==================== design 1
**src/rtl/pc_pkg.sv**
```systemverilog
// pc_pkg: shared definitions for the program-counter sequencer.
//   - pc_src_e   : next-PC source selected by the priority logic
//   - RAS_PTR_W  : return-stack pointer width for the default depth
//   - ras_ptr_width(): pointer width for any power-of-two depth
package pc_pkg;

    typedef enum logic [2:0] {
        SRC_SEQ    = 3'd0,
        SRC_BRANCH = 3'd1,
        SRC_JUMP   = 3'd2,
        SRC_CALL   = 3'd3,
        SRC_RET    = 3'd4
    } pc_src_e;

    localparam int unsigned RAS_DEPTH_DFLT = 32'd4;
    localparam int unsigned RAS_PTR_W      = $clog2(RAS_DEPTH_DFLT);

    // Pointer width for a circular stack of the given (power-of-two) depth.
    function automatic int unsigned ras_ptr_width(input int unsigned depth);
        return $clog2(depth);
    endfunction

endpackage

```
**src/rtl/ras_stack.sv**
```systemverilog
// ras_stack: circular return-address stack.
//   Ports:
//     clk, rst        clock (rising edge), async active-high reset
//     push_i          push push_data_i (overwrites oldest entry when full)
//     pop_i           pop top entry (ignored when empty)
//     push_data_i     value to push
//     top_data_o      current top-of-stack value (valid when !empty_o)
//     empty_o         no valid entries
//     count_o         number of valid entries (registered)
//     full_o          count_o == DEPTH (registered)
//   Entries are never cleared; only pointer and count reset.
module ras_stack
    import pc_pkg::*;
#(
    parameter int unsigned DATA_W = 32'd16,
    parameter int unsigned DEPTH  = 32'd4
) (
    input  logic                       clk,
    input  logic                       rst,
    input  logic                       push_i,
    input  logic                       pop_i,
    input  logic [DATA_W-1:0]          push_data_i,
    output logic [DATA_W-1:0]          top_data_o,
    output logic                       empty_o,
    output logic [$clog2(DEPTH+1)-1:0] count_o,
    output logic                       full_o
);

    localparam int unsigned PTR_W = ras_ptr_width(DEPTH);
    localparam int unsigned CNT_W = $clog2(DEPTH + 32'd1);

    logic [DATA_W-1:0] mem_q [DEPTH];
    logic [PTR_W-1:0]  ptr_q, ptr_d;      // next free slot; top is ptr_q-1
    logic [CNT_W-1:0]  count_q, count_d;
    logic              full_q, full_d;
    logic [PTR_W-1:0]  top_idx_s;

    assign top_idx_s  = ptr_q - PTR_W'(1);
    assign top_data_o = mem_q[top_idx_s];
    assign empty_o    = (count_q == CNT_W'(0));
    assign count_o    = count_q;
    assign full_o     = full_q;

    // Pointer/count next state; pointer wraps naturally, so a push when
    // full lands on the oldest entry while the count saturates.
    always_comb begin
        ptr_d   = ptr_q;
        count_d = count_q;
        if (pop_i && !empty_o) begin
            ptr_d   = ptr_q - PTR_W'(1);
            count_d = count_q - CNT_W'(1);
        end else if (push_i) begin
            ptr_d = ptr_q + PTR_W'(1);
            if (count_q != CNT_W'(DEPTH)) begin
                count_d = count_q + CNT_W'(1);
            end else begin
                count_d = count_q;
            end
        end else begin
            ptr_d   = ptr_q;
            count_d = count_q;
        end
        full_d = (count_d == CNT_W'(DEPTH));
    end

    // Pointer, count and full flag registers.
    always_ff @(posedge clk or posedge rst) begin
        if (rst) begin
            ptr_q   <= '0;
            count_q <= '0;
            full_q  <= 1'b0;
        end else begin
            ptr_q   <= ptr_d;
            count_q <= count_d;
            full_q  <= full_d;
        end
    end

    // Entry storage; no reset needed since count gates validity.
    always_ff @(posedge clk) begin
        if (push_i && !pop_i) begin
            mem_q[ptr_q] <= push_data_i;
        end
    end

endmodule

```
**src/rtl/pc_seq_unit.sv**
```systemverilog
// pc_seq_unit: program counter with branch/jump/call/return selection and
// a circular return-address stack.
//   Ports:
//     clk, rst         clock (rising edge), async active-high reset
//     enable           1 = state may update; 0 = stall
//     i_branch/i_jump/i_call/i_ret  redirect requests (ret > call > jump > branch)
//     i_target         absolute target for jump/call
//     i_offset         two's-complement branch offset
//     o_pc             current PC
//     o_ras_count      valid return-stack entries
//     o_ras_full       return stack full
//     o_ret_err        one-cycle pulse after a return with empty stack
//     o_redirect_cnt   taken-redirect counter
//   Optional macro PC_PERF_CNT_EN builds the saturating redirect counter;
//   without it o_redirect_cnt is tied to zero.
module pc_seq_unit
    import pc_pkg::*;
#(
    parameter int unsigned CONTENT_SIZE = 32'd16,
    parameter int unsigned PC_STEP      = 32'd1,
    parameter int unsigned RESET_VECTOR = 32'd0,
    parameter int unsigned RAS_DEPTH    = 32'd4
) (
    input  logic                           clk,
    input  logic                           rst,
    input  logic                           enable,
    input  logic                           i_branch,
    input  logic                           i_jump,
    input  logic                           i_call,
    input  logic                           i_ret,
    input  logic [CONTENT_SIZE-1:0]        i_target,
    input  logic [CONTENT_SIZE-1:0]        i_offset,
    output logic [CONTENT_SIZE-1:0]        o_pc,
    output logic [$clog2(RAS_DEPTH+1)-1:0] o_ras_count,
    output logic                           o_ras_full,
    output logic                           o_ret_err,
    output logic [15:0]                    o_redirect_cnt
);

    logic [CONTENT_SIZE-1:0] pc_q, pc_d;
    logic                    ret_err_q, ret_err_d;
    logic [CONTENT_SIZE-1:0] seq_pc_s;
    logic [CONTENT_SIZE-1:0] ras_top_s;
    logic                    ras_empty_s;
    logic                    push_s, pop_s;
    pc_src_e                 src_s;

    assign seq_pc_s = pc_q + CONTENT_SIZE'(PC_STEP);

    // Priority select; a return on an empty stack falls back to the
    // sequential step so it neither pops nor counts as a redirect.
    always_comb begin
        src_s = SRC_SEQ;
        if (i_ret) begin
            if (ras_empty_s) begin
                src_s = SRC_SEQ;
            end else begin
                src_s = SRC_RET;
            end
        end else if (i_call) begin
            src_s = SRC_CALL;
        end else if (i_jump) begin
            src_s = SRC_JUMP;
        end else if (i_branch) begin
            src_s = SRC_BRANCH;
        end else begin
            src_s = SRC_SEQ;
        end
    end

    // Next PC, stack handshake and return-error pulse.
    always_comb begin
        case (src_s)
            SRC_RET:    pc_d = ras_top_s;
            SRC_CALL:   pc_d = i_target;
            SRC_JUMP:   pc_d = i_target;
            SRC_BRANCH: pc_d = pc_q + i_offset;
            default:    pc_d = seq_pc_s;
        endcase
        if (!enable) begin
            pc_d = pc_q;
        end else begin
            pc_d = pc_d;
        end
        push_s    = enable && (src_s == SRC_CALL);
        pop_s     = enable && (src_s == SRC_RET);
        ret_err_d = enable && i_ret && ras_empty_s;
    end

    // PC and return-error registers.
    always_ff @(posedge clk or posedge rst) begin
        if (rst) begin
            pc_q      <= CONTENT_SIZE'(RESET_VECTOR);
            ret_err_q <= 1'b0;
        end else begin
            pc_q      <= pc_d;
            ret_err_q <= ret_err_d;
        end
    end

    assign o_pc      = pc_q;
    assign o_ret_err = ret_err_q;

    ras_stack #(
        .DATA_W (CONTENT_SIZE),
        .DEPTH  (RAS_DEPTH)
    ) u_ras (
        .clk         (clk),
        .rst         (rst),
        .push_i      (push_s),
        .pop_i       (pop_s),
        .push_data_i (seq_pc_s),
        .top_data_o  (ras_top_s),
        .empty_o     (ras_empty_s),
        .count_o     (o_ras_count),
        .full_o      (o_ras_full)
    );

`ifdef PC_PERF_CNT_EN
    logic [15:0] redir_cnt_q, redir_cnt_d;

    // Saturating count of enabled cycles that leave the sequential path.
    always_comb begin
        if (enable && (src_s != SRC_SEQ) && (redir_cnt_q != 16'hFFFF)) begin
            redir_cnt_d = redir_cnt_q + 16'd1;
        end else begin
            redir_cnt_d = redir_cnt_q;
        end
    end

    // Redirect counter register.
    always_ff @(posedge clk or posedge rst) begin
        if (rst) begin
            redir_cnt_q <= 16'h0000;
        end else begin
            redir_cnt_q <= redir_cnt_d;
        end
    end

    assign o_redirect_cnt = redir_cnt_q;
`else
    assign o_redirect_cnt = 16'h0000;
`endif

endmodule

```
**config.mk**
```make
export PLATFORM = sky130hd
export DESIGN_NAME = pc_seq_unit
export DESIGN_NICKNAME = d
export VERILOG_FILES = /design/src/rtl/pc_pkg.sv /design/src/rtl/ras_stack.sv /design/src/rtl/pc_seq_unit.sv
export SDC_FILE = /design/constraint.sdc
export NUM_CORES = 1
export LEC_CHECK = 0
export CELL_PAD_IN_SITES_DETAIL_PLACEMENT = 0
export CELL_PAD_IN_SITES_GLOBAL_PLACEMENT = 2
export CORE_UTILIZATION = 39
export DETAILED_ROUTE_END_ITERATION = 10
export MAX_ROUTING_LAYER = met4
export PLACE_DENSITY_LB_ADDON = 0.05
export SETUP_SLACK_MARGIN = 0.3
export SYNTH_ARGS = -nofsm -noshare
export SYNTH_HDL_FRONTEND = slang
export SYNTH_SLANG_ARGS = --single-unit
```
**constraint.sdc**
```tcl
create_clock -name clk -period 6.1 [get_ports clk]
set_input_delay 0.61 -clock clk [delete_from_list [all_inputs] [get_ports clk]]
set_output_delay 0.61 -clock clk [all_outputs]
set_load 0.05 [all_outputs]
```
==================== design 2
==> config.mk <==
export PLATFORM = sky130hd
export DESIGN_NAME = register_file_2r1w
export DESIGN_NICKNAME = d
export VERILOG_FILES = /design/src/rtl/register_file_2r1w.sv
export SDC_FILE = /design/constraint.sdc
export NUM_CORES = 2
export LEC_CHECK = 0
export CORE_MARGIN = 4
export CORE_UTILIZATION = 30
export DETAILED_ROUTE_END_ITERATION = 10
export PLACE_DENSITY = 0.45
export SLEW_MARGIN = 20
export SYNTH_ARGS = -nofsm -noshare
export SYNTH_HDL_FRONTEND = slang
export SYNTH_SLANG_ARGS = --single-unit
==> constraint.sdc <==
create_clock -name CLK -period 2.7 [get_ports CLK]
set_clock_uncertainty 0.15 [all_clocks]
set_input_delay 0.405 -clock CLK [delete_from_list [all_inputs] [get_ports CLK]]
set_output_delay 0.405 -clock CLK [all_outputs]
set_load 0.03 [all_outputs]
==> src/rtl/register_file_2r1w.sv <==
// 32 x 32-bit register file: two registered read ports, one write port,
// register 0 hardwired to zero, write-first bypass on read-during-write.
module register_file_2r1w #(
    parameter int unsigned DATA_WIDTH = 32,
    parameter int unsigned ADDR_WIDTH = 5,
    parameter int unsigned REG_COUNT  = 32
) (
    input  logic                  CLK,
    input  logic                  RST,
    input  logic                  READ,
    input  logic                  WRITE,
    input  logic [ADDR_WIDTH-1:0] ADDR_R1,
    input  logic [ADDR_WIDTH-1:0] ADDR_R2,
    input  logic [ADDR_WIDTH-1:0] ADDR_W,
    input  logic [DATA_WIDTH-1:0] DATA_W,
    output logic [DATA_WIDTH-1:0] DATA_R1,
    output logic [DATA_WIDTH-1:0] DATA_R2,
    output logic                  R_VALID
);

    logic [DATA_WIDTH-1:0] regs [REG_COUNT];
    logic [REG_COUNT-1:0]  wr_en_c;
    logic [DATA_WIDTH-1:0] rd1_c;
    logic [DATA_WIDTH-1:0] rd2_c;

    // One-hot row enable from the write address; row 0 never enabled.
    always_comb begin
        wr_en_c = '0;
        if (WRITE) begin
            wr_en_c[ADDR_W] = 1'b1;
        end
        wr_en_c[0] = 1'b0;
    end

    // Register 0 is a constant zero row.
    assign regs[0] = '0;

    // Storage rows 1..REG_COUNT-1.
    for (genvar g = 1; g < REG_COUNT; g++) begin : g_row
        always_ff @(posedge CLK) begin
            if (RST) begin
                regs[g] <= '0;
            end else if (wr_en_c[g]) begin
                regs[g] <= DATA_W;
            end
        end
    end

    // Read selection with per-port write-first bypass; address 0 forced to zero.
    always_comb begin
        rd1_c = regs[ADDR_R1];
        rd2_c = regs[ADDR_R2];
        if (WRITE && (ADDR_R1 == ADDR_W)) begin
            rd1_c = DATA_W;
        end
        if (WRITE && (ADDR_R2 == ADDR_W)) begin
            rd2_c = DATA_W;
        end
        if (ADDR_R1 == '0) begin
            rd1_c = '0;
        end
        if (ADDR_R2 == '0) begin
            rd2_c = '0;
        end
    end

    // Registered read ports; data holds when no read is accepted.
    always_ff @(posedge CLK) begin
        if (RST) begin
            DATA_R1 <= '0;
            DATA_R2 <= '0;
            R_VALID <= 1'b0;
        end else begin
            R_VALID <= READ;
            if (READ) begin
                DATA_R1 <= rd1_c;
                DATA_R2 <= rd2_c;
            end
        end
    end

endmodule

Design 1, congestion heat map:
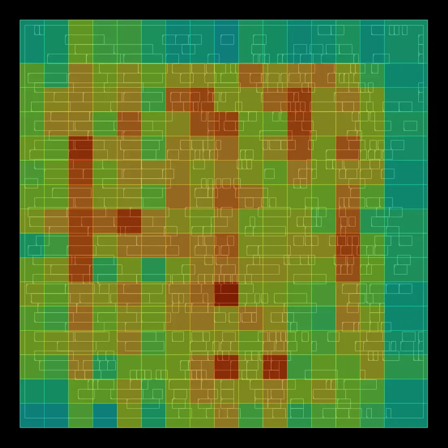
met3 track demand over resource: 2.77%
M1 GR Usage: 30.0%
Layout Utilization: 48.3%
global router's overall resource usage: 20.9%

==> results.sh, design 1 <==
# physical design summary
export IMPL_path_max_fanout=30
export IMPL_mi_logic_area_um2=2350
export IMPL_global_route_overflow_total=0
export IMPL_timing_critical_path_max_delay_family="simple AND/OR/NAND/NOR gates"
export IMPL_power_share_sequential_pct=31.8
export IMPL_fillCellCount=1151
export IMPL_swShare_pct=42.2
export IMPL_hold_class="flop to flop"
export IMPL_grt_first_pass_wirelength_um=19800
export IMPL_dominant_combinational_cell_family_by_area_after_synthesis="AND-OR/OR-AND gates"
export IMPL_gp_congestion=0.822
export IMPL_final_max_slew_violation_count=0
export IMPL_synth_cell_types=61
export IMPL_timing_setup_critical_path_class="primary input to flop"
export IMPL_finalHoldWorstSlack_ns=0.602
export IMPL_non_clock_buffer_count=66
export IMPL_min_from="o_pc[15]"
export IMPL_power_internal_mw=1.71
export IMPL_grt_busiest_layer="met2"
export IMPL_area_share_clock_buf_inv_pct=5.36
export IMPL_simple_gate_fraction_of_synth_area_pct=11.0
export IMPL_worst_r2r_endpoint="o_pc[14]"
export IMPL_core_area_um2=12600
export IMPL_timing_critical_path_cells="clkdlybuf4s50_1 > buf_4 > nand2_1 > nor2_1 > and2_1"
export IMPL_htree_levels=3
export IMPL_drt_iter0_markers=259
export IMPL_portion_of_the_layout_cell_area_used_by_non_clock_buffers_pct=10.5
export IMPL_portBuffers=59
export IMPL_drc=0
export IMPL_largest_register_ffs=64
export IMPL_p_leak_nw=2.30
export IMPL_total_power_mw=2.95
export IMPL_ys_top_cells_by_area="sky130_fd_sc_hd__edfxtp_1 (38%), sky130_fd_sc_hd__dfrtp_1 (11%), sky130_fd_sc_hd__ha_1 (5.7%)"
export IMPL_critPathBufInv=2
export IMPL_clock_slew_at_the_register_clock_pins_of_the_worst_setup_and_hold_paths_ns=0.06
export IMPL_run_status="completed"
export IMPL_clock_net_power_mw=0.599
export IMPL_vdd_ir_drop_worst_mv=0.247
export IMPL_power_sequential_mw=0.939
export IMPL_cap_viol_max_count=0
Design 2, signal wires on met1:
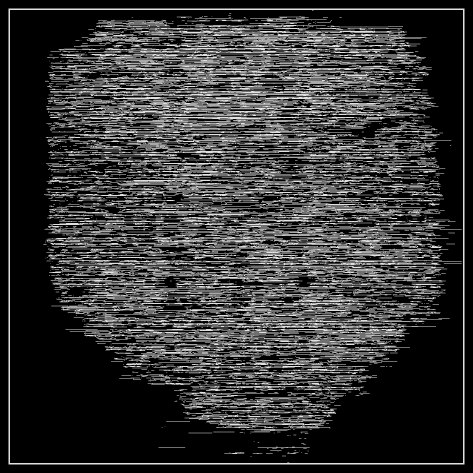
6,009 nets have wire on it. The wires run mostly horizontal. The longest straight run is 103 um.

==> results.sh, design 2 <==
# physical design summary
export IMPL_run_status="completed"
export IMPL_synthAdderAreaFrac_pct=0
export IMPL_synthMostInstantiatedCell="sky130_fd_sc_hd__nand2_1"
export IMPL_portBuffers=115
export IMPL_insertedDiodeCount=5
export IMPL_fp_util_pct=30.3
export IMPL_clk_root_buffer_cell="sky130_fd_sc_hd__clkbuf_16"
export IMPL_clock_sinks=1057
export IMPL_cts_tree="yes"
export IMPL_grt_util_met1_pct=36.0
export IMPL_tightestPinTransition_ns=1.07
export IMPL_avgRoutedWirePerCell_um=29.8
export IMPL_totalWireLength_um=258000
export IMPL_maxPowerGroup="the clock network"
export IMPL_timing_setup_critical_path_class="flop to primary output"
export IMPL_swShare_pct=26.3
export IMPL_hold_path_endpoint="regs[782]"

==================== design 3
Design 3, close-up of the layout:
The bar under the picture is 5 um long. Window x 17 to 37, y 72 to 92 um. Cells in grey, sequential cells in the stronger grey; small squares are vias.
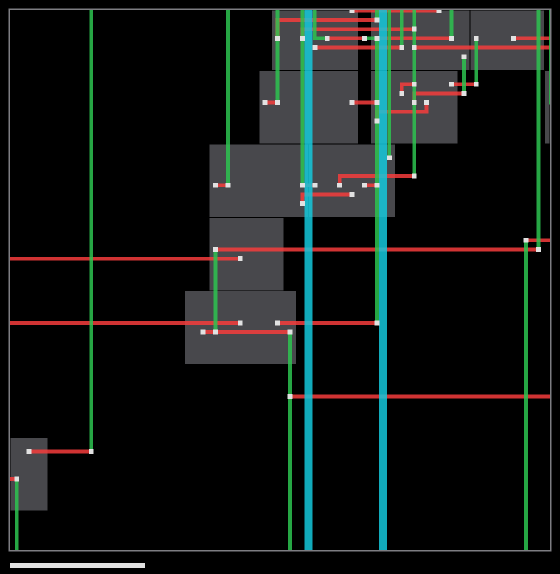

`config.mk`:
```
export PLATFORM = sky130hd
export DESIGN_NAME = nnrv_ram_arb
export DESIGN_NICKNAME = d
export VERILOG_FILES = /design/src/rtl/nnrv_ram_arb.sv
export SDC_FILE = /design/constraint.sdc
export NUM_CORES = 1
export LEC_CHECK = 0
export CAP_MARGIN = 20
export CORE_AREA = 2 2 106 108
export DETAILED_ROUTE_END_ITERATION = 16
export DIE_AREA = 0 0 108 110
export GPL_TIMING_DRIVEN = 0
export PLACE_DENSITY = 0.68
export SYNTH_ARGS = -nofsm -noshare
export SYNTH_HDL_FRONTEND = slang
export SYNTH_SLANG_ARGS = --single-unit
```
`constraint.sdc`:
```
create_clock -name i_clk -period 2.7 [get_ports i_clk]
set_input_delay 0.81 -clock i_clk [delete_from_list [all_inputs] [get_ports i_clk]]
set_output_delay 0.81 -clock i_clk [all_outputs]
set_load 0.05 [all_outputs]
```
`src/rtl/nnrv_ram_arb.sv`:
```
// nnrv_ram_arb: shares one single-port synchronous RAM between the
// instruction-fetch port and the data port. Data has fixed priority.
// Ifetch is forced through after STARVE_MAX consecutive denied cycles.
// Read data returns one cycle after the grant, routed to the requester
// that owned that access.
module nnrv_ram_arb #(
    parameter int XLEN       = 32,
    parameter int STARVE_MAX = 4
) (
    input  logic            i_clk,
    input  logic            i_rst_n,
    input  logic            i_if_req,
    input  logic [XLEN-1:0] i_if_addr,
    output logic            o_if_gnt,
    output logic            o_if_rvalid,
    output logic [XLEN-1:0] o_if_rdata,
    input  logic            i_d_req,
    input  logic            i_d_we,
    input  logic [XLEN-1:0] i_d_addr,
    input  logic [XLEN-1:0] i_d_wdata,
    input  logic [3:0]      i_d_mask,
    output logic            o_d_gnt,
    output logic            o_d_rvalid,
    output logic [XLEN-1:0] o_d_rdata,
    output logic            o_ram_en,
    output logic            o_ram_we,
    output logic [XLEN-1:0] o_ram_addr,
    output logic [3:0]      o_ram_mask,
    output logic [XLEN-1:0] o_ram_wdata,
    input  logic [XLEN-1:0] i_ram_rdata
);

    // Owner of the RAM access issued in the previous cycle.
    typedef enum logic [1:0] {
        IDLE  = 2'd0,
        IF_RD = 2'd1,
        D_RD  = 2'd2,
        D_WR  = 2'd3
    } own_t;

    localparam logic [3:0] STARVE_LIM = 4'(STARVE_MAX);

    own_t       state;
    own_t       state_next;
    logic [3:0] starve_cnt;
    logic       force_if;

    // Grant decision: data wins unless ifetch has been starved long enough.
    always_comb begin
        force_if = (starve_cnt >= STARVE_LIM) && i_if_req;
        o_if_gnt = i_if_req && (!i_d_req || force_if);
        o_d_gnt  = i_d_req && !o_if_gnt;
    end

    // Steer the granted requester onto the RAM port; idle bus is all zeros.
    always_comb begin
        // NOTE: every output gets a default first so no path leaves it unassigned, which would infer a latch.
        o_ram_en    = 1'b0;
        o_ram_we    = 1'b0;
        o_ram_addr  = '0;
        o_ram_mask  = 4'h0;
        o_ram_wdata = '0;
        if (o_d_gnt) begin
            o_ram_en    = 1'b1;
            o_ram_we    = i_d_we;
            o_ram_addr  = i_d_addr;
            o_ram_mask  = i_d_mask;
            o_ram_wdata = i_d_wdata;
        end else if (o_if_gnt) begin
            o_ram_en    = 1'b1;
            o_ram_addr  = i_if_addr;
            o_ram_mask  = 4'hF;
        end
    end

    // Decode which access this cycle's grant starts.
    always_comb begin
        state_next = IDLE;
        if (o_if_gnt)
            state_next = IF_RD;
        else if (o_d_gnt)
            state_next = i_d_we ? D_WR : D_RD;
    end

    // Ownership FSM with registered rvalids; reset drops any access in flight.
    always_ff @(posedge i_clk or negedge i_rst_n) begin
        if (!i_rst_n) begin
            state       <= IDLE;
            o_if_rvalid <= 1'b0;
            o_d_rvalid  <= 1'b0;
        end else begin
            // NOTE: non-blocking assignments so every flop samples pre-edge values regardless of statement order.
            state       <= state_next;
            o_if_rvalid <= (state_next == IF_RD);
            o_d_rvalid  <= (state_next == D_RD);
        end
    end

    // Starvation counter: counts denied ifetch cycles, saturates at 15,
    // clears on an ifetch grant and holds while ifetch is not requesting.
    always_ff @(posedge i_clk or negedge i_rst_n) begin
        if (!i_rst_n)
            starve_cnt <= 4'd0;
        else if (o_if_gnt)
            starve_cnt <= 4'd0;
        else if (i_if_req && starve_cnt != 4'hF)
            starve_cnt <= starve_cnt + 4'd1;
    end

    // RAM data arrives the cycle after the grant; route it to its owner only.
    always_comb begin
        o_if_rdata = (state == IF_RD) ? i_ram_rdata : '0;
        o_d_rdata  = (state == D_RD)  ? i_ram_rdata : '0;
    end

endmodule

```
==================== design 4
==> src/rtl/dmem_ctrl.sv <==
// Data-memory bus controller sitting behind the MEM stage.
// Turns a single-cycle MEM request into a req/ack bus transaction, stalls the
// pipeline until completion, returns load data, and times out hung cycles.
//
// Handshake: the MEM side presents a request with mem_ce_i and must hold its
// inputs stable while stallreq_o=1. The bus side sees bus_req_o held high with
// stable bus_* fields until a single-cycle bus_ack_i. bus_rdata_i is sampled
// only in that ack cycle. An ack seen outside BUSY is ignored.
module dmem_ctrl #(
  parameter int TIMEOUT = 16,
  parameter int CNT_W   = 5
) (
  input  logic        clk,
  input  logic        rst,
  input  logic        mem_ce_i,
  input  logic        mem_we_i,
  input  logic [3:0]  mem_sel_i,
  input  logic [31:0] mem_addr_i,
  input  logic [31:0] mem_data_i,
  output logic [31:0] mem_data_o,
  output logic        stallreq_o,
  output logic        err_o,
  output logic        bus_req_o,
  output logic        bus_we_o,
  output logic [3:0]  bus_sel_o,
  output logic [31:0] bus_addr_o,
  output logic [31:0] bus_wdata_o,
  input  logic        bus_ack_i,
  input  logic [31:0] bus_rdata_i,
  output logic [1:0]  dbg_state_o
);

  typedef enum logic [1:0] {
    IDLE = 2'd0,
    BUSY = 2'd1,
    DONE = 2'd2
  } state_t;

  state_t            state_q;
  logic [CNT_W-1:0]  cnt_q;
  logic [31:0]       mem_data_q;
  logic              err_q;
  logic              bus_req_q;
  logic              bus_we_q;
  logic [3:0]        bus_sel_q;
  logic [31:0]       bus_addr_q;
  logic [31:0]       bus_wdata_q;

  // Byte offset is carried by the lane select; the bus address is word aligned.
  logic unused_addr_lsb;
  assign unused_addr_lsb = ^mem_addr_i[1:0];

  logic req_valid;
  assign req_valid = mem_ce_i && (mem_sel_i != 4'b0000);

  // Control FSM with all bus/MEM outputs registered.
  always_ff @(posedge clk) begin
    if (rst) begin
      state_q     <= IDLE;
      cnt_q       <= '0;
      mem_data_q  <= '0;
      err_q       <= 1'b0;
      bus_req_q   <= 1'b0;
      bus_we_q    <= 1'b0;
      bus_sel_q   <= '0;
      bus_addr_q  <= '0;
      bus_wdata_q <= '0;
    end else begin
      case (state_q)
        IDLE: begin
          if (req_valid) begin
            bus_we_q    <= mem_we_i;
            bus_sel_q   <= mem_sel_i;
            bus_addr_q  <= {mem_addr_i[31:2], 2'b00};
            bus_wdata_q <= mem_data_i;
            bus_req_q   <= 1'b1;
            cnt_q       <= '0;
            state_q     <= BUSY;
          end else if (mem_ce_i) begin
            // Misaligned access flagged upstream by an empty lane select.
            mem_data_q <= '0;
          end
        end
        BUSY: begin
          if (bus_ack_i) begin
            // Ack takes priority over a coincident timeout.
            bus_req_q <= 1'b0;
            if (!bus_we_q) begin
              mem_data_q <= bus_rdata_i;
            end
            state_q <= DONE;
          end else if (cnt_q == CNT_W'(TIMEOUT - 1)) begin
            bus_req_q  <= 1'b0;
            mem_data_q <= '0;
            err_q      <= 1'b1;
            state_q    <= DONE;
          end else begin
            cnt_q <= cnt_q + CNT_W'(1);
          end
        end
        DONE: begin
          err_q   <= 1'b0;
          state_q <= IDLE;
        end
        default: begin
          state_q <= IDLE;
        end
      endcase
    end
  end

  // Stall is raised combinationally in the request cycle so the pipeline holds.
  always_comb begin
    stallreq_o = 1'b0;
    if (!rst) begin
      stallreq_o = ((state_q == IDLE) && req_valid) || (state_q == BUSY);
    end
  end

  assign mem_data_o  = mem_data_q;
  assign err_o       = err_q;
  assign bus_req_o   = bus_req_q;
  assign bus_we_o    = bus_we_q;
  assign bus_sel_o   = bus_sel_q;
  assign bus_addr_o  = bus_addr_q;
  assign bus_wdata_o = bus_wdata_q;
  assign dbg_state_o = state_q;

endmodule
==> config.mk <==
export PLATFORM = sky130hd
export DESIGN_NAME = dmem_ctrl
export DESIGN_NICKNAME = d
export VERILOG_FILES = /design/src/rtl/dmem_ctrl.sv
export SDC_FILE = /design/constraint.sdc
export NUM_CORES = 1
export LEC_CHECK = 0
export CAP_MARGIN = 20
export CORE_MARGIN = 3
export CORE_UTILIZATION = 36
export DETAILED_ROUTE_END_ITERATION = 10
export MAX_ROUTING_LAYER = met4
export PLACE_DENSITY = 0.77
export SYNTH_ARGS = -nofsm -noshare
export SYNTH_HDL_FRONTEND = slang
export SYNTH_SLANG_ARGS = --single-unit
export TNS_END_PERCENT = 20
==> constraint.sdc <==
create_clock -name clk -period 1.9 [get_ports clk]
set_input_delay 0.38 -clock clk [delete_from_list [all_inputs] [get_ports clk]]
set_output_delay 0.38 -clock clk [all_outputs]
set_load 0.01 [all_outputs]
==================== design 5
--- src/rtl/vga_pkg.sv ---
`default_nettype none
// vga_pkg: shared 640x480@60 raster constants, counter width and sync-bundle type.
package vga_pkg;

  localparam int CNT_W = 10;

  localparam int H_VISIBLE = 640;
  localparam int H_FRONT   = 16;
  localparam int H_SYNC    = 96;
  localparam int H_BACK    = 48;
  localparam int V_VISIBLE = 480;
  localparam int V_FRONT   = 10;
  localparam int V_SYNC    = 2;
  localparam int V_BACK    = 33;

  localparam int H_TOTAL = H_VISIBLE + H_FRONT + H_SYNC + H_BACK;
  localparam int V_TOTAL = V_VISIBLE + V_FRONT + V_SYNC + V_BACK;

  localparam int MAX_SYNC_DELAY = 7;

  typedef struct packed {
    logic visible;
    logic hsync;
    logic vsync;
  } sync_t;

  function automatic logic in_window(input int v, input int lo, input int hi);
    return (v >= lo) && (v < hi);
  endfunction

endpackage
`default_nettype wire

--- src/rtl/sig_delay.sv ---
`default_nettype none
// sig_delay: enable-gated shift register; every stage loads RESET_VAL on reset.
module sig_delay #(
  parameter int                WIDTH     = 1,
  parameter int                DEPTH     = 1,
  parameter logic [WIDTH-1:0]  RESET_VAL = '0
) (
  input  logic             clk,
  input  logic             rst,
  input  logic             en,
  input  logic [WIDTH-1:0] din,
  output logic [WIDTH-1:0] dout
);

  generate
    if (DEPTH == 0) begin : g_bypass
      assign dout = din;
    end else begin : g_shift
      logic [WIDTH-1:0] stages [DEPTH];

      always_ff @(posedge clk) begin
        if (rst) begin
          for (int i = 0; i < DEPTH; i++) stages[i] <= RESET_VAL;
        end else if (en) begin
          stages[0] <= din;
          for (int i = 1; i < DEPTH; i++) stages[i] <= stages[i-1];
        end
      end

      assign dout = stages[DEPTH-1];
    end
  endgenerate

endmodule
`default_nettype wire

--- src/rtl/vga_timing.sv ---
`default_nettype none
// vga_timing: raster counters with delayed hsync/vsync/visible and an undelayed frame_start pulse.
module vga_timing
  import vga_pkg::*;
#(
  parameter int C_H_VISIBLE  = H_VISIBLE,
  parameter int C_H_FRONT    = H_FRONT,
  parameter int C_H_SYNC     = H_SYNC,
  parameter int C_H_BACK     = H_BACK,
  parameter int C_V_VISIBLE  = V_VISIBLE,
  parameter int C_V_FRONT    = V_FRONT,
  parameter int C_V_SYNC     = V_SYNC,
  parameter int C_V_BACK     = V_BACK,
  parameter bit C_HSYNC_POL  = 1'b0,
  parameter bit C_VSYNC_POL  = 1'b0,
  parameter int C_SYNC_DELAY = 2
) (
  input  logic             iclk,
  input  logic             irst,
  input  logic             iclk_en,
  output logic [CNT_W-1:0] vga_x,
  output logic [CNT_W-1:0] vga_y,
  output logic             hsync,
  output logic             vsync,
  output logic             visible,
  output logic             frame_start
);

  localparam int HT = C_H_VISIBLE + C_H_FRONT + C_H_SYNC + C_H_BACK;
  localparam int VT = C_V_VISIBLE + C_V_FRONT + C_V_SYNC + C_V_BACK;
  localparam int HS_START = C_H_VISIBLE + C_H_FRONT;
  localparam int VS_START = C_V_VISIBLE + C_V_FRONT;

  localparam logic [CNT_W-1:0] X_LAST = CNT_W'(HT - 1);
  localparam logic [CNT_W-1:0] Y_LAST = CNT_W'(VT - 1);

  localparam sync_t SYNC_IDLE = '{visible: 1'b0, hsync: ~C_HSYNC_POL, vsync: ~C_VSYNC_POL};

  generate
    if (HT > (1 << CNT_W) || VT > (1 << CNT_W) || HT < 2 || VT < 1 ||
        C_H_VISIBLE < 0 || C_H_FRONT < 0 || C_H_SYNC < 0 || C_H_BACK < 0 ||
        C_V_VISIBLE < 0 || C_V_FRONT < 0 || C_V_SYNC < 0 || C_V_BACK < 0 ||
        C_SYNC_DELAY < 0 || C_SYNC_DELAY > MAX_SYNC_DELAY) begin : g_bad_params
      $error("vga_timing: illegal timing parameters");
    end
  endgenerate

  logic [CNT_W-1:0] x_nxt;
  logic [CNT_W-1:0] y_nxt;
  sync_t            raw_nxt;
  sync_t            sync_q;

  always_comb begin
    x_nxt = vga_x + 1'b1;
    y_nxt = vga_y;
    if (vga_x == X_LAST) begin
      x_nxt = '0;
      y_nxt = (vga_y == Y_LAST) ? '0 : vga_y + 1'b1;
    end
  end

  // Raw sync is evaluated on the next coordinates, so a delay line one stage
  // longer than C_SYNC_DELAY yields exactly C_SYNC_DELAY periods of lag.
  always_comb begin
    raw_nxt.visible = (int'(x_nxt) < C_H_VISIBLE) && (int'(y_nxt) < C_V_VISIBLE);
    raw_nxt.hsync   = in_window(int'(x_nxt), HS_START, HS_START + C_H_SYNC) ? C_HSYNC_POL : ~C_HSYNC_POL;
    raw_nxt.vsync   = in_window(int'(y_nxt), VS_START, VS_START + C_V_SYNC) ? C_VSYNC_POL : ~C_VSYNC_POL;
  end

  always_ff @(posedge iclk) begin
    if (irst) begin
      vga_x       <= '0;
      vga_y       <= '0;
      frame_start <= 1'b0;
    end else if (iclk_en) begin
      vga_x       <= x_nxt;
      vga_y       <= y_nxt;
      frame_start <= (x_nxt == '0) && (y_nxt == '0);
    end
  end

  sig_delay #(
    .WIDTH     ($bits(sync_t)),
    .DEPTH     (C_SYNC_DELAY + 1),
    .RESET_VAL (SYNC_IDLE)
  ) u_sync_delay (
    .clk  (iclk),
    .rst  (irst),
    .en   (iclk_en),
    .din  (raw_nxt),
    .dout (sync_q)
  );

  assign visible = sync_q.visible;
  assign hsync   = sync_q.hsync;
  assign vsync   = sync_q.vsync;

endmodule
`default_nettype wire
--- config.mk ---
export PLATFORM = sky130hd
export DESIGN_NAME = vga_timing
export DESIGN_NICKNAME = d
export VERILOG_FILES = /design/src/rtl/vga_pkg.sv /design/src/rtl/sig_delay.sv /design/src/rtl/vga_timing.sv
export SDC_FILE = /design/constraint.sdc
export NUM_CORES = 1
export LEC_CHECK = 0
export CAP_MARGIN = 10
export CORE_UTILIZATION = 35
export CTS_CLUSTER_SIZE = 16
export DETAILED_ROUTE_END_ITERATION = 16
export DONT_BUFFER_PORTS = 1
export SYNTH_ARGS = -nofsm -noshare
export SYNTH_HDL_FRONTEND = slang
export SYNTH_SLANG_ARGS = --single-unit
export TNS_END_PERCENT = 50
--- constraint.sdc ---
create_clock -name iclk -period 2.97 [get_ports iclk]
set_clock_uncertainty 0.2 [all_clocks]
set_input_delay 0.297 -clock iclk [delete_from_list [all_inputs] [get_ports iclk]]
set_output_delay 0.297 -clock iclk [all_outputs]
set_load 0.02 [all_outputs]
==================== design 6
<file path="src/rtl/cmp_rr_sched_if.sv">
// Bundle of request/operand and response signals between client blocks and
// the shared comparator scheduler; master = clients, slave = scheduler.
interface cmp_rr_sched_if #(
  parameter int NREQ  = 4,
  parameter int WIDTH = 4,
  parameter int IDW   = 2
);
  logic [NREQ-1:0]       req;
  logic [NREQ*WIDTH-1:0] a_in;
  logic [NREQ*WIDTH-1:0] b_in;
  logic [NREQ-1:0]       gnt;
  logic                  busy;
  logic                  rsp_valid;
  logic [IDW-1:0]        rsp_id;
  logic                  eq;
  logic                  gt;
  logic                  sm;

  modport master (
    output req, a_in, b_in,
    input  gnt, busy, rsp_valid, rsp_id, eq, gt, sm
  );

  modport slave (
    input  req, a_in, b_in,
    output gnt, busy, rsp_valid, rsp_id, eq, gt, sm
  );
endinterface

</file>
<file path="src/rtl/cmp_rr_sched.sv">
// Round-robin scheduler sharing one registered magnitude comparator among NREQ
// requesters. Define CMP_SIGNED_EN for a two's-complement compare.
module cmp_rr_sched #(
  parameter int NREQ  = 4,
  parameter int WIDTH = 4,
  parameter int IDW   = 2
) (
  input  logic              clk,
  input  logic              rst_n,
  cmp_rr_sched_if.slave     sif
);

  typedef enum logic [1:0] {
    ST_IDLE = 2'd0,
    ST_CMP  = 2'd1,
    ST_RESP = 2'd2
  } state_t;

  state_t           state_q;
  logic [IDW-1:0]   rr_ptr_q;
  logic [IDW-1:0]   rsp_id_q;
  logic [NREQ-1:0]  gnt_q;
  logic             busy_q;
  logic             rsp_valid_q;
  logic             eq_q;
  logic             gt_q;
  logic             sm_q;
  logic [WIDTH-1:0] a_q;
  logic [WIDTH-1:0] b_q;

  logic [IDW-1:0]   winner_d;
  logic             found_d;
  logic [IDW-1:0]   rr_ptr_d;
  logic [IDW:0]     idx_d;
  logic             cmp_eq;
  logic             cmp_lt;

  logic [WIDTH-1:0] a_slice [NREQ];
  logic [WIDTH-1:0] b_slice [NREQ];

  genvar gi;
  generate
    for (gi = 0; gi < NREQ; gi++) begin : g_unpack
      assign a_slice[gi] = sif.a_in[gi*WIDTH +: WIDTH];
      assign b_slice[gi] = sif.b_in[gi*WIDTH +: WIDTH];
    end
  endgenerate

  // Scan offsets from farthest to nearest so the requester closest to rr_ptr wins.
  always_comb begin
    winner_d = '0;
    found_d  = 1'b0;
    idx_d    = '0;
    for (int off = NREQ - 1; off >= 0; off--) begin
      idx_d = {1'b0, rr_ptr_q} + (IDW+1)'(off);
      if (idx_d >= (IDW+1)'(NREQ)) begin
        idx_d = idx_d - (IDW+1)'(NREQ);
      end
      if (sif.req[idx_d[IDW-1:0]]) begin
        winner_d = idx_d[IDW-1:0];
        found_d  = 1'b1;
      end
    end
  end

  assign rr_ptr_d = (winner_d == IDW'(NREQ - 1)) ? '0 : winner_d + IDW'(1);

`ifdef CMP_SIGNED_EN
  assign cmp_lt = $signed(a_q) < $signed(b_q);
`else
  assign cmp_lt = a_q < b_q;
`endif
  assign cmp_eq = (a_q == b_q);

  always_ff @(posedge clk or negedge rst_n) begin
    if (!rst_n) begin
      state_q     <= ST_IDLE;
      rr_ptr_q    <= '0;
      rsp_id_q    <= '0;
      gnt_q       <= '0;
      busy_q      <= 1'b0;
      rsp_valid_q <= 1'b0;
      eq_q        <= 1'b0;
      gt_q        <= 1'b0;
      sm_q        <= 1'b0;
      a_q         <= '0;
      b_q         <= '0;
    end else begin
      gnt_q       <= '0;
      rsp_valid_q <= 1'b0;
      case (state_q)
        ST_IDLE: begin
          if (found_d) begin
            a_q      <= a_slice[winner_d];
            b_q      <= b_slice[winner_d];
            gnt_q    <= NREQ'(1) << winner_d;
            rsp_id_q <= winner_d;
            rr_ptr_q <= rr_ptr_d;
            busy_q   <= 1'b1;
            state_q  <= ST_CMP;
          end
        end
        ST_CMP: begin
          eq_q        <= cmp_eq;
          gt_q        <= !cmp_eq && !cmp_lt;
          sm_q        <= cmp_lt;
          rsp_valid_q <= 1'b1;
          state_q     <= ST_RESP;
        end
        ST_RESP: begin
          busy_q  <= 1'b0;
          state_q <= ST_IDLE;
        end
        default: begin
          busy_q  <= 1'b0;
          state_q <= ST_IDLE;
        end
      endcase
    end
  end

  assign sif.gnt       = gnt_q;
  assign sif.busy      = busy_q;
  assign sif.rsp_valid = rsp_valid_q;
  assign sif.rsp_id    = rsp_id_q;
  assign sif.eq        = eq_q;
  assign sif.gt        = gt_q;
  assign sif.sm        = sm_q;

endmodule

</file>
<file path="src/flat_wrapper.sv">
// flat-port wrapper written by rule: the top's interface ports become plain ports
module cmp_rr_sched_flat 
#(
  parameter int NREQ  = 4,
  parameter int WIDTH = 4,
  parameter int IDW   = 2
)
  (clk, rst_n, sif_req, sif_a_in, sif_b_in, sif_gnt, sif_busy, sif_rsp_valid, sif_rsp_id, sif_eq, sif_gt, sif_sm);
  cmp_rr_sched_if #(.NREQ(NREQ), .WIDTH(WIDTH), .IDW(IDW)) sif_i ();
  input  logic clk;
  input  logic rst_n;
  input wire logic [$bits(sif_i.req)-1:0] sif_req;
  input wire logic [$bits(sif_i.a_in)-1:0] sif_a_in;
  input wire logic [$bits(sif_i.b_in)-1:0] sif_b_in;
  output wire logic [$bits(sif_i.gnt)-1:0] sif_gnt;
  output wire logic [$bits(sif_i.busy)-1:0] sif_busy;
  output wire logic [$bits(sif_i.rsp_valid)-1:0] sif_rsp_valid;
  output wire logic [$bits(sif_i.rsp_id)-1:0] sif_rsp_id;
  output wire logic [$bits(sif_i.eq)-1:0] sif_eq;
  output wire logic [$bits(sif_i.gt)-1:0] sif_gt;
  output wire logic [$bits(sif_i.sm)-1:0] sif_sm;
  assign sif_i.req = sif_req;
  assign sif_i.a_in = sif_a_in;
  assign sif_i.b_in = sif_b_in;
  assign sif_gnt = sif_i.gnt;
  assign sif_busy = sif_i.busy;
  assign sif_rsp_valid = sif_i.rsp_valid;
  assign sif_rsp_id = sif_i.rsp_id;
  assign sif_eq = sif_i.eq;
  assign sif_gt = sif_i.gt;
  assign sif_sm = sif_i.sm;
  cmp_rr_sched #(.NREQ(NREQ), .WIDTH(WIDTH), .IDW(IDW)) u_core (.clk(clk), .rst_n(rst_n), .sif(sif_i));
endmodule
</file>
<file path="config.mk">
export PLATFORM = sky130hd
export DESIGN_NAME = cmp_rr_sched_flat
export DESIGN_NICKNAME = d
export VERILOG_FILES = /design/src/rtl/cmp_rr_sched_if.sv /design/src/rtl/cmp_rr_sched.sv /design/src/flat_wrapper.sv
export SDC_FILE = /design/constraint.sdc
export NUM_CORES = 1
export LEC_CHECK = 0
export CORE_MARGIN = 2
export CORE_UTILIZATION = 47
export CTS_BUF_LIST = sky130_fd_sc_hd__clkbuf_8 sky130_fd_sc_hd__clkbuf_16
export DETAILED_ROUTE_END_ITERATION = 8
export PLACE_DENSITY = 0.85
export SETUP_SLACK_MARGIN = 0.05
export SYNTH_ARGS = -nofsm -noshare
export SYNTH_HDL_FRONTEND = slang
export SYNTH_SLANG_ARGS = --single-unit
</file>
<file path="constraint.sdc">
create_clock -name clk -period 3.8 [get_ports clk]
set_input_delay 1.14 -clock clk [delete_from_list [all_inputs] [get_ports clk]]
set_output_delay 1.14 -clock clk [all_outputs]
set_load 0.1 [all_outputs]
</file>

==> layout pictures side by side <==
Metal 3.
The bar under the picture is 20 um long.
image #1
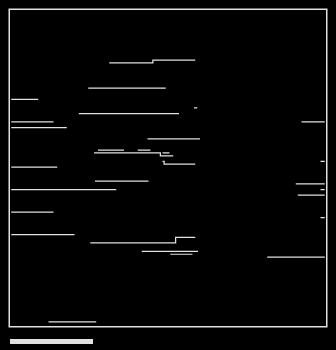
image #2
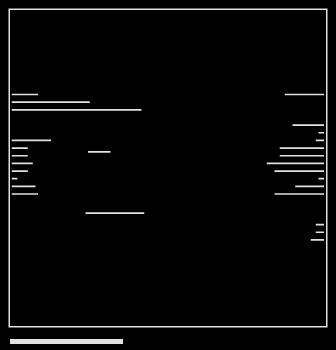
image #3
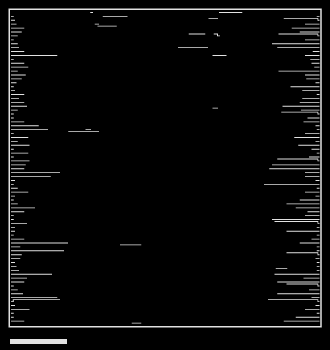
image #4
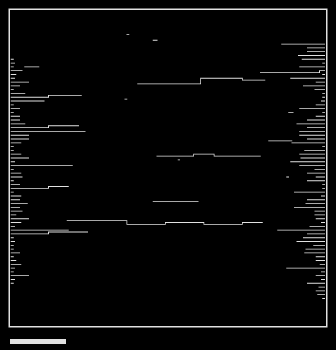
| from | picture |
|---|---|
| design 3 | image #3 |
| design 5 | image #1 |
| design 4 | image #4 |
| design 6 | image #2 |
Of these, smallest die: image #2

Design 3, the metal 2 layer:
The bar under the picture is 20 um long.
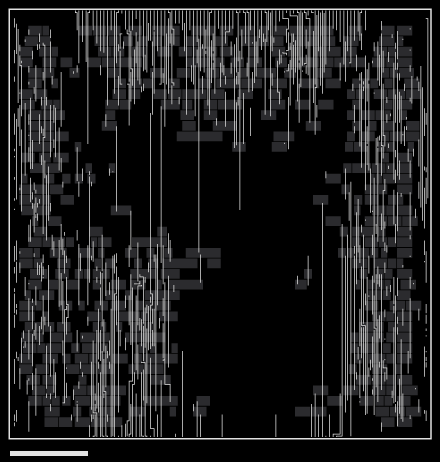
540 nets have wire on it. The longest straight run is 65.3 um.

## Picture notes: 'close-up of the layout' of design 3
Key: red = M1; cyan = M4; green = M2
10 logic cells have their middle in the window. Most frequent: a22o_1 (3), clkdlybuf4s50_1 (3), buf_4 (2). Sequential cells in the window: 0.

==> results.sh, design 3 <==
# physical design summary
export IMPL_violations="setup timing"
export IMPL_report_final_setup_viol=1
export IMPL_global_route_overflow_total=0
export IMPL_timing_max_slew_rel_slack_pct=63.4
export IMPL_hold_class="flop to flop"
export IMPL_ctsLongestPathBuffers=2
export IMPL_worstSetupEndpoint="o_ram_wdata[26]"
export IMPL_cts_setup_buffers=0
export IMPL_floorplan_tapcells=140
export IMPL_timing_final_crit_share_pct=100
export IMPL_non_clock_buffer_count=298
export IMPL_post_route_worst_setup_slack_ns=-0.00614
export IMPL_use_met3_pct=3.17
export IMPL_run_status="finished with violations"
export IMPL_gp_congestion=0.758
export IMPL_power_sequential_mw=0.146
export IMPL_clockBufferCount=3
Design 6, congestion heat map:
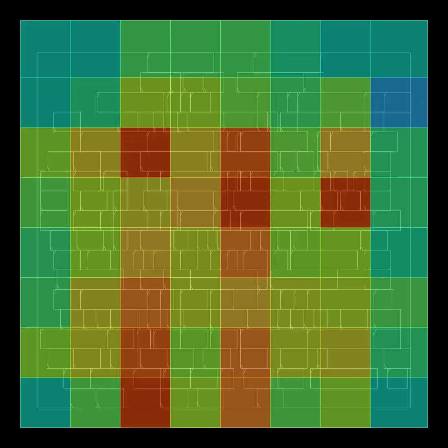
M1 GR Usage: 21.3%
GR Layer Usage met2: 36.8%
layer carrying the most global-route usage: met2

==> results.sh, design 6 <==
# physical design summary
export IMPL_synth_top_cell_by_area="sky130_fd_sc_hd__dfrtp_1"
export IMPL_p_leak_nw=0.884
export IMPL_post_synth_cell_area_avg_um2=10.3
export IMPL_cap_viol_max_count=0
export IMPL_ant_nets=0
export IMPL_post_synth_ao_oa_area_fraction_pct=12.5
export IMPL_finClkSkew_ns=0.00282
export IMPL_cts_setup_buffers=0
export IMPL_run_status="completed"
export IMPL_post_synth_inst_count=124
export IMPL_simple_gate_fraction_of_synth_area_pct=14.2
export IMPL_hold_viol=0
export IMPL_min_from="u_core.sif.rsp_id[0]"
export IMPL_share_clk_of_total_power_pct=9.6
export IMPL_global_route_overflow_total=0
export IMPL_detail_route_wirelength_met1_um=1160
export IMPL_fillCellCount=213
export IMPL_htree_levels=1
export IMPL_finalSetupTns_ns=0
export IMPL_critPathBufInv=1
export IMPL_post_route_cells_drive_above_1_share_pct=10.0
export IMPL_yosys_area_share_xor_xnor_pct=0
export IMPL_drc=0
export IMPL_mi_logic_area_um2=591
export IMPL_grt_start_max_net_pins=37
export IMPL_worstSetupEndpoint="u_core.a_q[1]"
export IMPL_regArea_um2=576
export IMPL_met2WireLength_um=1490
export IMPL_hold_class="flop to flop"
export IMPL_power_sequential_mw=0.421
export IMPL_synth_cell_area_um2=1280
export IMPL_dr_max_layer_used="met3"
export IMPL_grt_first_pass_wirelength_um=4840
export IMPL_clock_net_power_mw=0.145
export IMPL_fp_util_pct=50.7
export IMPL_clock_sinks=23
export IMPL_cpMaxStageDelayCell="sky130_fd_sc_hd__or3_1"
export IMPL_clockBufferCount=3
export IMPL_place_detailed_instances=196
export IMPL_finish_cell_count_without_fillers=200
export IMPL_maxPowerGroup="combinational logic"
export IMPL_grt_pass1_vias=1099
export IMPL_crit_path_end_kind="flop"
export IMPL_report_final_setup_viol=0
export IMPL_synthAdderAreaFrac_pct=4.89
export IMPL_nNonClkInverters=12
export IMPL_detailed_place_hpwl_um=2160
export IMPL_lay_top_count="sky130_fd_sc_hd__clkdlybuf4s50_1"
export IMPL_synthMostInstantiatedCell="sky130_fd_sc_hd__dfrtp_1"
export IMPL_synth_mux_area_fraction_pct=14.6
export IMPL_gp_congestion=0.739
export IMPL_viasPerCell=5.38
export IMPL_power_switching_mw=0.774
export IMPL_worst_r2r_endpoint="u_core.a_q[3]"
export IMPL_layout_core_utilization_pct=70.1
export IMPL_finalNetCount=214
export IMPL_sequential_cell_total=23
export IMPL_insertedDiodeCount=0
export IMPL_final_max_slew_violation_count=0
export IMPL_ys_top_cells_by_area="sky130_fd_sc_hd__dfrtp_1 (45%), sky130_fd_sc_hd__mux2i_1 (13%), sky130_fd_sc_hd__nor3_1 (7.4%)"
export IMPL_timing_max_slew_rel_slack_pct=30.9
export IMPL_share_of_flip_flops_with_an_asynchronous_set_or_reset_pct=100
export IMPL_enable_flop_cells=0
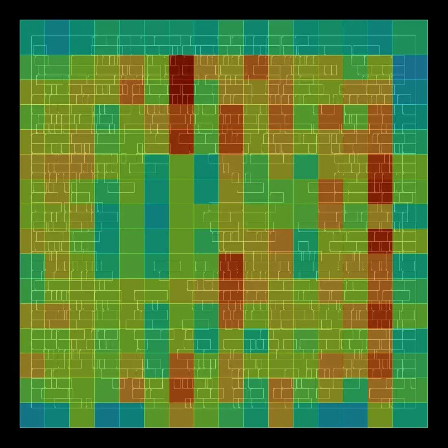
Design 4: congestion heat map
layer carrying the most global-route usage: met2
GR Layer Usage met2: 31.4%
met3 track demand over resource: 6.79%
global router's overall resource usage: 19.4%
M1 GR Usage: 23.6%

Design 4, close-up of the layout:
The bar under the picture is 5 um long. Window x 18 to 38, y 75 to 95 um. Cells in grey, sequential cells in the stronger grey; small squares are vias.
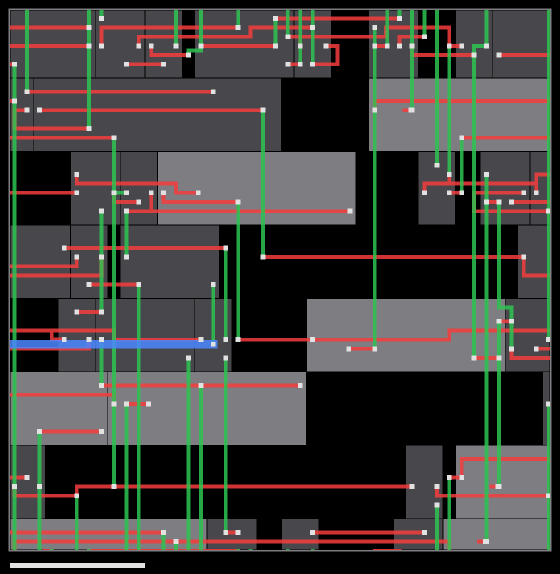
Key: blue = M3; red = M1; green = M2
Sequential cells in the window: 4. Most frequent: nand2_1 (12), a21oi_1 (5), clkdlybuf4s50_1 (5). Netlist names of flops here include `bus_addr_o` (3), `bus_wdata_o` (1). 27 logic cells have their middle in the window.

==> results.sh, design 4 <==
# physical design summary
export IMPL_clkLatencyLatePin_ns=0.35
export IMPL_hold_depth=3
export IMPL_design_portCount=211
export IMPL_power_sequential_mw=2.42
export IMPL_power_per_cell_area_nw_per_um2=761
export IMPL_critPathBufInv=2
export IMPL_regArea_um2=2160
export IMPL_detailedRoute_firstPassIterationCount=4
export IMPL_run_status="completed"
export IMPL_power_switching_mw=1.24
export IMPL_finish_cell_count_without_fillers=836
export IMPL_viasPerCell=4.74
export IMPL_crit_path_end_kind="primary output"
export IMPL_global_route_overflow_total=0
export IMPL_clock_net_power_mw=1.80
export IMPL_numCtsBuffers=9
export IMPL_power_share_sequential_pct=47.3
export IMPL_synth_yosys_chip_area_um2=4140
export IMPL_totalWireLength_um=12500
export IMPL_floorplan_tapcells=140
export IMPL_power_frac_comb_pct=17.6
Design 5, the metal 2 layer:
The bar under the picture is 20 um long.
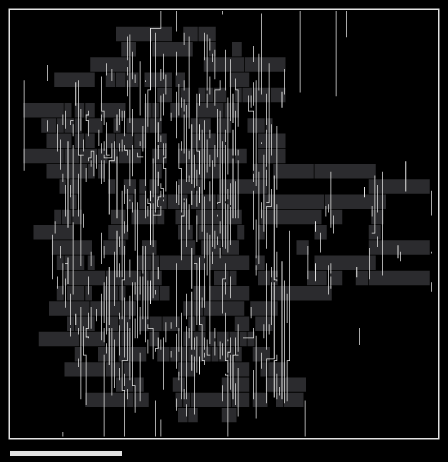
193 nets have wire on it. The longest straight run is 32.0 um. The layer holds 45% of the routed length. The wires run mostly vertical. The layer carries 2,180 um of wire.

==> results.sh, design 5 <==
# physical design summary
export IMPL_clockBufferCount=6
export IMPL_synth_ff_latch_count=30
export IMPL_design_area_um2=2160
export IMPL_timing_critical_path_depth=7
export IMPL_post_route_worst_setup_slack_ns=0.206
export IMPL_run_status="completed"
export IMPL_wl_met3_um=306
export IMPL_groute_layer_met2_usage_pct=27.6
export IMPL_power_switching_mw=0.195
export IMPL_dr_max_layer_used="met4"
export IMPL_regArea_um2=691
export IMPL_dieHeight_um=76.4
export IMPL_met2WireLength_um=2180
export IMPL_use_met3_pct=5.51
export IMPL_synth_cell_area_um2=1940
export IMPL_vdd_ir_drop_worst_mv=0.181
export IMPL_design_portCount=27
export IMPL_placed_area_um2=2050
export IMPL_yosys_area_share_xor_xnor_pct=5.43

==================== design 7
File: config.mk
export PLATFORM = sky130hd
export DESIGN_NAME = la_ohdemux4
export DESIGN_NICKNAME = d
export VERILOG_FILES = /design/src/rtl/la_ohdemux4.sv
export SDC_FILE = /design/constraint.sdc
export NUM_CORES = 1
export LEC_CHECK = 0
export ABC_AREA = 1
export CAP_MARGIN = 10
export CORE_ASPECT_RATIO = 0.5
export CORE_MARGIN = 2
export CORE_UTILIZATION = 45
export CTS_CLUSTER_DIAMETER = 120
export DETAILED_ROUTE_END_ITERATION = 8
export PLACE_DENSITY = 0.75
export SETUP_SLACK_MARGIN = 0.5
export SLEW_MARGIN = 10
export SYNTH_ARGS = -nofsm -noshare
export SYNTH_HDL_FRONTEND = slang
export SYNTH_SLANG_ARGS = --single-unit
File: constraint.sdc
create_clock -name clk -period 1.6 [get_ports clk]
set_clock_uncertainty 0.2 [all_clocks]
set_input_delay 0.32 -clock clk [delete_from_list [all_inputs] [get_ports clk]]
set_output_delay 0.32 -clock clk [all_outputs]
set_load 0.02 [all_outputs]
File: src/rtl/la_ohdemux4.sv
// la_ohdemux4: registered 4-way one-hot stream demultiplexer.
// One beat per cycle enters on a single valid/ready port with a one-hot
// select and leaves on the selected one of four valid/ready channels.
// A main register drives the outputs and a skid register absorbs the beat
// accepted in the cycle the output stalls, so in_ready can come straight
// from the state flops. Beats whose select is not one-hot are consumed,
// dropped, flagged on err and counted in a saturating err_count.

module la_ohdemux4 #(
   parameter int unsigned DW   = 8,
   parameter              PROP = "DEFAULT"
) (
   input  logic          clk,
   input  logic          nreset,
   input  logic          in_valid,
   output logic          in_ready,
   input  logic [3:0]    in_sel,
   input  logic [DW-1:0] in_data,
   output logic [3:0]    out_valid,
   input  logic [3:0]    out_ready,
   output logic [DW-1:0] out_data,
   output logic          err,
   output logic [7:0]    err_count
);

   // PROP is a cell property passthrough with no functional effect.
   if (PROP == "") begin : g_prop_empty
   end

   typedef enum logic [1:0] {
      StEmpty,
      StBusy,
      StFull
   } state_e;

   state_e        state_q, state_d;
   logic [3:0]    main_sel_q, main_sel_d;
   logic [DW-1:0] main_data_q, main_data_d;
   logic [3:0]    skid_sel_q, skid_sel_d;
   logic [DW-1:0] skid_data_q, skid_data_d;
   logic          err_q, err_d;
   logic [7:0]    err_count_q, err_count_d;

   logic sel_onehot;
   logic accept;
   logic push;
   logic drop;
   logic pop;

   // Exactly one bit set: non-zero and clearing the lowest set bit leaves zero.
   assign sel_onehot = (in_sel != 4'b0000) && ((in_sel & (in_sel - 4'd1)) == 4'b0000);

   // Ready depends only on the state flops; nothing combinational from the ports.
   assign in_ready = (state_q != StFull);

   assign accept = in_valid & in_ready;
   assign push   = accept & sel_onehot;
   assign drop   = accept & ~sel_onehot;

   // The main register holds the head beat in both BUSY and FULL.
   assign out_valid = (state_q == StEmpty) ? 4'b0000 : main_sel_q;
   assign out_data  = main_data_q;

   // Only the selected channel's ready can complete the transfer.
   assign pop = |(out_valid & out_ready);

   assign err       = err_q;
   assign err_count = err_count_q;

   // Next state and register loads for the main/skid pair.
   always_comb begin
      state_d     = state_q;
      main_sel_d  = main_sel_q;
      main_data_d = main_data_q;
      skid_sel_d  = skid_sel_q;
      skid_data_d = skid_data_q;
      case (state_q)
         StEmpty: begin
            if (push) begin
               state_d     = StBusy;
               main_sel_d  = in_sel;
               main_data_d = in_data;
            end
         end
         StBusy: begin
            if (push && pop) begin
               // Output advances to the new beat with no bubble.
               main_sel_d  = in_sel;
               main_data_d = in_data;
            end else if (push) begin
               state_d     = StFull;
               skid_sel_d  = in_sel;
               skid_data_d = in_data;
            end else if (pop) begin
               state_d = StEmpty;
            end
         end
         StFull: begin
            // in_ready is low here, so only a pop can happen.
            if (pop) begin
               state_d     = StBusy;
               main_sel_d  = skid_sel_q;
               main_data_d = skid_data_q;
            end
         end
         default: begin
            state_d = StEmpty;
         end
      endcase
   end

   // Drop flag is a one-cycle pulse; the counter sticks at its maximum.
   always_comb begin
      err_d       = drop;
      err_count_d = err_count_q;
      if (drop && (err_count_q != 8'hFF)) begin
         err_count_d = err_count_q + 8'd1;
      end
   end

   // State and error registers, cleared asynchronously.
   always_ff @(posedge clk or negedge nreset) begin
      if (!nreset) begin
         state_q     <= StEmpty;
         err_q       <= 1'b0;
         err_count_q <= 8'h00;
      end else begin
         state_q     <= state_d;
         err_q       <= err_d;
         err_count_q <= err_count_d;
      end
   end

   // Beat storage; cleared on reset so outputs never show stale X.
   always_ff @(posedge clk or negedge nreset) begin
      if (!nreset) begin
         main_sel_q  <= 4'b0000;
         main_data_q <= '0;
         skid_sel_q  <= 4'b0000;
         skid_data_q <= '0;
      end else begin
         main_sel_q  <= main_sel_d;
         main_data_q <= main_data_d;
         skid_sel_q  <= skid_sel_d;
         skid_data_q <= skid_data_d;
      end
   end

endmodule

==================== design 8
===== config.mk =====
export PLATFORM = sky130hd
export DESIGN_NAME = counter_sched
export DESIGN_NICKNAME = d
export VERILOG_FILES = /design/src/rtl/counter_sched_pkg.sv /design/src/rtl/count_dp.sv /design/src/rtl/counter_sched.sv
export SDC_FILE = /design/constraint.sdc
export NUM_CORES = 1
export LEC_CHECK = 0
export CAP_MARGIN = 20
export CORE_MARGIN = 4
export CORE_UTILIZATION = 32
export DETAILED_ROUTE_END_ITERATION = 10
export PLACE_DENSITY = 0.54
export SETUP_SLACK_MARGIN = 0.5
export SKIP_LAST_GASP = 1
export SYNTH_ARGS = -nofsm -noshare
export SYNTH_HDL_FRONTEND = slang
export SYNTH_HIERARCHICAL = 1
export SYNTH_SLANG_ARGS = --single-unit

===== constraint.sdc =====
create_clock -name clk -period 2.35 [get_ports clk]
set_clock_uncertainty 0.15 [all_clocks]
set_input_delay 0.47 -clock clk [delete_from_list [all_inputs] [get_ports clk]]
set_output_delay 0.47 -clock clk [all_outputs]
set_load 0.02 [all_outputs]

===== src/rtl/counter_sched_pkg.sv =====
// Shared types for the interval-timer controller.
// No logic; state encoding only.
// No flow control.
package counter_sched_pkg;

    typedef enum logic [1:0] {
        IDLE = 2'b00,
        RUN  = 2'b01,
        DONE = 2'b10
    } state_t;

endpackage


===== src/rtl/count_dp.sv =====
// WIDTH-bit up-counter with synchronous clear and enable, plus terminal compare.
// count registered, at_lim combinational from count and lim.
// No flow control; clr has priority over en.
module count_dp #(
    parameter int WIDTH = 4
) (
    input  logic             clk,
    input  logic             clr,
    input  logic             en,
    input  logic [WIDTH-1:0] lim,
    output logic [WIDTH-1:0] count,
    output logic             at_lim
);

    // Counter register: clear wins, otherwise increment when enabled.
    always_ff @(posedge clk) begin
        if (clr) begin
            count <= '0;
        end else if (en) begin
            count <= count + 1'b1;
        end
    end

    assign at_lim = (count == lim);

endmodule


===== src/rtl/counter_sched.sv =====
// Programmable interval timer: one-shot / periodic with start, stop, pause.
// All outputs registered; tc arrives limit+1 unpaused cycles after the start edge.
// No flow control; stop beats start beats pause on every edge.
module counter_sched
    import counter_sched_pkg::*;
#(
    parameter int WIDTH = 4
) (
    input  logic             clk,
    input  logic             reset,
    input  logic             start,
    input  logic             stop,
    input  logic             pause,
    input  logic             periodic,
    input  logic [WIDTH-1:0] limit,
    output logic [WIDTH-1:0] count,
    output logic             busy,
    output logic             tc,
    output logic             done
);

    state_t             state;
    state_t             state_nxt;
    logic [WIDTH-1:0]   lim_q;
    logic               per_q;
    logic               at_lim;
    logic               clr;
    logic               en;
    logic               latch;
    logic               busy_d;
    logic               tc_d;
    logic               done_d;

    // The datapath has no reset of its own; reset is folded into its clear.
    count_dp #(.WIDTH(WIDTH)) u_dp (
        .clk    (clk),
        .clr    (clr | ~reset),
        .en     (en),
        .lim    (lim_q),
        .count  (count),
        .at_lim (at_lim)
    );

    // State register with synchronous active-low reset.
    always_ff @(posedge clk) begin
        if (!reset) begin
            state <= IDLE;
        end else begin
            state <= state_nxt;
        end
    end

    // Next-state logic; the unused encoding falls back to IDLE.
    always_comb begin
        state_nxt = state;
        case (state)
            IDLE: if (!stop && start) state_nxt = RUN;
            RUN: begin
                if (stop) begin
                    state_nxt = IDLE;
                end else if (!pause && at_lim && !per_q) begin
                    state_nxt = DONE;
                end
            end
            DONE: begin
                if (stop) begin
                    state_nxt = IDLE;
                end else if (start) begin
                    state_nxt = RUN;
                end
            end
            default: state_nxt = IDLE;
        endcase
    end

    // Datapath controls and next values of the output registers.
    always_comb begin
        clr    = 1'b0;
        en     = 1'b0;
        latch  = 1'b0;
        busy_d = 1'b0;
        tc_d   = 1'b0;
        done_d = 1'b0;
        case (state)
            IDLE: begin
                clr = 1'b1;
                if (!stop && start) begin
                    latch  = 1'b1;
                    busy_d = 1'b1;
                end
            end
            RUN: begin
                if (stop) begin
                    clr = 1'b1;
                end else if (pause) begin
                    busy_d = 1'b1;
                end else if (!at_lim) begin
                    en     = 1'b1;
                    busy_d = 1'b1;
                end else if (per_q) begin
                    // Explicit clear rather than wrap so any limit restarts at 0.
                    clr    = 1'b1;
                    busy_d = 1'b1;
                    tc_d   = 1'b1;
                end else begin
                    tc_d   = 1'b1;
                    done_d = 1'b1;
                end
            end
            DONE: begin
                if (stop) begin
                    clr = 1'b1;
                end else if (start) begin
                    clr    = 1'b1;
                    latch  = 1'b1;
                    busy_d = 1'b1;
                end else begin
                    done_d = 1'b1;
                end
            end
            default: clr = 1'b1;
        endcase
    end

    // Output flags and the limit/mode latches captured at start.
    always_ff @(posedge clk) begin
        if (!reset) begin
            busy  <= 1'b0;
            tc    <= 1'b0;
            done  <= 1'b0;
            lim_q <= '0;
            per_q <= 1'b0;
        end else begin
            busy <= busy_d;
            tc   <= tc_d;
            done <= done_d;
            if (latch) begin
                lim_q <= limit;
                per_q <= periodic;
            end
        end
    end

endmodule


==================== design 9
File: config.mk
export PLATFORM = sky130hd
export DESIGN_NAME = fpu_sched
export DESIGN_NICKNAME = d
export VERILOG_FILES = /design/src/rtl/fpu_sched_pkg.sv /design/src/rtl/fpu_rr_arbiter.sv /design/src/rtl/fpu_sched.sv
export SDC_FILE = /design/constraint.sdc
export NUM_CORES = 1
export LEC_CHECK = 0
export CAP_MARGIN = 20
export CORE_AREA = 3 3 143 145
export CTS_BUF_LIST = sky130_fd_sc_hd__clkbuf_4
export DETAILED_ROUTE_END_ITERATION = 10
export DIE_AREA = 0 0 146 148
export GPL_ROUTABILITY_DRIVEN = 0
export PLACE_DENSITY = 0.74
export SLEW_MARGIN = 0
export SYNTH_ARGS = -nofsm -noshare
export SYNTH_HDL_FRONTEND = slang
export SYNTH_SLANG_ARGS = --single-unit
File: constraint.sdc
create_clock -name clock -period 5.8 [get_ports clock]
set_input_delay 1.16 -clock clock [delete_from_list [all_inputs] [get_ports clock]]
set_output_delay 1.16 -clock clock [all_outputs]
set_load 0.1 [all_outputs]
File: src/rtl/fpu_sched_pkg.sv
// fpu_sched_pkg: shared FPU types, scheduler state encoding and NaN constants.
// Rev 1.0
`default_nettype none

`ifndef FP16_NAN
`define FP16_NAN 16'h7E00
`endif
`ifndef FP32_NAN
`define FP32_NAN 32'h7FC0_0000
`endif
`ifndef FP64_NAN
`define FP64_NAN 64'h7FF8_0000_0000_0000
`endif

package fpu_sched_pkg;

  typedef logic [15:0] fp16_t;
  typedef logic [3:0]  condCode_t;
  typedef logic [4:0]  statusFlag_t;

  typedef enum logic [2:0] {
    FPU_ADD  = 3'd0,
    FPU_SUB  = 3'd1,
    FPU_MUL  = 3'd2,
    FPU_DIV  = 3'd3,
    FPU_SQRT = 3'd4,
    FPU_FMA  = 3'd5
  } fpuOp_t;

  typedef enum logic [1:0] {
    IDLE  = 2'd0,
    ISSUE = 2'd1,
    WAIT  = 2'd2,
    RESP  = 2'd3
  } fpuSchedState_t;

  localparam int FPU_SCHED_TIMEOUT = 64;

  // Quiet NaN for an IEEE format of the given width; all-ones is a NaN in any other format.
  function automatic logic [63:0] fp_qnan(input int w);
    if (w == 16) return {48'd0, `FP16_NAN};
    if (w == 32) return {32'd0, `FP32_NAN};
    if (w == 64) return `FP64_NAN;
    return '1;
  endfunction

endpackage

`default_nettype wire

File: src/rtl/fpu_rr_arbiter.sv
// fpu_rr_arbiter: combinational round-robin grant starting at ptr_i, wrapping at NREQ.
// Rev 1.0
`default_nettype none

module fpu_rr_arbiter #(
  parameter int NREQ = 4,
  parameter int IDW  = $clog2(NREQ)
) (
  input  logic [NREQ-1:0] reqValid_i,
  input  logic [IDW-1:0]  ptr_i,
  output logic [NREQ-1:0] grant_o,
  output logic [IDW-1:0]  grantIdx_o,
  output logic            anyValid_o
);

  localparam int XW = IDW + 1;

  logic [XW-1:0] idx;
  logic          found;

  always_comb begin
    grant_o    = '0;
    grantIdx_o = '0;
    anyValid_o = 1'b0;
    found      = 1'b0;
    idx        = '0;
    for (int i = 0; i < NREQ; i++) begin
      // One extra bit so ptr+i cannot overflow before the explicit wrap.
      idx = {1'b0, ptr_i} + XW'(i);
      if (idx >= XW'(NREQ)) idx = idx - XW'(NREQ);
      if (!found && reqValid_i[idx[IDW-1:0]]) begin
        found                     = 1'b1;
        anyValid_o                = 1'b1;
        grant_o[idx[IDW-1:0]]     = 1'b1;
        grantIdx_o                = idx[IDW-1:0];
      end
    end
  end

endmodule

`default_nettype wire

File: src/rtl/fpu_sched.sv
// fpu_sched: round-robin scheduler sharing one fpu among NREQ requesters, one op in flight.
// Rev 1.0
`default_nettype none

module fpu_sched
  import fpu_sched_pkg::*;
#(
  parameter type FP_T    = fp16_t,
  parameter int  NREQ    = 4,
  parameter int  TIMEOUT = FPU_SCHED_TIMEOUT,
  parameter int  IDW     = $clog2(NREQ)
) (
  input  logic            clock,
  input  logic            reset,
  input  logic [NREQ-1:0] reqValid,
  output logic [NREQ-1:0] reqReady,
  input  FP_T             reqIn1 [NREQ],
  input  FP_T             reqIn2 [NREQ],
  input  FP_T             reqIn3 [NREQ],
  input  fpuOp_t          reqOp  [NREQ],
  output logic            rspValid,
  input  logic            rspReady,
  output logic [IDW-1:0]  rspId,
  output FP_T             rspOut,
  output condCode_t       rspCondCodes,
  output statusFlag_t     rspStatusFlags,
  output logic            rspTimeout,
  output FP_T             fpuIn1,
  output FP_T             fpuIn2,
  output FP_T             fpuIn3,
  output fpuOp_t          op,
  output logic            start,
  input  FP_T             fpuOut,
  input  logic            fpuDone,
  input  condCode_t       condCodes,
  input  statusFlag_t     statusFlags,
  output logic            busy
);

  localparam int  CW    = $clog2(TIMEOUT + 1);
  localparam FP_T NAN_C = FP_T'(fp_qnan($bits(FP_T)));

  fpuSchedState_t state_q, state_d;
  logic [IDW-1:0] ptr_q, ptr_d;
  logic [IDW-1:0] gnt_q, gnt_d;
  FP_T            in1_q, in1_d, in2_q, in2_d, in3_q, in3_d;
  fpuOp_t         op_q, op_d;
  logic [CW-1:0]  cnt_q, cnt_d;
  FP_T            out_q, out_d;
  condCode_t      cc_q, cc_d;
  statusFlag_t    sf_q, sf_d;
  logic           to_q, to_d;

  logic [NREQ-1:0] arbGrant;
  logic [IDW-1:0]  arbIdx;
  logic            arbAny;

  fpu_rr_arbiter #(
    .NREQ (NREQ),
    .IDW  (IDW)
  ) u_arb (
    .reqValid_i (reqValid),
    .ptr_i      (ptr_q),
    .grant_o    (arbGrant),
    .grantIdx_o (arbIdx),
    .anyValid_o (arbAny)
  );

  always_ff @(posedge clock or posedge reset) begin
    if (reset) begin
      state_q <= IDLE;
      ptr_q   <= '0;
      gnt_q   <= '0;
      in1_q   <= '0;
      in2_q   <= '0;
      in3_q   <= '0;
      op_q    <= FPU_ADD;
      cnt_q   <= '0;
      out_q   <= '0;
      cc_q    <= '0;
      sf_q    <= '0;
      to_q    <= 1'b0;
    end else begin
      state_q <= state_d;
      ptr_q   <= ptr_d;
      gnt_q   <= gnt_d;
      in1_q   <= in1_d;
      in2_q   <= in2_d;
      in3_q   <= in3_d;
      op_q    <= op_d;
      cnt_q   <= cnt_d;
      out_q   <= out_d;
      cc_q    <= cc_d;
      sf_q    <= sf_d;
      to_q    <= to_d;
    end
  end

  always_comb begin
    state_d = state_q;
    ptr_d   = ptr_q;
    gnt_d   = gnt_q;
    in1_d   = in1_q;
    in2_d   = in2_q;
    in3_d   = in3_q;
    op_d    = op_q;
    cnt_d   = cnt_q;
    out_d   = out_q;
    cc_d    = cc_q;
    sf_d    = sf_q;
    to_d    = to_q;
    case (state_q)
      IDLE: begin
        if (arbAny) begin
          gnt_d   = arbIdx;
          in1_d   = reqIn1[arbIdx];
          in2_d   = reqIn2[arbIdx];
          in3_d   = reqIn3[arbIdx];
          op_d    = reqOp[arbIdx];
          state_d = ISSUE;
        end
      end
      ISSUE: begin
        cnt_d   = '0;
        state_d = WAIT;
      end
      WAIT: begin
        // Done has priority over the watchdog on the final allowed cycle.
        if (fpuDone) begin
          out_d   = fpuOut;
          cc_d    = condCodes;
          sf_d    = statusFlags;
          to_d    = 1'b0;
          state_d = RESP;
        end else if (cnt_q == CW'(TIMEOUT - 1)) begin
          out_d   = NAN_C;
          cc_d    = '0;
          sf_d    = '0;
          to_d    = 1'b1;
          state_d = RESP;
        end else begin
          cnt_d = cnt_q + CW'(1);
        end
      end
      RESP: begin
        if (rspReady) begin
          ptr_d   = (gnt_q == IDW'(NREQ - 1)) ? '0 : gnt_q + IDW'(1);
          state_d = IDLE;
        end
      end
      default: state_d = IDLE;
    endcase
  end

  assign reqReady       = (state_q == IDLE) ? arbGrant : '0;
  assign start          = (state_q == ISSUE);
  assign rspValid       = (state_q == RESP);
  assign busy           = (state_q != IDLE);
  assign rspId          = gnt_q;
  assign rspOut         = out_q;
  assign rspCondCodes   = cc_q;
  assign rspStatusFlags = sf_q;
  assign rspTimeout     = to_q;
  assign fpuIn1         = in1_q;
  assign fpuIn2         = in2_q;
  assign fpuIn3         = in3_q;
  assign op             = op_q;

endmodule

`default_nettype wire
Design 8, the metal 2 layer:
The bar under the picture is 20 um long.
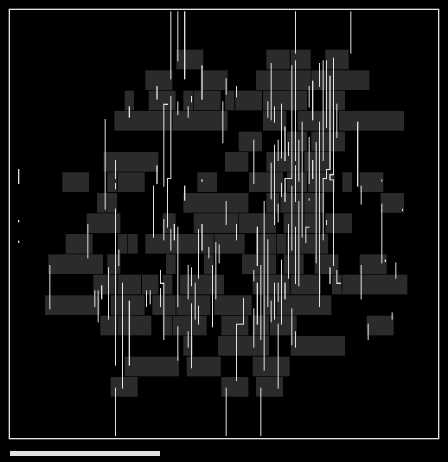
The layer carries 723 um of wire. The layer holds 45% of the routed length.

==> results.sh, design 8 <==
# physical design summary
export IMPL_nNonClkInverters=4
export IMPL_power_switching_mw=0.179
export IMPL_timing_critical_path_max_delay_family="simple AND/OR/NAND/NOR gates"
export IMPL_area_share_sequential_pct=26.7
export IMPL_cts_tree="yes"
export IMPL_groute_layer_met2_usage_pct=17.1
export IMPL_hold_path_endpoint="lim_q[0]"
export IMPL_clkLatencyLatePin_ns=0.28
export IMPL_clock_net_power_mw=0.174
export IMPL_detailedRoute_firstPassIterationCount=2
export IMPL_portBuffers=16
export IMPL_ys_top_cells_by_area="sky130_fd_sc_hd__dfxtp_1 (37%), sky130_fd_sc_hd__ha_1 (8.2%), sky130_fd_sc_hd__mux2i_1 (6.5%)"
export IMPL_regArea_um2=294
export IMPL_flop_cell="sky130_fd_sc_hd__dfxtp_1"
export IMPL_timing_critical_path_from_type="flop"
export IMPL_hold_class="flop to flop"
export IMPL_enable_flop_cells=0
export IMPL_use_met3_pct=5.06
export IMPL_top_area_share_pct=36.6
export IMPL_run_status="completed"
export IMPL_maxClockFrequency_mhz=521
export IMPL_post_synth_inst_count=74
export IMPL_clk_root_buffer_cell="sky130_fd_sc_hd__clkbuf_4"
export IMPL_vdd_ir_drop_worst_mv=0.319
export IMPL_cap_viol_max_count=0
export IMPL_cpPeakStageDelay_ns=0.35
export IMPL_placed_area_um2=990
export IMPL_dominant_combinational_cell_family_by_area_after_synthesis="simple AND/OR/NAND/NOR gates"
export IMPL_clock_slew_at_the_register_clock_pins_of_the_worst_setup_and_hold_paths_ns=0.09
export IMPL_layout_core_utilization_pct=48.8
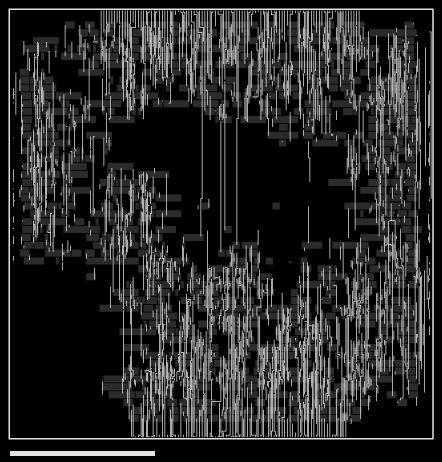
Design 9: the metal 2 layer
The bar under the picture is 50 um long.
The longest straight run is 57.6 um. The layer holds 49% of the routed length. The layer carries 10,600 um of wire. The wires run mostly vertical. 985 nets have wire on it.

==> results.sh, design 9 <==
# physical design summary
export IMPL_run_status="completed"
export IMPL_ys_cells=630
export IMPL_crit_path_end_kind="primary output"
export IMPL_setup_reg_to_reg_worst_slack_ns=1.62
export IMPL_cts_resized=0
export IMPL_fillCellCount=1830
export IMPL_final_max_slew_violation_count=0
export IMPL_design_area_um2=9420
export IMPL_cts_hold_buf=0
export IMPL_simple_gate_fraction_of_synth_area_pct=15.1
export IMPL_p_leak_nw=3.92
export IMPL_insertedDiodeCount=1
export IMPL_timing_critical_path_cells="buf_4 > inv_1 > ha_1 > mux4_2 > nor2b_4 > a22oi_1 > nor2_1 > a221oi_1 > nor2_1 > buf_12"
export IMPL_ctsLongestPathBuffers=2
export IMPL_cap_viol_max_count=0
export IMPL_avgRoutedWirePerCell_um=18.0
export IMPL_grt_pass1_vias=6109
export IMPL_report_final_setup_viol=0
export IMPL_relative_area_change_from_synthesis_to_final_layout_pct=63.1
export IMPL_timing_critical_path_from_type="flop"
export IMPL_clock_slew_at_the_register_clock_pins_of_the_worst_setup_and_hold_paths_ns=0.17
Design 7, signal wires on met1:
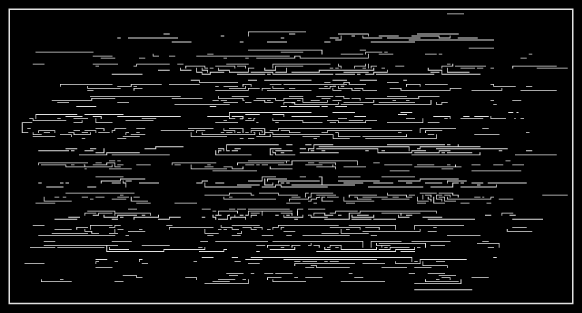
The layer holds 38% of the routed length. The longest straight run is 27.1 um. The wires run mostly horizontal. 313 nets have wire on it.

==> results.sh, design 7 <==
# physical design summary
export IMPL_run_status="finished with violations"
export IMPL_violations="setup timing"
export IMPL_gp_congestion=0.807
export IMPL_cts_tree="yes"
export IMPL_post_synth_inst_count=236
export IMPL_share_clk_of_total_power_pct=13.8
export IMPL_total_power_mw=5.58
export IMPL_worst_r2r_endpoint="skid_sel_q[1]"
export IMPL_critPathBufInv=4
export IMPL_report_final_setup_viol=40
export IMPL_top_area_share_pct=47.1
export IMPL_finish_cell_count_without_fillers=387
export IMPL_grt_antenna_before_repair=0
export IMPL_design_portCount=41
export IMPL_relative_area_change_from_synthesis_to_final_layout_pct=71.9
export IMPL_ys_top_cells_by_area="sky130_fd_sc_hd__dfrtp_1 (47%), sky130_fd_sc_hd__nand2_1 (20%), sky130_fd_sc_hd__nand3_1 (5.9%)"
export IMPL_global_router_s_overall_resource_usage_pct=26.4
export IMPL_swShare_pct=41.8
export IMPL_avgRoutedWirePerCell_um=16.0
export IMPL_hold_viol=0
export IMPL_share_of_flip_flops_with_an_asynchronous_set_or_reset_pct=100
export IMPL_maxClockFrequency_mhz=526
export IMPL_fp_util_pct=47.4
export IMPL_numCtsBuffers=5
export IMPL_grt_pass1_vias=2101
export IMPL_nMultiInputCombCells=178
export IMPL_post_route_worst_setup_slack_ns=-0.303
export IMPL_netlist_top_cells_count="sky130_fd_sc_hd__nand2_1 (101), sky130_fd_sc_hd__dfrtp_1 (35), sky130_fd_sc_hd__nand3_1 (22)"
export IMPL_crit_arrival_ns=1.88
export IMPL_commonest_cells_after_routing_fill_and_taps_aside="sky130_fd_sc_hd__nand2_1 (78), sky130_fd_sc_hd__buf_4 (41), sky130_fd_sc_hd__buf_6 (32)"
export IMPL_enable_flop_cells=0
export IMPL_design_area_um2=3190
export IMPL_placed_area_um2=2620
export IMPL_cap_viol_max_count=0
export IMPL_core_area_um2=3920
export IMPL_cts_hold_buf=0
export IMPL_flop_cell="sky130_fd_sc_hd__dfrtp_1"
export IMPL_worst_endpoint_required_ns=1.58
export IMPL_clock_net_power_mw=0.770
export IMPL_fillCellCount=226
export IMPL_clk_root_buffer_cell="sky130_fd_sc_hd__clkbuf_8"
export IMPL_crit_path_end_kind="flop"
export IMPL_groute_layer_met2_usage_pct=47.6
export IMPL_simple_gate_fraction_of_synth_area_pct=38.9
export IMPL_worst_r2r_cell_count=11
export IMPL_reg2reg_from="state_q[1]"
export IMPL_synth_cell_types=25
export IMPL_clockBufferCount=6
export IMPL_portBuffers=40
export IMPL_sequential_cell_total=35
export IMPL_clock_slew_at_the_register_clock_pins_of_the_worst_setup_and_hold_paths_ns=0.07
export IMPL_power_frac_comb_pct=57.7
export IMPL_p_leak_nw=1.59
export IMPL_timing_max_slew_rel_slack_pct=70.7
export IMPL_power_share_sequential_pct=28.5
export IMPL_non_clock_buffer_count=97

==================== design 10
Design 10, metal 3:
The bar under the picture is 20 um long.
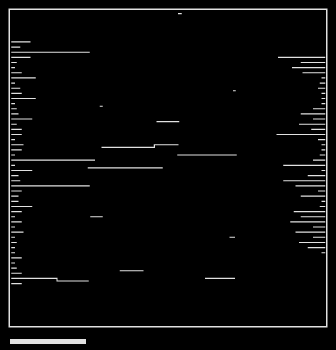

<file path="src/rtl/bus_arbiter_if.sv">
// bus_arbiter_if: two-requester handshake and memory/IO bus signals of the bus arbiter
interface bus_arbiter_if #(parameter int WIDTH = 16);
  logic req0, we0, ack0, req1, we1, ack1;
  logic busy, bus_read_strobe, bus_write_strobe;
  logic [WIDTH-1:0] addr0, wdata0, addr1, wdata1, rdata;
  logic [WIDTH-1:0] bus_addr, bus_wdata, bus_rdata;
  modport slave (
    input req0, we0, addr0, wdata0, req1, we1, addr1, wdata1, bus_rdata,
    output ack0, ack1, rdata, busy, bus_addr, bus_wdata, bus_read_strobe, bus_write_strobe
  );
  modport master (
    output req0, we0, addr0, wdata0, req1, we1, addr1, wdata1, bus_rdata,
    input ack0, ack1, rdata, busy, bus_addr, bus_wdata, bus_read_strobe, bus_write_strobe
  );
endinterface

</file>
<file path="src/rtl/bus_arbiter.sv">
// bus_arbiter: round-robin arbiter granting two requesters a strobed memory/IO bus
module bus_arbiter #(
  parameter int WIDTH = 16,
  parameter int STROBE_CYCLES = 1
) (
  input logic clk,
  input logic reset,
  bus_arbiter_if.slave bus
);
  typedef enum logic [1:0] {IDLE, ADDR, STROBE, ACK} state_t;
  state_t state_q, state_d;
  logic [3:0] cnt_q, cnt_d;
  logic last_q, last_d, win_q, win_d, we_q, we_d, win;
  logic [WIDTH-1:0] addr_q, addr_d, wdata_q, wdata_d, rdata_q, rdata_d;
  always_comb begin
    win = (bus.req0 && bus.req1) ? !last_q : bus.req1;
    state_d = state_q;
    cnt_d = cnt_q;
    last_d = last_q;
    win_d = win_q;
    we_d = we_q;
    addr_d = addr_q;
    wdata_d = wdata_q;
    rdata_d = rdata_q;
    case (state_q)
      IDLE: if (bus.req0 || bus.req1) begin
        state_d = ADDR;
        last_d = win;
        win_d = win;
        we_d = win ? bus.we1 : bus.we0;
        addr_d = win ? bus.addr1 : bus.addr0;
        wdata_d = win ? bus.wdata1 : bus.wdata0;
      end
      ADDR: begin
        state_d = STROBE;
        cnt_d = 4'(STROBE_CYCLES - 1);
      end
      STROBE: if (cnt_q == 4'd0) begin
        state_d = ACK;
        rdata_d = we_q ? rdata_q : bus.bus_rdata;
      end else begin
        cnt_d = cnt_q - 4'd1;
      end
      default: state_d = IDLE;
    endcase
  end
  always_ff @(posedge clk or posedge reset) begin
    if (reset) begin
      state_q <= IDLE;
      cnt_q <= '0;
      last_q <= 1'b1;
      win_q <= 1'b0;
      we_q <= 1'b0;
      addr_q <= '0;
      wdata_q <= '0;
      rdata_q <= '0;
    end else begin
      state_q <= state_d;
      cnt_q <= cnt_d;
      last_q <= last_d;
      win_q <= win_d;
      we_q <= we_d;
      addr_q <= addr_d;
      wdata_q <= wdata_d;
      rdata_q <= rdata_d;
    end
  end
  assign bus.ack0 = (state_q == ACK) && !win_q;
  assign bus.ack1 = (state_q == ACK) && win_q;
  assign bus.busy = state_q != IDLE;
  assign bus.bus_read_strobe = (state_q == STROBE) && !we_q;
  assign bus.bus_write_strobe = (state_q == STROBE) && we_q;
  assign bus.bus_addr = addr_q;
  assign bus.bus_wdata = wdata_q;
  assign bus.rdata = rdata_q;
endmodule

</file>
<file path="src/flat_wrapper.sv">
// flat-port wrapper written by rule: the top's interface ports become plain ports
module bus_arbiter_flat 
#(
  parameter int WIDTH = 16,
  parameter int STROBE_CYCLES = 1
)
  (clk, reset, bus_req0, bus_we0, bus_addr0, bus_wdata0, bus_req1, bus_we1, bus_addr1, bus_wdata1, bus_bus_rdata, bus_ack0, bus_ack1, bus_rdata, bus_busy, bus_bus_addr, bus_bus_wdata, bus_bus_read_strobe, bus_bus_write_strobe);
  bus_arbiter_if #(.WIDTH(WIDTH)) bus_i ();
  input logic clk;
  input logic reset;
  input wire logic [$bits(bus_i.req0)-1:0] bus_req0;
  input wire logic [$bits(bus_i.we0)-1:0] bus_we0;
  input wire logic [$bits(bus_i.addr0)-1:0] bus_addr0;
  input wire logic [$bits(bus_i.wdata0)-1:0] bus_wdata0;
  input wire logic [$bits(bus_i.req1)-1:0] bus_req1;
  input wire logic [$bits(bus_i.we1)-1:0] bus_we1;
  input wire logic [$bits(bus_i.addr1)-1:0] bus_addr1;
  input wire logic [$bits(bus_i.wdata1)-1:0] bus_wdata1;
  input wire logic [$bits(bus_i.bus_rdata)-1:0] bus_bus_rdata;
  output wire logic [$bits(bus_i.ack0)-1:0] bus_ack0;
  output wire logic [$bits(bus_i.ack1)-1:0] bus_ack1;
  output wire logic [$bits(bus_i.rdata)-1:0] bus_rdata;
  output wire logic [$bits(bus_i.busy)-1:0] bus_busy;
  output wire logic [$bits(bus_i.bus_addr)-1:0] bus_bus_addr;
  output wire logic [$bits(bus_i.bus_wdata)-1:0] bus_bus_wdata;
  output wire logic [$bits(bus_i.bus_read_strobe)-1:0] bus_bus_read_strobe;
  output wire logic [$bits(bus_i.bus_write_strobe)-1:0] bus_bus_write_strobe;
  assign bus_i.req0 = bus_req0;
  assign bus_i.we0 = bus_we0;
  assign bus_i.addr0 = bus_addr0;
  assign bus_i.wdata0 = bus_wdata0;
  assign bus_i.req1 = bus_req1;
  assign bus_i.we1 = bus_we1;
  assign bus_i.addr1 = bus_addr1;
  assign bus_i.wdata1 = bus_wdata1;
  assign bus_i.bus_rdata = bus_bus_rdata;
  assign bus_ack0 = bus_i.ack0;
  assign bus_ack1 = bus_i.ack1;
  assign bus_rdata = bus_i.rdata;
  assign bus_busy = bus_i.busy;
  assign bus_bus_addr = bus_i.bus_addr;
  assign bus_bus_wdata = bus_i.bus_wdata;
  assign bus_bus_read_strobe = bus_i.bus_read_strobe;
  assign bus_bus_write_strobe = bus_i.bus_write_strobe;
  bus_arbiter #(.WIDTH(WIDTH), .STROBE_CYCLES(STROBE_CYCLES)) u_core (.clk(clk), .reset(reset), .bus(bus_i));
endmodule
</file>
<file path="config.mk">
export PLATFORM = sky130hd
export DESIGN_NAME = bus_arbiter_flat
export DESIGN_NICKNAME = d
export VERILOG_FILES = /design/src/rtl/bus_arbiter_if.sv /design/src/rtl/bus_arbiter.sv /design/src/flat_wrapper.sv
export SDC_FILE = /design/constraint.sdc
export NUM_CORES = 1
export LEC_CHECK = 0
export CAP_MARGIN = 20
export CORE_UTILIZATION = 40
export CTS_CLUSTER_DIAMETER = 40
export DETAILED_ROUTE_END_ITERATION = 10
export MAX_ROUTING_LAYER = met4
export PLACE_DENSITY = 0.9
export SLEW_MARGIN = 15
export SYNTH_ARGS = -nofsm -noshare
export SYNTH_HDL_FRONTEND = slang
export SYNTH_SLANG_ARGS = --single-unit
</file>
<file path="constraint.sdc">
create_clock -name clk -period 2.6 [get_ports clk]
set_input_delay 0.39 -clock clk [delete_from_list [all_inputs] [get_ports clk]]
set_output_delay 0.39 -clock clk [all_outputs]
set_load 0.01 [all_outputs]
</file>
==================== design 11
File: src/rtl/bru_pkg.sv
// Shared types and default sizing for the branch resolve unit.
package bru_pkg;

    localparam int unsigned BRU_DEPTH = 4;
    localparam int unsigned BRU_CNT_W = 16;
    localparam int unsigned PTR_W     = $clog2(BRU_DEPTH);
    localparam int unsigned OCC_W     = $clog2(BRU_DEPTH + 1);

    // One in-flight prediction; room left for future tag fields.
    typedef struct packed {
        logic pred;
    } bru_entry_t;

endpackage

File: src/rtl/bru_pred_fifo.sv
// In-order store of in-flight predictions with occupancy and synchronous clear.
// A clear wins over a push or pop in the same cycle.
module bru_pred_fifo
    import bru_pkg::*;
#(
    parameter  int unsigned DEPTH = BRU_DEPTH,
    localparam int unsigned PW    = $clog2(DEPTH),
    localparam int unsigned CW    = $clog2(DEPTH + 1)
) (
    input  logic          clk,
    input  logic          reset,
    input  logic          push,
    input  bru_entry_t    push_data,
    input  logic          pop,
    input  logic          clear,
    output bru_entry_t    rd_data_c,
    output logic [CW-1:0] count,
    output logic          ready
);

    bru_entry_t    mem [DEPTH];
    logic [PW-1:0] wr_ptr;
    logic [PW-1:0] rd_ptr;
    logic [CW-1:0] count_nxt;
    logic          do_push;
    logic          do_pop;

    assign do_push   = push && ready;
    assign do_pop    = pop && (count != '0);
    assign rd_data_c = mem[rd_ptr];

    // Next occupancy: clear empties, push and pop together leave it unchanged.
    always_comb begin
        count_nxt = count;
        if (clear) begin
            count_nxt = '0;
        end else begin
            case ({do_push, do_pop})
                2'b10:   count_nxt = count + CW'(1);
                2'b01:   count_nxt = count - CW'(1);
                default: count_nxt = count;
            endcase
        end
    end

    // Storage, pointers and registered occupancy/ready.
    always_ff @(posedge clk or negedge reset) begin
        if (!reset) begin
            wr_ptr <= '0;
            rd_ptr <= '0;
            count  <= '0;
            ready  <= 1'b1;
            for (int i = 0; i < int'(DEPTH); i++) begin
                mem[i] <= '0;
            end
        end else begin
            if (clear) begin
                wr_ptr <= '0;
                rd_ptr <= '0;
            end else begin
                if (do_push) begin
                    mem[wr_ptr] <= push_data;
                    wr_ptr      <= wr_ptr + PW'(1);
                end
                if (do_pop) begin
                    rd_ptr <= rd_ptr + PW'(1);
                end
            end
            count <= count_nxt;
            ready <= (count_nxt < CW'(DEPTH));
        end
    end

endmodule

File: src/rtl/branch_resolve_unit.sv
// Resolves queued branch predictions against execute outcomes in order,
// trains the predictor and flags mispredicts.
// Optional statistics counters are built when BRU_STATS_EN is defined.
module branch_resolve_unit
    import bru_pkg::*;
#(
    parameter  int unsigned DEPTH = BRU_DEPTH,
    parameter  int unsigned CNT_W = BRU_CNT_W,
    localparam int unsigned INF_W = $clog2(DEPTH + 1)
) (
    input  logic             clk,
    input  logic             reset,
    input  logic             pred_valid,
    input  logic             pred_taken,
    output logic             pred_ready,
    input  logic             res_valid,
    input  logic             res_taken,
    output logic             upd_branch,
    output logic             upd_taken,
    output logic             mispredict,
    output logic             res_err,
    output logic [INF_W-1:0] inflight,
    output logic [CNT_W-1:0] br_count,
    output logic [CNT_W-1:0] miss_count
);

    bru_entry_t head;
    bru_entry_t push_entry;
    logic       res_hit;
    logic       res_miss;

    assign push_entry.pred = pred_taken;
    assign res_hit         = res_valid && (inflight != '0);
    assign res_miss        = res_hit && (head.pred != res_taken);

    // A mispredict flushes every younger entry, including a same-cycle push.
    bru_pred_fifo #(
        .DEPTH (DEPTH)
    ) u_fifo (
        .clk       (clk),
        .reset     (reset),
        .push      (pred_valid),
        .push_data (push_entry),
        .pop       (res_hit && !res_miss),
        .clear     (res_miss),
        .rd_data_c (head),
        .count     (inflight),
        .ready     (pred_ready)
    );

    // Predictor update and status pulses, one cycle after the resolve.
    always_ff @(posedge clk or negedge reset) begin
        if (!reset) begin
            upd_branch <= 1'b0;
            upd_taken  <= 1'b0;
            mispredict <= 1'b0;
            res_err    <= 1'b0;
        end else begin
            upd_branch <= res_hit;
            upd_taken  <= res_hit && res_taken;
            mispredict <= res_miss;
            res_err    <= res_valid && (inflight == '0);
        end
    end

`ifdef BRU_STATS_EN
    localparam logic [CNT_W-1:0] CNT_MAX = '1;

    // Saturating resolve and mispredict counters.
    always_ff @(posedge clk or negedge reset) begin
        if (!reset) begin
            br_count   <= '0;
            miss_count <= '0;
        end else begin
            if (res_hit && (br_count != CNT_MAX)) begin
                br_count <= br_count + CNT_W'(1);
            end
            if (res_miss && (miss_count != CNT_MAX)) begin
                miss_count <= miss_count + CNT_W'(1);
            end
        end
    end
`else
    assign br_count   = '0;
    assign miss_count = '0;
`endif

endmodule
File: config.mk
export PLATFORM = sky130hd
export DESIGN_NAME = branch_resolve_unit
export DESIGN_NICKNAME = d
export VERILOG_FILES = /design/src/rtl/bru_pkg.sv /design/src/rtl/bru_pred_fifo.sv /design/src/rtl/branch_resolve_unit.sv
export SDC_FILE = /design/constraint.sdc
export NUM_CORES = 1
export LEC_CHECK = 0
export ABC_AREA = 1
export CORE_MARGIN = 3
export CORE_UTILIZATION = 30
export CTS_BUF_LIST = sky130_fd_sc_hd__clkbuf_16
export CTS_CLUSTER_DIAMETER = 40
export DETAILED_ROUTE_END_ITERATION = 10
export SYNTH_ARGS = -nofsm -noshare
export SYNTH_HDL_FRONTEND = slang
export SYNTH_SLANG_ARGS = --single-unit
File: constraint.sdc
create_clock -name clk -period 2.5 [get_ports clk]
set_clock_uncertainty 0.15 [all_clocks]
set_input_delay 0.625 -clock clk [delete_from_list [all_inputs] [get_ports clk]]
set_output_delay 0.625 -clock clk [all_outputs]
set_load 0.02 [all_outputs]
==================== design 12
$ cat src/rtl/cpu_ctrl_pkg.sv
// Shared definitions for the CPU run controller: state encoding and counter width helper.
package cpu_ctrl_pkg;

  localparam logic [1:0] ST_IDLE = 2'b00;
  localparam logic [1:0] ST_HOLD = 2'b01;
  localparam logic [1:0] ST_RUN  = 2'b10;
  localparam logic [1:0] ST_DONE = 2'b11;

  typedef enum logic [1:0] {
    IDLE = ST_IDLE,
    HOLD = ST_HOLD,
    RUN  = ST_RUN,
    DONE = ST_DONE
  } state_e;

  // Bits needed to hold 0..n; never less than 1 so n=0 still yields a legal vector.
  function automatic int cnt_w(input int n);
    return (n < 1) ? 1 : $clog2(n + 1);
  endfunction

endpackage

$ cat src/rtl/cpu_run_controller_stability.sv
// Counts consecutive cycles where data_result equals the expected value, saturating at
// STABLE_CYCLES; a mismatch restarts the count.
module result_stability_counter
  import cpu_ctrl_pkg::*;
#(
  parameter int DATA_WIDTH    = 32,
  parameter int STABLE_CYCLES = 4
) (
  input  logic                  clock,
  input  logic                  reset,
  input  logic                  clear,
  input  logic                  en,
  input  logic [DATA_WIDTH-1:0] data_result,
  input  logic [DATA_WIDTH-1:0] expected,
  output logic                  hit
);

  localparam int SW = cnt_w(STABLE_CYCLES);
  localparam logic [SW-1:0] SMAX = SW'(STABLE_CYCLES);

  logic [SW-1:0] cnt_q, cnt_d, cnt_step;
  logic          match;

  always_comb begin
    match    = (data_result == expected);
    cnt_step = '0;
    if (match) cnt_step = (cnt_q == SMAX) ? cnt_q : cnt_q + SW'(1);
    cnt_d = cnt_q;
    if (clear)   cnt_d = '0;
    else if (en) cnt_d = cnt_step;
    // Raised on the cycle whose sample completes the window, so the caller can leave RUN now.
    hit = en && (cnt_step == SMAX);
  end

  always_ff @(posedge clock) begin
    if (reset) cnt_q <= '0;
    else       cnt_q <= cnt_d;
  end

endmodule

$ cat src/rtl/cpu_run_controller.sv
// Run controller for the single-cycle CPU: sequences CPU reset, counts run cycles and
// reports pass once data_result settles on the expected value, or timeout.
module cpu_run_controller
  import cpu_ctrl_pkg::*;
#(
  parameter int DATA_WIDTH    = 32,
  parameter int RESET_CYCLES  = 2,
  parameter int MAX_CYCLES    = 1024,
  parameter int STABLE_CYCLES = 4,
  parameter int RERESET_COUNT = 0,
  parameter int RERESET_AT    = 5,
  localparam int CNT_W        = cnt_w(MAX_CYCLES)
) (
  input  logic                  clock,
  input  logic                  reset,
  input  logic                  start,
  input  logic [DATA_WIDTH-1:0] expected_result,
  input  logic [DATA_WIDTH-1:0] data_result,
  output logic                  cpu_reset,
  output logic [CNT_W-1:0]      cycle_count,
  output logic                  done,
  output logic                  pass,
  output logic                  timeout
);

  localparam int HW = cnt_w(RESET_CYCLES);
  localparam int RW = cnt_w(RERESET_COUNT);
  localparam logic [CNT_W-1:0] CNT_LAST  = CNT_W'(MAX_CYCLES - 1);
  localparam logic [CNT_W-1:0] RR_AT     = CNT_W'(RERESET_AT);
  localparam logic [HW-1:0]    HOLD_LAST = HW'(RESET_CYCLES - 1);
  localparam logic [RW-1:0]    RR_MAX    = RW'(RERESET_COUNT);
  localparam bit               RR_EN     = (RERESET_COUNT > 0);

  state_e                  state_q, state_d;
  logic [HW-1:0]           hold_q, hold_d;
  logic [CNT_W-1:0]        cnt_q, cnt_d;
  logic [RW-1:0]           rr_q, rr_d;
  logic [DATA_WIDTH-1:0]   exp_q, exp_d;
  logic                    cpu_reset_q, cpu_reset_d;
  logic                    done_q, done_d;
  logic                    pass_q, pass_d;
  logic                    timeout_q, timeout_d;
  logic                    start_ok, rr_fire, stab_en, stab_clear, stab_hit, go_pass;

  assign start_ok   = start && (state_q == IDLE || state_q == DONE);
  assign rr_fire    = RR_EN && (state_q == RUN) && (cnt_q == RR_AT) && (rr_q < RR_MAX);
  assign stab_en    = (state_q == RUN);
  assign stab_clear = start_ok || rr_fire;

  result_stability_counter #(
    .DATA_WIDTH   (DATA_WIDTH),
    .STABLE_CYCLES(STABLE_CYCLES)
  ) u_stab (
    .clock      (clock),
    .reset      (reset),
    .clear      (stab_clear),
    .en         (stab_en),
    .data_result(data_result),
    .expected   (exp_q),
    .hit        (stab_hit)
  );

  always_ff @(posedge clock) begin
    if (reset) begin
      state_q     <= IDLE;
      hold_q      <= '0;
      cnt_q       <= '0;
      rr_q        <= '0;
      exp_q       <= '0;
      cpu_reset_q <= 1'b1;
      done_q      <= 1'b0;
      pass_q      <= 1'b0;
      timeout_q   <= 1'b0;
    end else begin
      state_q     <= state_d;
      hold_q      <= hold_d;
      cnt_q       <= cnt_d;
      rr_q        <= rr_d;
      exp_q       <= exp_d;
      cpu_reset_q <= cpu_reset_d;
      done_q      <= done_d;
      pass_q      <= pass_d;
      timeout_q   <= timeout_d;
    end
  end

  always_comb begin
    state_d = state_q;
    hold_d  = hold_q;
    cnt_d   = cnt_q;
    rr_d    = rr_q;
    exp_d   = exp_q;
    go_pass = 1'b0;
    case (state_q)
      IDLE, DONE: begin
        if (start) begin
          state_d = HOLD;
          exp_d   = expected_result;
          hold_d  = '0;
          cnt_d   = '0;
          rr_d    = '0;
        end
      end
      HOLD: begin
        if (hold_q == HOLD_LAST) begin
          state_d = RUN;
          hold_d  = '0;
        end else begin
          hold_d = hold_q + HW'(1);
        end
      end
      RUN: begin
        // Re-reset outranks pass, which outranks timeout.
        if (rr_fire) begin
          state_d = HOLD;
          cnt_d   = '0;
          hold_d  = '0;
          rr_d    = rr_q + RW'(1);
        end else if (stab_hit) begin
          state_d = DONE;
          go_pass = 1'b1;
        end else if (cnt_q == CNT_LAST) begin
          state_d = DONE;
        end else begin
          cnt_d = cnt_q + CNT_W'(1);
        end
      end
      default: state_d = IDLE;
    endcase
  end

  always_comb begin
    cpu_reset_d = (state_d != RUN);
    done_d      = (state_d == DONE);
    pass_d      = pass_q;
    timeout_d   = timeout_q;
    if (state_d != DONE) begin
      pass_d    = 1'b0;
      timeout_d = 1'b0;
    end else if (state_q == RUN) begin
      pass_d    = go_pass;
      timeout_d = !go_pass;
    end
  end

  assign cpu_reset   = cpu_reset_q;
  assign cycle_count = cnt_q;
  assign done        = done_q;
  assign pass        = pass_q;
  assign timeout     = timeout_q;

endmodule

$ cat config.mk
export PLATFORM = sky130hd
export DESIGN_NAME = cpu_run_controller
export DESIGN_NICKNAME = d
export VERILOG_FILES = /design/src/rtl/cpu_ctrl_pkg.sv /design/src/rtl/cpu_run_controller_stability.sv /design/src/rtl/cpu_run_controller.sv
export SDC_FILE = /design/constraint.sdc
export NUM_CORES = 1
export LEC_CHECK = 0
export ABC_AREA = 0
export CORE_MARGIN = 8
export CORE_UTILIZATION = 42
export DETAILED_ROUTE_END_ITERATION = 8
export GPL_ROUTABILITY_DRIVEN = 0
export HOLD_SLACK_MARGIN = 0.05
export PLACE_DENSITY = 0.76
export SYNTH_ARGS = -nofsm -noshare
export SYNTH_HDL_FRONTEND = slang
export SYNTH_SLANG_ARGS = --single-unit
export TNS_END_PERCENT = 30
$ cat constraint.sdc
create_clock -name clock -period 2.21 [get_ports clock]
set_clock_uncertainty 0.2 [all_clocks]
set_input_delay 0.3315 -clock clock [delete_from_list [all_inputs] [get_ports clock]]
set_output_delay 0.3315 -clock clock [all_outputs]
set_load 0.02 [all_outputs]
==================== design 13
--- src/rtl/home_pkg.sv ---
// -----------------------------------------------------------------------------
// home_pkg
// Shared definitions for the sensor scan/debounce block:
//   - scan FSM state encoding (2 bits)
//   - fixed channel count and select width of the 4-to-1 sensor mux
//   - default timing/debounce parameters and the counter-width legality check
// -----------------------------------------------------------------------------
package home_pkg;

    // Channel count is tied to the physical mux input width.
    localparam int unsigned NUM_CH = 4;
    localparam int unsigned SEL_W  = 2;

    // Default timing / debounce parameters.
    localparam int unsigned DEF_SETTLE_CYC = 4;
    localparam int unsigned DEF_DEB_CNT    = 8;
    localparam int unsigned DEF_CNT_W      = 4;

    typedef enum logic [1:0] {
        ST_IDLE    = 2'd0,
        ST_SETTLE  = 2'd1,
        ST_SAMPLE  = 2'd2,
        ST_ADVANCE = 2'd3
    } scan_state_e;

    // A debounce counter must be able to hold the value DEB_CNT.
    function automatic bit cnt_w_ok(input int unsigned cnt_w, input int unsigned deb_cnt);
        return (cnt_w >= $clog2(deb_cnt + 32'd1));
    endfunction

    localparam bit CNT_W_OK = cnt_w_ok(DEF_CNT_W, DEF_DEB_CNT);

endpackage

--- src/rtl/sensor_debounce_ch.sv ---
// -----------------------------------------------------------------------------
// sensor_debounce_ch
// Per-channel debounce counter. Counts consecutive samples that disagree with
// the current published status bit; after DEB_CNT of them it raises a flip
// strobe for that sample cycle and restarts. Any agreeing sample restarts the
// count. The flip strobe is only consumed by registered logic in the parent.
// Ports:
//   clk          system clock
//   rst_n        asynchronous active-low reset
//   sample_en_i  this channel is being sampled this cycle
//   sample_i     sampled sensor bit
//   status_i     current debounced status bit of this channel
//   flip_o       strobe: status bit must toggle at the end of this cycle
// -----------------------------------------------------------------------------
module sensor_debounce_ch #(
    parameter int unsigned DEB_CNT = 8,
    parameter int unsigned CNT_W   = 4
) (
    input  logic clk,
    input  logic rst_n,
    input  logic sample_en_i,
    input  logic sample_i,
    input  logic status_i,
    output logic flip_o
);

    localparam logic [CNT_W-1:0] CNT_LAST = CNT_W'(DEB_CNT - 32'd1);

    logic [CNT_W-1:0] cnt_q;
    logic [CNT_W-1:0] cnt_d;
    logic             differ_s;

    // Next-count and flip strobe; the count never passes DEB_CNT-1 because
    // reaching DEB_CNT flips the status and clears the count in one step.
    always_comb begin
        differ_s = sample_i ^ status_i;
        cnt_d    = cnt_q;
        flip_o   = 1'b0;
        if (sample_en_i) begin
            if (differ_s) begin
                if (cnt_q == CNT_LAST) begin
                    cnt_d  = '0;
                    flip_o = 1'b1;
                end else begin
                    cnt_d = cnt_q + CNT_W'(1);
                end
            end else begin
                cnt_d = '0;
            end
        end else begin
            cnt_d = cnt_q;
        end
    end

    // Debounce counter register.
    always_ff @(posedge clk or negedge rst_n) begin
        if (!rst_n) begin
            cnt_q <= '0;
        end else begin
            cnt_q <= cnt_d;
        end
    end

endmodule

--- src/rtl/sensor_scan_debounce.sv ---
// -----------------------------------------------------------------------------
// sensor_scan_debounce
// Scans a 4-to-1 sensor mux: drives sel, waits SETTLE_CYC cycles, samples
// mux_out once, then advances to the next channel. Each channel is debounced
// independently; a status bit flips after DEB_CNT consecutive disagreeing
// samples. At the end of every full scan a one-cycle scan_done is emitted,
// together with change_pulse and the mask of flipped channels when any
// channel flipped during that scan. All outputs are registered.
// Ports:
//   clk           system clock
//   rst_n         asynchronous active-low reset
//   en            scan enable (a channel in progress always completes)
//   mux_out       selected sensor bit from the mux
//   sel           channel select driven to the mux
//   status        debounced per-channel sensor state
//   scan_done     one-cycle pulse after the last channel is processed
//   change_pulse  one-cycle pulse with scan_done when any status bit flipped
//   changed_ch    mask of channels flipped in the last completed scan
// -----------------------------------------------------------------------------
module sensor_scan_debounce
    import home_pkg::*;
#(
    parameter int unsigned SETTLE_CYC = DEF_SETTLE_CYC,
    parameter int unsigned DEB_CNT    = DEF_DEB_CNT,
    parameter int unsigned CNT_W      = DEF_CNT_W
) (
    input  logic              clk,
    input  logic              rst_n,
    input  logic              en,
    input  logic              mux_out,
    output logic [SEL_W-1:0]  sel,
    output logic [NUM_CH-1:0] status,
    output logic              scan_done,
    output logic              change_pulse,
    output logic [NUM_CH-1:0] changed_ch
);

    localparam int unsigned       STL_W    = $clog2(SETTLE_CYC + 32'd1);
    localparam logic [STL_W-1:0]  STL_LAST = STL_W'(SETTLE_CYC - 32'd1);
    localparam logic [SEL_W-1:0]  SEL_LAST = SEL_W'(NUM_CH - 32'd1);

    if (!CNT_W_OK || !cnt_w_ok(CNT_W, DEB_CNT) || (SETTLE_CYC < 32'd1) || (DEB_CNT < 32'd1))
    begin : g_param_err
        $error("sensor_scan_debounce: illegal SETTLE_CYC/DEB_CNT/CNT_W combination");
    end

    scan_state_e       state_q;
    logic [STL_W-1:0]  settle_cnt_q;
    logic [SEL_W-1:0]  sel_q;
    logic [NUM_CH-1:0] status_q;
    logic [NUM_CH-1:0] scan_mask_q;
    logic [NUM_CH-1:0] changed_ch_q;
    logic              scan_done_q;
    logic              change_pulse_q;

    logic [NUM_CH-1:0] sample_en_s;
    logic [NUM_CH-1:0] flip_s;

    // One debounce counter per channel; only the selected channel is
    // enabled, and only in the SAMPLE cycle.
    for (genvar ch = 0; ch < NUM_CH; ch++) begin : g_ch
        assign sample_en_s[ch] = (state_q == ST_SAMPLE) && (sel_q == SEL_W'(ch));

        sensor_debounce_ch #(
            .DEB_CNT (DEB_CNT),
            .CNT_W   (CNT_W)
        ) u_deb (
            .clk         (clk),
            .rst_n       (rst_n),
            .sample_en_i (sample_en_s[ch]),
            .sample_i    (mux_out),
            .status_i    (status_q[ch]),
            .flip_o      (flip_s[ch])
        );
    end

    // Scan FSM with settle counter, select, status, scan mask and pulses.
    always_ff @(posedge clk or negedge rst_n) begin
        if (!rst_n) begin
            state_q        <= ST_IDLE;
            settle_cnt_q   <= '0;
            sel_q          <= '0;
            status_q       <= '0;
            scan_mask_q    <= '0;
            changed_ch_q   <= '0;
            scan_done_q    <= 1'b0;
            change_pulse_q <= 1'b0;
        end else begin
            scan_done_q    <= 1'b0;
            change_pulse_q <= 1'b0;
            case (state_q)
                ST_IDLE: begin
                    if (en) begin
                        state_q      <= ST_SETTLE;
                        settle_cnt_q <= '0;
                    end else begin
                        state_q <= ST_IDLE;
                    end
                end
                ST_SETTLE: begin
                    if (settle_cnt_q == STL_LAST) begin
                        state_q      <= ST_SAMPLE;
                        settle_cnt_q <= '0;
                    end else begin
                        settle_cnt_q <= settle_cnt_q + STL_W'(1);
                    end
                end
                ST_SAMPLE: begin
                    // flip_s has at most the selected channel's bit set.
                    status_q    <= status_q ^ flip_s;
                    scan_mask_q <= scan_mask_q | flip_s;
                    state_q     <= ST_ADVANCE;
                end
                ST_ADVANCE: begin
                    if (sel_q == SEL_LAST) begin
                        sel_q          <= '0;
                        scan_done_q    <= 1'b1;
                        change_pulse_q <= |scan_mask_q;
                        changed_ch_q   <= scan_mask_q;
                        scan_mask_q    <= '0;
                    end else begin
                        sel_q <= sel_q + SEL_W'(1);
                    end
                    settle_cnt_q <= '0;
                    state_q      <= en ? ST_SETTLE : ST_IDLE;
                end
                default: begin
                    state_q <= ST_IDLE;
                end
            endcase
        end
    end

    assign sel          = sel_q;
    assign status       = status_q;
    assign scan_done    = scan_done_q;
    assign change_pulse = change_pulse_q;
    assign changed_ch   = changed_ch_q;

endmodule

--- config.mk ---
export PLATFORM = sky130hd
export DESIGN_NAME = sensor_scan_debounce
export DESIGN_NICKNAME = d
export VERILOG_FILES = /design/src/rtl/home_pkg.sv /design/src/rtl/sensor_debounce_ch.sv /design/src/rtl/sensor_scan_debounce.sv
export SDC_FILE = /design/constraint.sdc
export NUM_CORES = 1
export LEC_CHECK = 0
export CORE_MARGIN = 2
export CORE_UTILIZATION = 50
export CTS_BUF_LIST = sky130_fd_sc_hd__clkbuf_4 sky130_fd_sc_hd__clkbuf_8
export DETAILED_ROUTE_END_ITERATION = 10
export DONT_BUFFER_PORTS = 1
export PLACE_DENSITY = 0.68
export REMOVE_ABC_BUFFERS = 1
export SETUP_SLACK_MARGIN = 0.4
export SYNTH_ARGS = -nofsm -noshare
export SYNTH_HDL_FRONTEND = slang
export SYNTH_SLANG_ARGS = --single-unit
export TNS_END_PERCENT = 1
--- constraint.sdc ---
create_clock -name clk -period 1.42 [get_ports clk]
set_input_delay 0.284 -clock clk [delete_from_list [all_inputs] [get_ports clk]]
set_output_delay 0.284 -clock clk [all_outputs]
set_load 0.05 [all_outputs]
Design 11, the metal 2 layer:
The bar under the picture is 20 um long.
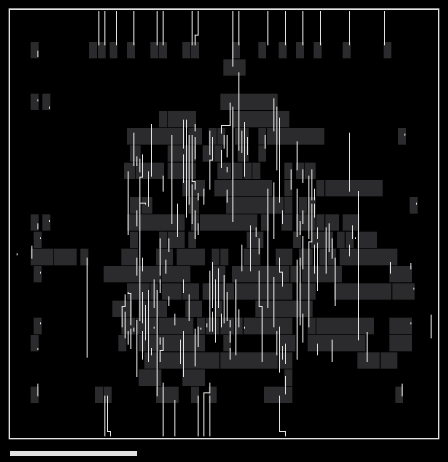
The layer carries 893 um of wire. The layer holds 48% of the routed length.

==> results.sh, design 11 <==
# physical design summary
export IMPL_run_status="completed"
export IMPL_finish_cell_count_without_fillers=205
export IMPL_rsz0062_at_grt="false"
export IMPL_top_area_share_pct=33.0
export IMPL_detail_route_wirelength_met1_um=812
export IMPL_swShare_pct=39.6
export IMPL_dieHeight_um=67.5
export IMPL_cpMaxStageDelayCell="sky130_fd_sc_hd__dfrtp_1"
export IMPL_timing_critical_path_depth=17
export IMPL_portBuffers=13
export IMPL_simple_gate_fraction_of_synth_area_pct=21.3
export IMPL_fp_util_pct=32.5
export IMPL_timing_setup_critical_path_class="flop to flop"
export IMPL_power_internal_mw=0.848
export IMPL_global_router_s_overall_resource_usage_pct=9.37
export IMPL_drc=0
export IMPL_clock_slew_at_the_register_clock_pins_of_the_worst_setup_and_hold_paths_ns=0.05
export IMPL_hold_path_endpoint="u_fifo.mem[3]"
export IMPL_ys_warn_count=0
export IMPL_netlist_top_cells_count="sky130_fd_sc_hd__buf_4 (32), sky130_fd_sc_hd__nand2_1 (24), sky130_fd_sc_hd__inv_1 (17)"
export IMPL_htree_levels=1
export IMPL_synthAdderAreaFrac_pct=8.81
export IMPL_comb_power_mw=0.662
export IMPL_gp_congestion=0.780
export IMPL_crit_arrival_ns=2.24
export IMPL_ant_nets=0
export IMPL_groute_layer_met2_usage_pct=14.6
export IMPL_dominant_combinational_cell_family_by_area_after_synthesis="buffers and inverters"
export IMPL_synth_cell_types=22
export IMPL_largest_cell_class="multi-input combinational cells"
export IMPL_post_synth_cell_area_avg_um2=8.48
export IMPL_post_route_worst_setup_slack_ns=0.243
export IMPL_largest_register_ffs=4
export IMPL_finalNetCount=174
export IMPL_hold_class="flop to flop"
Design 12, signal wires on met1:
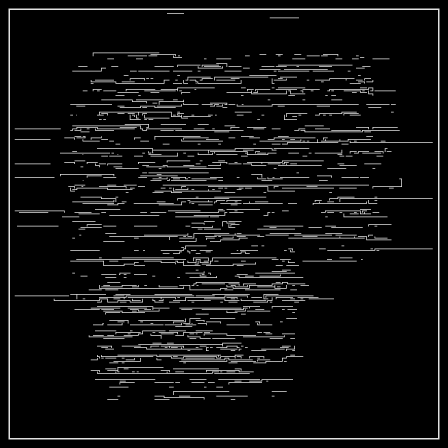
470 nets have wire on it. The wires run mostly horizontal.

==> results.sh, design 12 <==
# physical design summary
export IMPL_synthAdderAreaFrac_pct=2.34
export IMPL_worst_endpoint_required_ns=2.24
export IMPL_share_of_flip_flops_with_an_asynchronous_set_or_reset_pct=0
export IMPL_clock_slew_at_the_register_clock_pins_of_the_worst_setup_and_hold_paths_ns=0.10
export IMPL_dr_total_vias=2609
export IMPL_simple_gate_fraction_of_synth_area_pct=25.6
export IMPL_cpMaxStageDelayCell="sky130_fd_sc_hd__or4_4"
export IMPL_grt_pass1_vias=2539
export IMPL_detail_route_wirelength_met1_um=3340
export IMPL_clkLatencyLatePin_ns=0.31
export IMPL_cts_tree="yes"
export IMPL_p_leak_nw=1.65
export IMPL_drc=0
export IMPL_grt_antenna_before_repair=0
export IMPL_numCtsBuffers=5
export IMPL_global_route_overflow_total=0
export IMPL_mi_logic_area_um2=1570
export IMPL_synth_ff_latch_count=54
export IMPL_drt_iter0_markers=172
export IMPL_timing_setup_critical_path_class="flop to flop"
export IMPL_finish_cell_count_without_fillers=509
export IMPL_finalNetCount=503
export IMPL_worst_r2r_endpoint="cycle_count[3]"
export IMPL_non_clock_buffer_count=112
export IMPL_maxPowerGroup="sequential cells"
export IMPL_regArea_um2=1090
export IMPL_design_portCount=82
export IMPL_sequential_cell_total=54
export IMPL_swShare_pct=28.1
export IMPL_grt_util_met1_pct=21.0
export IMPL_htree_levels=2
export IMPL_portBuffers=81
export IMPL_timing_critical_path_from_type="flop"
export IMPL_dominant_combinational_cell_family_by_area_after_synthesis="simple AND/OR/NAND/NOR gates"
export IMPL_totalWireLength_um=7700
export IMPL_hold_depth=2
export IMPL_insertedDiodeCount=0
export IMPL_synth_cell_area_um2=2670
export IMPL_relative_area_change_from_synthesis_to_final_layout_pct=50.6
export IMPL_crit_path_end_kind="flop"
export IMPL_run_status="completed"
export IMPL_reg2reg_from="u_stab.cnt_q[1]"
export IMPL_die_area_um2=9180
export IMPL_power_per_cell_area_nw_per_um2=573
export IMPL_post_synth_inst_count=328
export IMPL_path_max_fanout=7
export IMPL_layout_core_utilization_pct=64.5
export IMPL_post_route_cells_drive_above_1_share_pct=15.7
export IMPL_hold_viol=0
export IMPL_lay_top_count="sky130_fd_sc_hd__nand2_1"
export IMPL_global_router_s_overall_resource_usage_pct=16.5
export IMPL_area_share_combinational_pct=39.1
export IMPL_critPathBufInv=3
export IMPL_vdd_ir_drop_worst_mv=0.417
export IMPL_rows=29
export IMPL_grt_busiest_layer="met2"
export IMPL_cts_setup_buffers=3
export IMPL_fp_nets=400
export IMPL_worst_r2r_cell_count=10
export IMPL_synth_mux_area_fraction_pct=0.374
export IMPL_largest_register="exp_q"
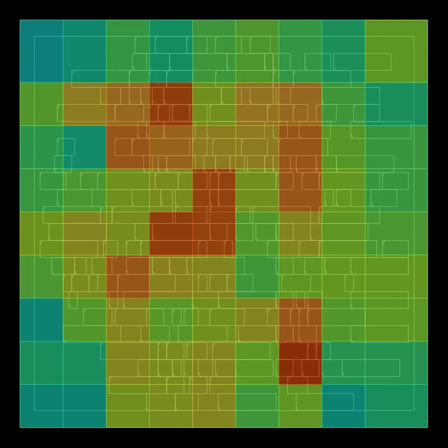
Design 13: congestion heat map
detailed-route wire length per cell: 15.5 um
met3 track demand over resource: 4.79%

==> results.sh, design 13 <==
# physical design summary
export IMPL_synth_cell_types=30
export IMPL_finalNetCount=205
export IMPL_synth_ff_latch_count=37
export IMPL_groute_layer_met2_usage_pct=31.1
export IMPL_grt_start_max_net_pins=38
export IMPL_hold_viol=37
export IMPL_design_portCount=16
export IMPL_detail_route_wirelength_met1_um=1620
export IMPL_timing_critical_path_max_delay_family="flip-flops"
export IMPL_fin_crit_ns=1.37
export IMPL_timing_critical_path_cells="ha_2 > buf_6 > o31a_1 > mux2i_1"
export IMPL_maxPowerGroup="combinational logic"
export IMPL_timing_critical_path_depth=4
export IMPL_ctsLongestPathBuffers=2
export IMPL_cts_tree="yes"
export IMPL_finalHoldWorstSlack_ns=-0.322
export IMPL_mi_logic_area_um2=993
export IMPL_post_route_cells_drive_above_1_share_pct=35.6
export IMPL_floorplan_tapcells=48
export IMPL_totalWireLength_um=3650
export IMPL_numCtsBuffers=5
export IMPL_clockBufferCount=7
export IMPL_lay_top_count="sky130_fd_sc_hd__dfrtp_1"
export IMPL_cpMaxStageDelayCell="sky130_fd_sc_hd__dfrtp_2"
export IMPL_violations="hold timing"
export IMPL_viasPerCell=5.54
export IMPL_share_clk_of_total_power_pct=22.4
export IMPL_run_status="finished with violations"
export IMPL_relative_area_change_from_synthesis_to_final_layout_pct=25.3
export IMPL_worst_endpoint_required_ns=1.59
export IMPL_simple_gate_fraction_of_synth_area_pct=12.4
export IMPL_drc=0
export IMPL_cts_resized=23
export IMPL_cts_setup_buffers=3
export IMPL_maxClockFrequency_mhz=731
Design 10, the metal 2 layer:
The bar under the picture is 20 um long.
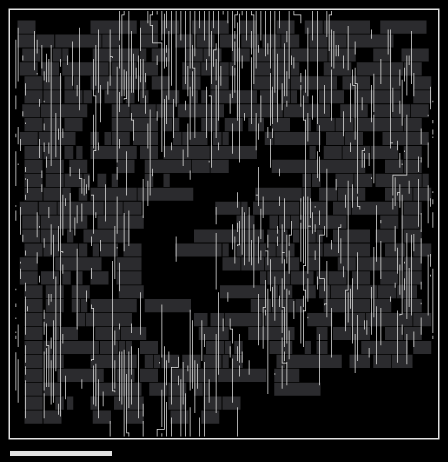
The layer holds 48% of the routed length. The longest straight run is 67.0 um.

About 'metal 3' of design 10:
90 nets have wire on it. The wires run mostly horizontal. The layer holds 7.0% of the routed length.

==> results.sh, design 10 <==
# physical design summary
export IMPL_run_status="completed"
export IMPL_cap_viol_max_count=0
export IMPL_vdd_ir_drop_worst_mv=0.723
export IMPL_synth_ff_latch_count=57
export IMPL_synth_seq_area_share_pct=53.6
export IMPL_crit_arrival_ns=2.59
export IMPL_clock_net_power_mw=0.933
export IMPL_clock_slew_at_the_register_clock_pins_of_the_worst_setup_and_hold_paths_ns=0.06
export IMPL_post_synth_inst_count=234
export IMPL_portBuffers=138
export IMPL_finish_cell_count_without_fillers=455
export IMPL_dr_total_vias=2165
export IMPL_area_share_sequential_pct=32.8
export IMPL_grt_busiest_layer="met2"
export IMPL_critPathLaunch="u_core.cnt_q[0]"
export IMPL_cpMaxStageDelayCell="sky130_fd_sc_hd__or3b_1"
export IMPL_ys_top_cells_by_area="sky130_fd_sc_hd__dfrtp_1 (53%), sky130_fd_sc_hd__mux2i_1 (13%), sky130_fd_sc_hd__o21ai_0 (6.8%)"
export IMPL_rows=29
export IMPL_clock_sinks=57
export IMPL_lay_top_count="sky130_fd_sc_hd__clkdlybuf4s50_1"
export IMPL_totalWireLength_um=6170
export IMPL_finClkSkew_ns=0.00645
export IMPL_synth_cell_types=28
export IMPL_fp_util_pct=41.7
export IMPL_post_synth_ao_oa_area_fraction_pct=8.83
export IMPL_maxClockFrequency_mhz=421
export IMPL_timing_critical_path_cells="inv_1 > ha_1 > or3b_4 > or3b_1 > mux2_4"
export IMPL_share_clk_of_total_power_pct=20.0
export IMPL_post_route_cells_drive_above_1_share_pct=11.1
export IMPL_dieHeight_um=83.6
export IMPL_die_area_um2=6990
export IMPL_synth_top_cell_by_area="sky130_fd_sc_hd__dfrtp_1"
export IMPL_area_share_clock_buf_inv_pct=5.26
export IMPL_groute_layer_met2_usage_pct=30.7
export IMPL_clkLatencyLatePin_ns=0.32
export IMPL_placed_area_um2=4130
export IMPL_cts_resized=0
export IMPL_reg2reg_from="u_core.cnt_q[0]"
export IMPL_fp_nets=326
export IMPL_drc=0
export IMPL_flop_cell="sky130_fd_sc_hd__dfrtp_1"
export IMPL_p_leak_nw=2.00
export IMPL_synthAdderAreaFrac_pct=2.82
export IMPL_fillCellCount=506
export IMPL_power_share_sequential_pct=33.0
export IMPL_met2WireLength_um=2970
export IMPL_dominant_combinational_cell_family_by_area_after_synthesis="multiplexers"
export IMPL_power_sequential_mw=1.54
export IMPL_area_share_combinational_pct=26.3
export IMPL_cts_setup_buffers=0
export IMPL_final_max_slew_violation_count=0
export IMPL_worstSetupEndpoint="u_core.bus.rdata[1]"
export IMPL_floorplan_tapcells=77
export IMPL_warnings=30
export IMPL_non_clock_buffer_count=142
export IMPL_hold_viol=0

==> layout pictures side by side <==
Metal 3.
The bar under the picture is 20 um long.
picture 1
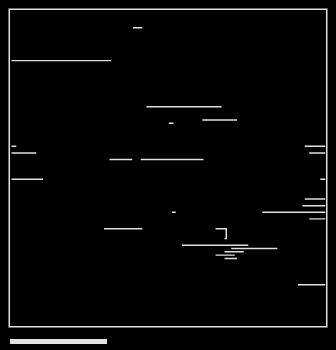
picture 2
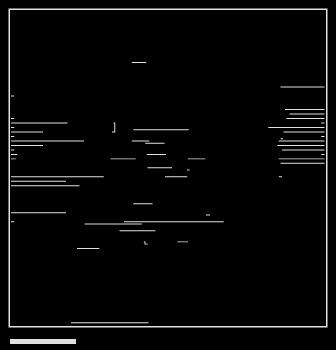
picture 3
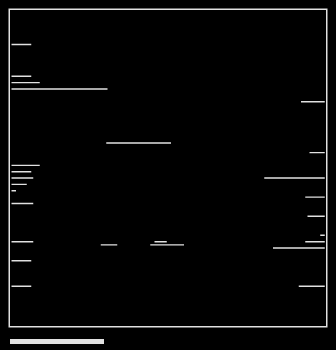
- largest die: picture 2
picture 3: design 11
picture 1: design 13
picture 2: design 12



==> screenshots <==
Signal wires on met1.
Plate I
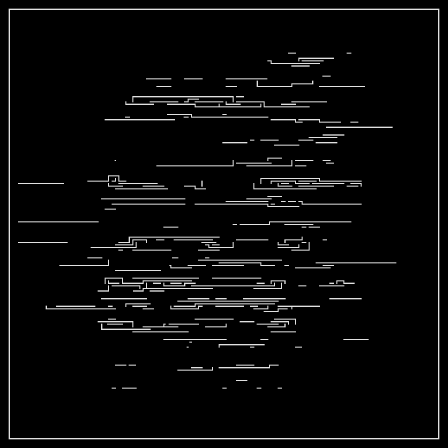
Plate II
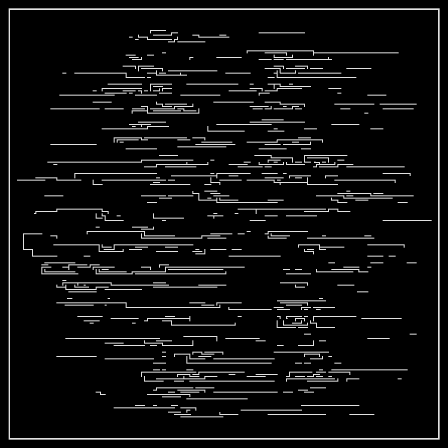
Plate III
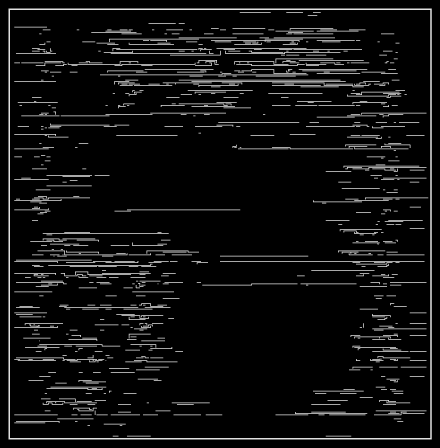
Plate IV
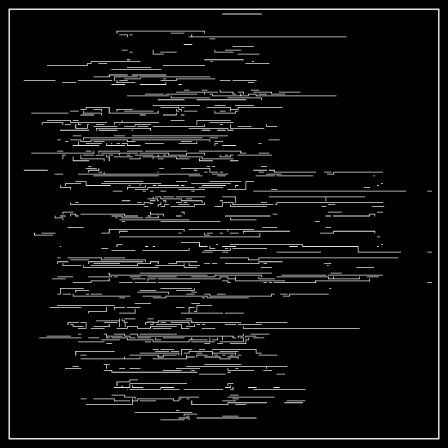
Plate V
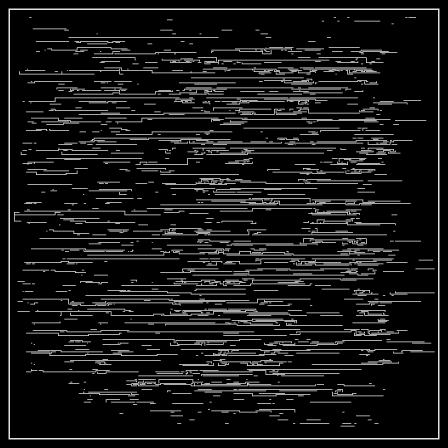
Plate VI
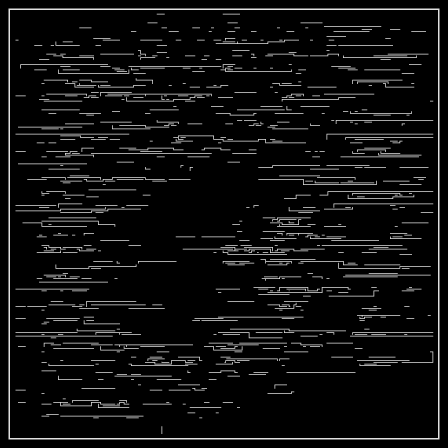
Design 13 is Plate II.
Design 8 is Plate I.
Design 10 is Plate VI.
Design 1 is Plate V.
Design 3 is Plate III.
Design 5 is Plate IV.

Key to Plate III:
The layer holds 37% of the routed length. The layer carries 3,740 um of wire. 490 nets have wire on it. The longest straight run is 52.4 um.


## Gallery

Close-up of the layout.
(a)
The bar under the picture is 5 um long. Window x 9 to 29, y 47 to 67 um. Cells in grey, sequential cells in the stronger grey; small squares are vias.
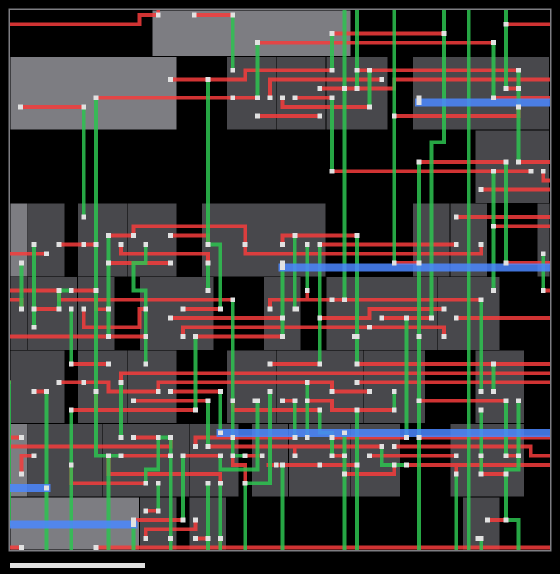
(b)
The bar under the picture is 5 um long. Window x 19 to 39, y 77 to 97 um. Cells in grey, sequential cells in the stronger grey; small squares are vias.
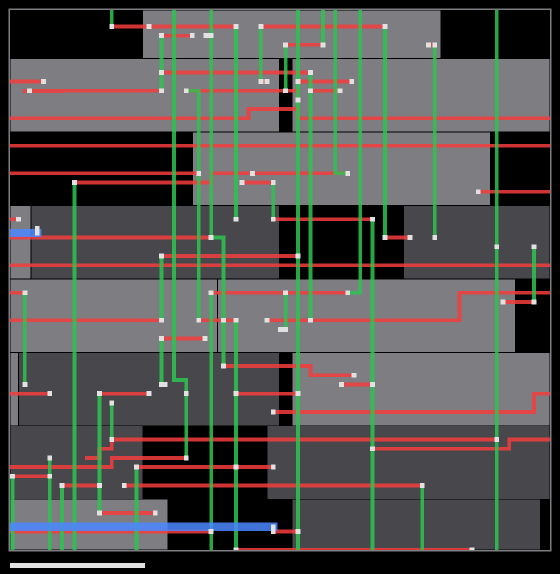
(c)
The bar under the picture is 5 um long. Window x 4 to 24, y 32 to 52 um. Cells in grey, sequential cells in the stronger grey; small squares are vias.
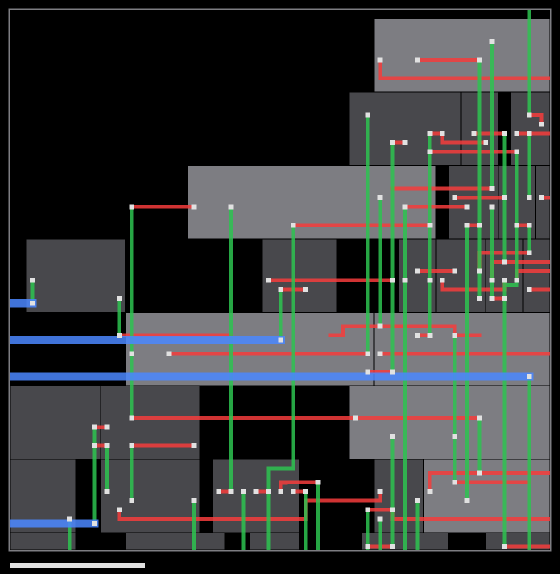
(d)
The bar under the picture is 5 um long. Window x 6 to 26, y 39 to 59 um. Cells in grey, sequential cells in the stronger grey; small squares are vias.
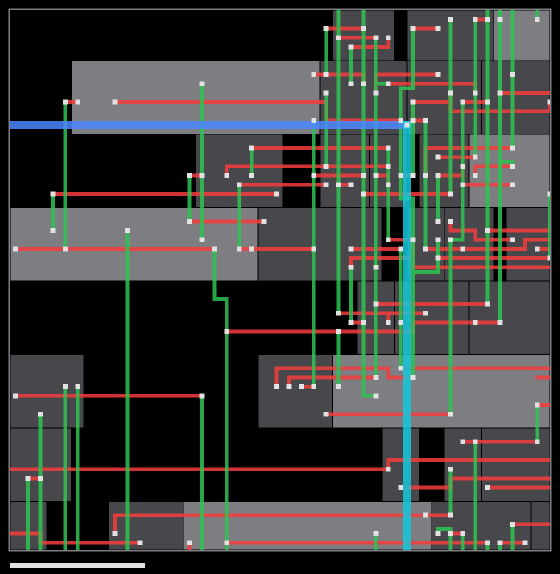
(e)
The bar under the picture is 5 um long. Window x 14 to 34, y 62 to 82 um. Cells in grey, sequential cells in the stronger grey; small squares are vias.
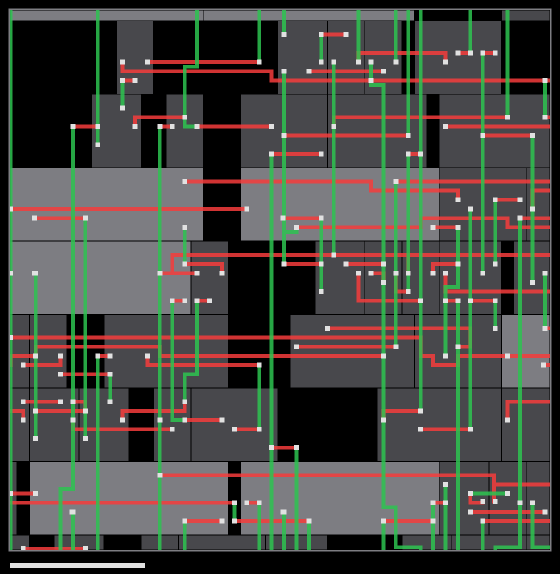
(f)
The bar under the picture is 5 um long. Window x 4 to 24, y 33 to 53 um. Cells in grey, sequential cells in the stronger grey; small squares are vias.
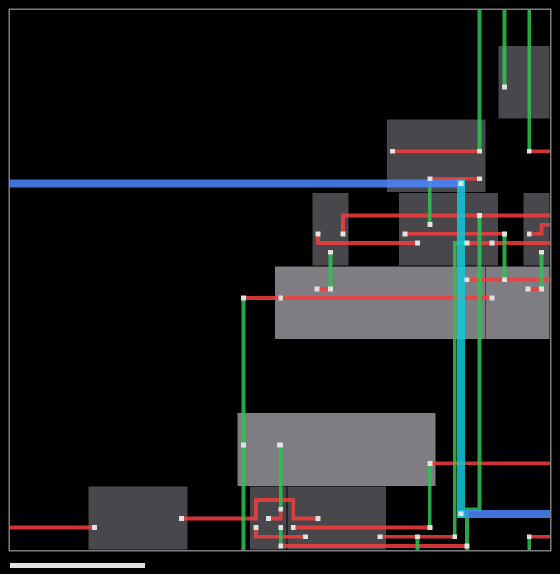
- largest die: (b)
Design 8 is (f).
Design 13 is (d).
Design 1 is (b).
Design 6 is (c).
Design 5 is (a).
Design 12 is (e).

Key to (e):
Key: red = M1; green = M2
Netlist names of flops here include `exp_q` (5). 34 logic cells have their middle in the window. Sequential cells in the window: 5. Most frequent: nand2_1 (12), a21oi_1 (6), xor2_1 (5).

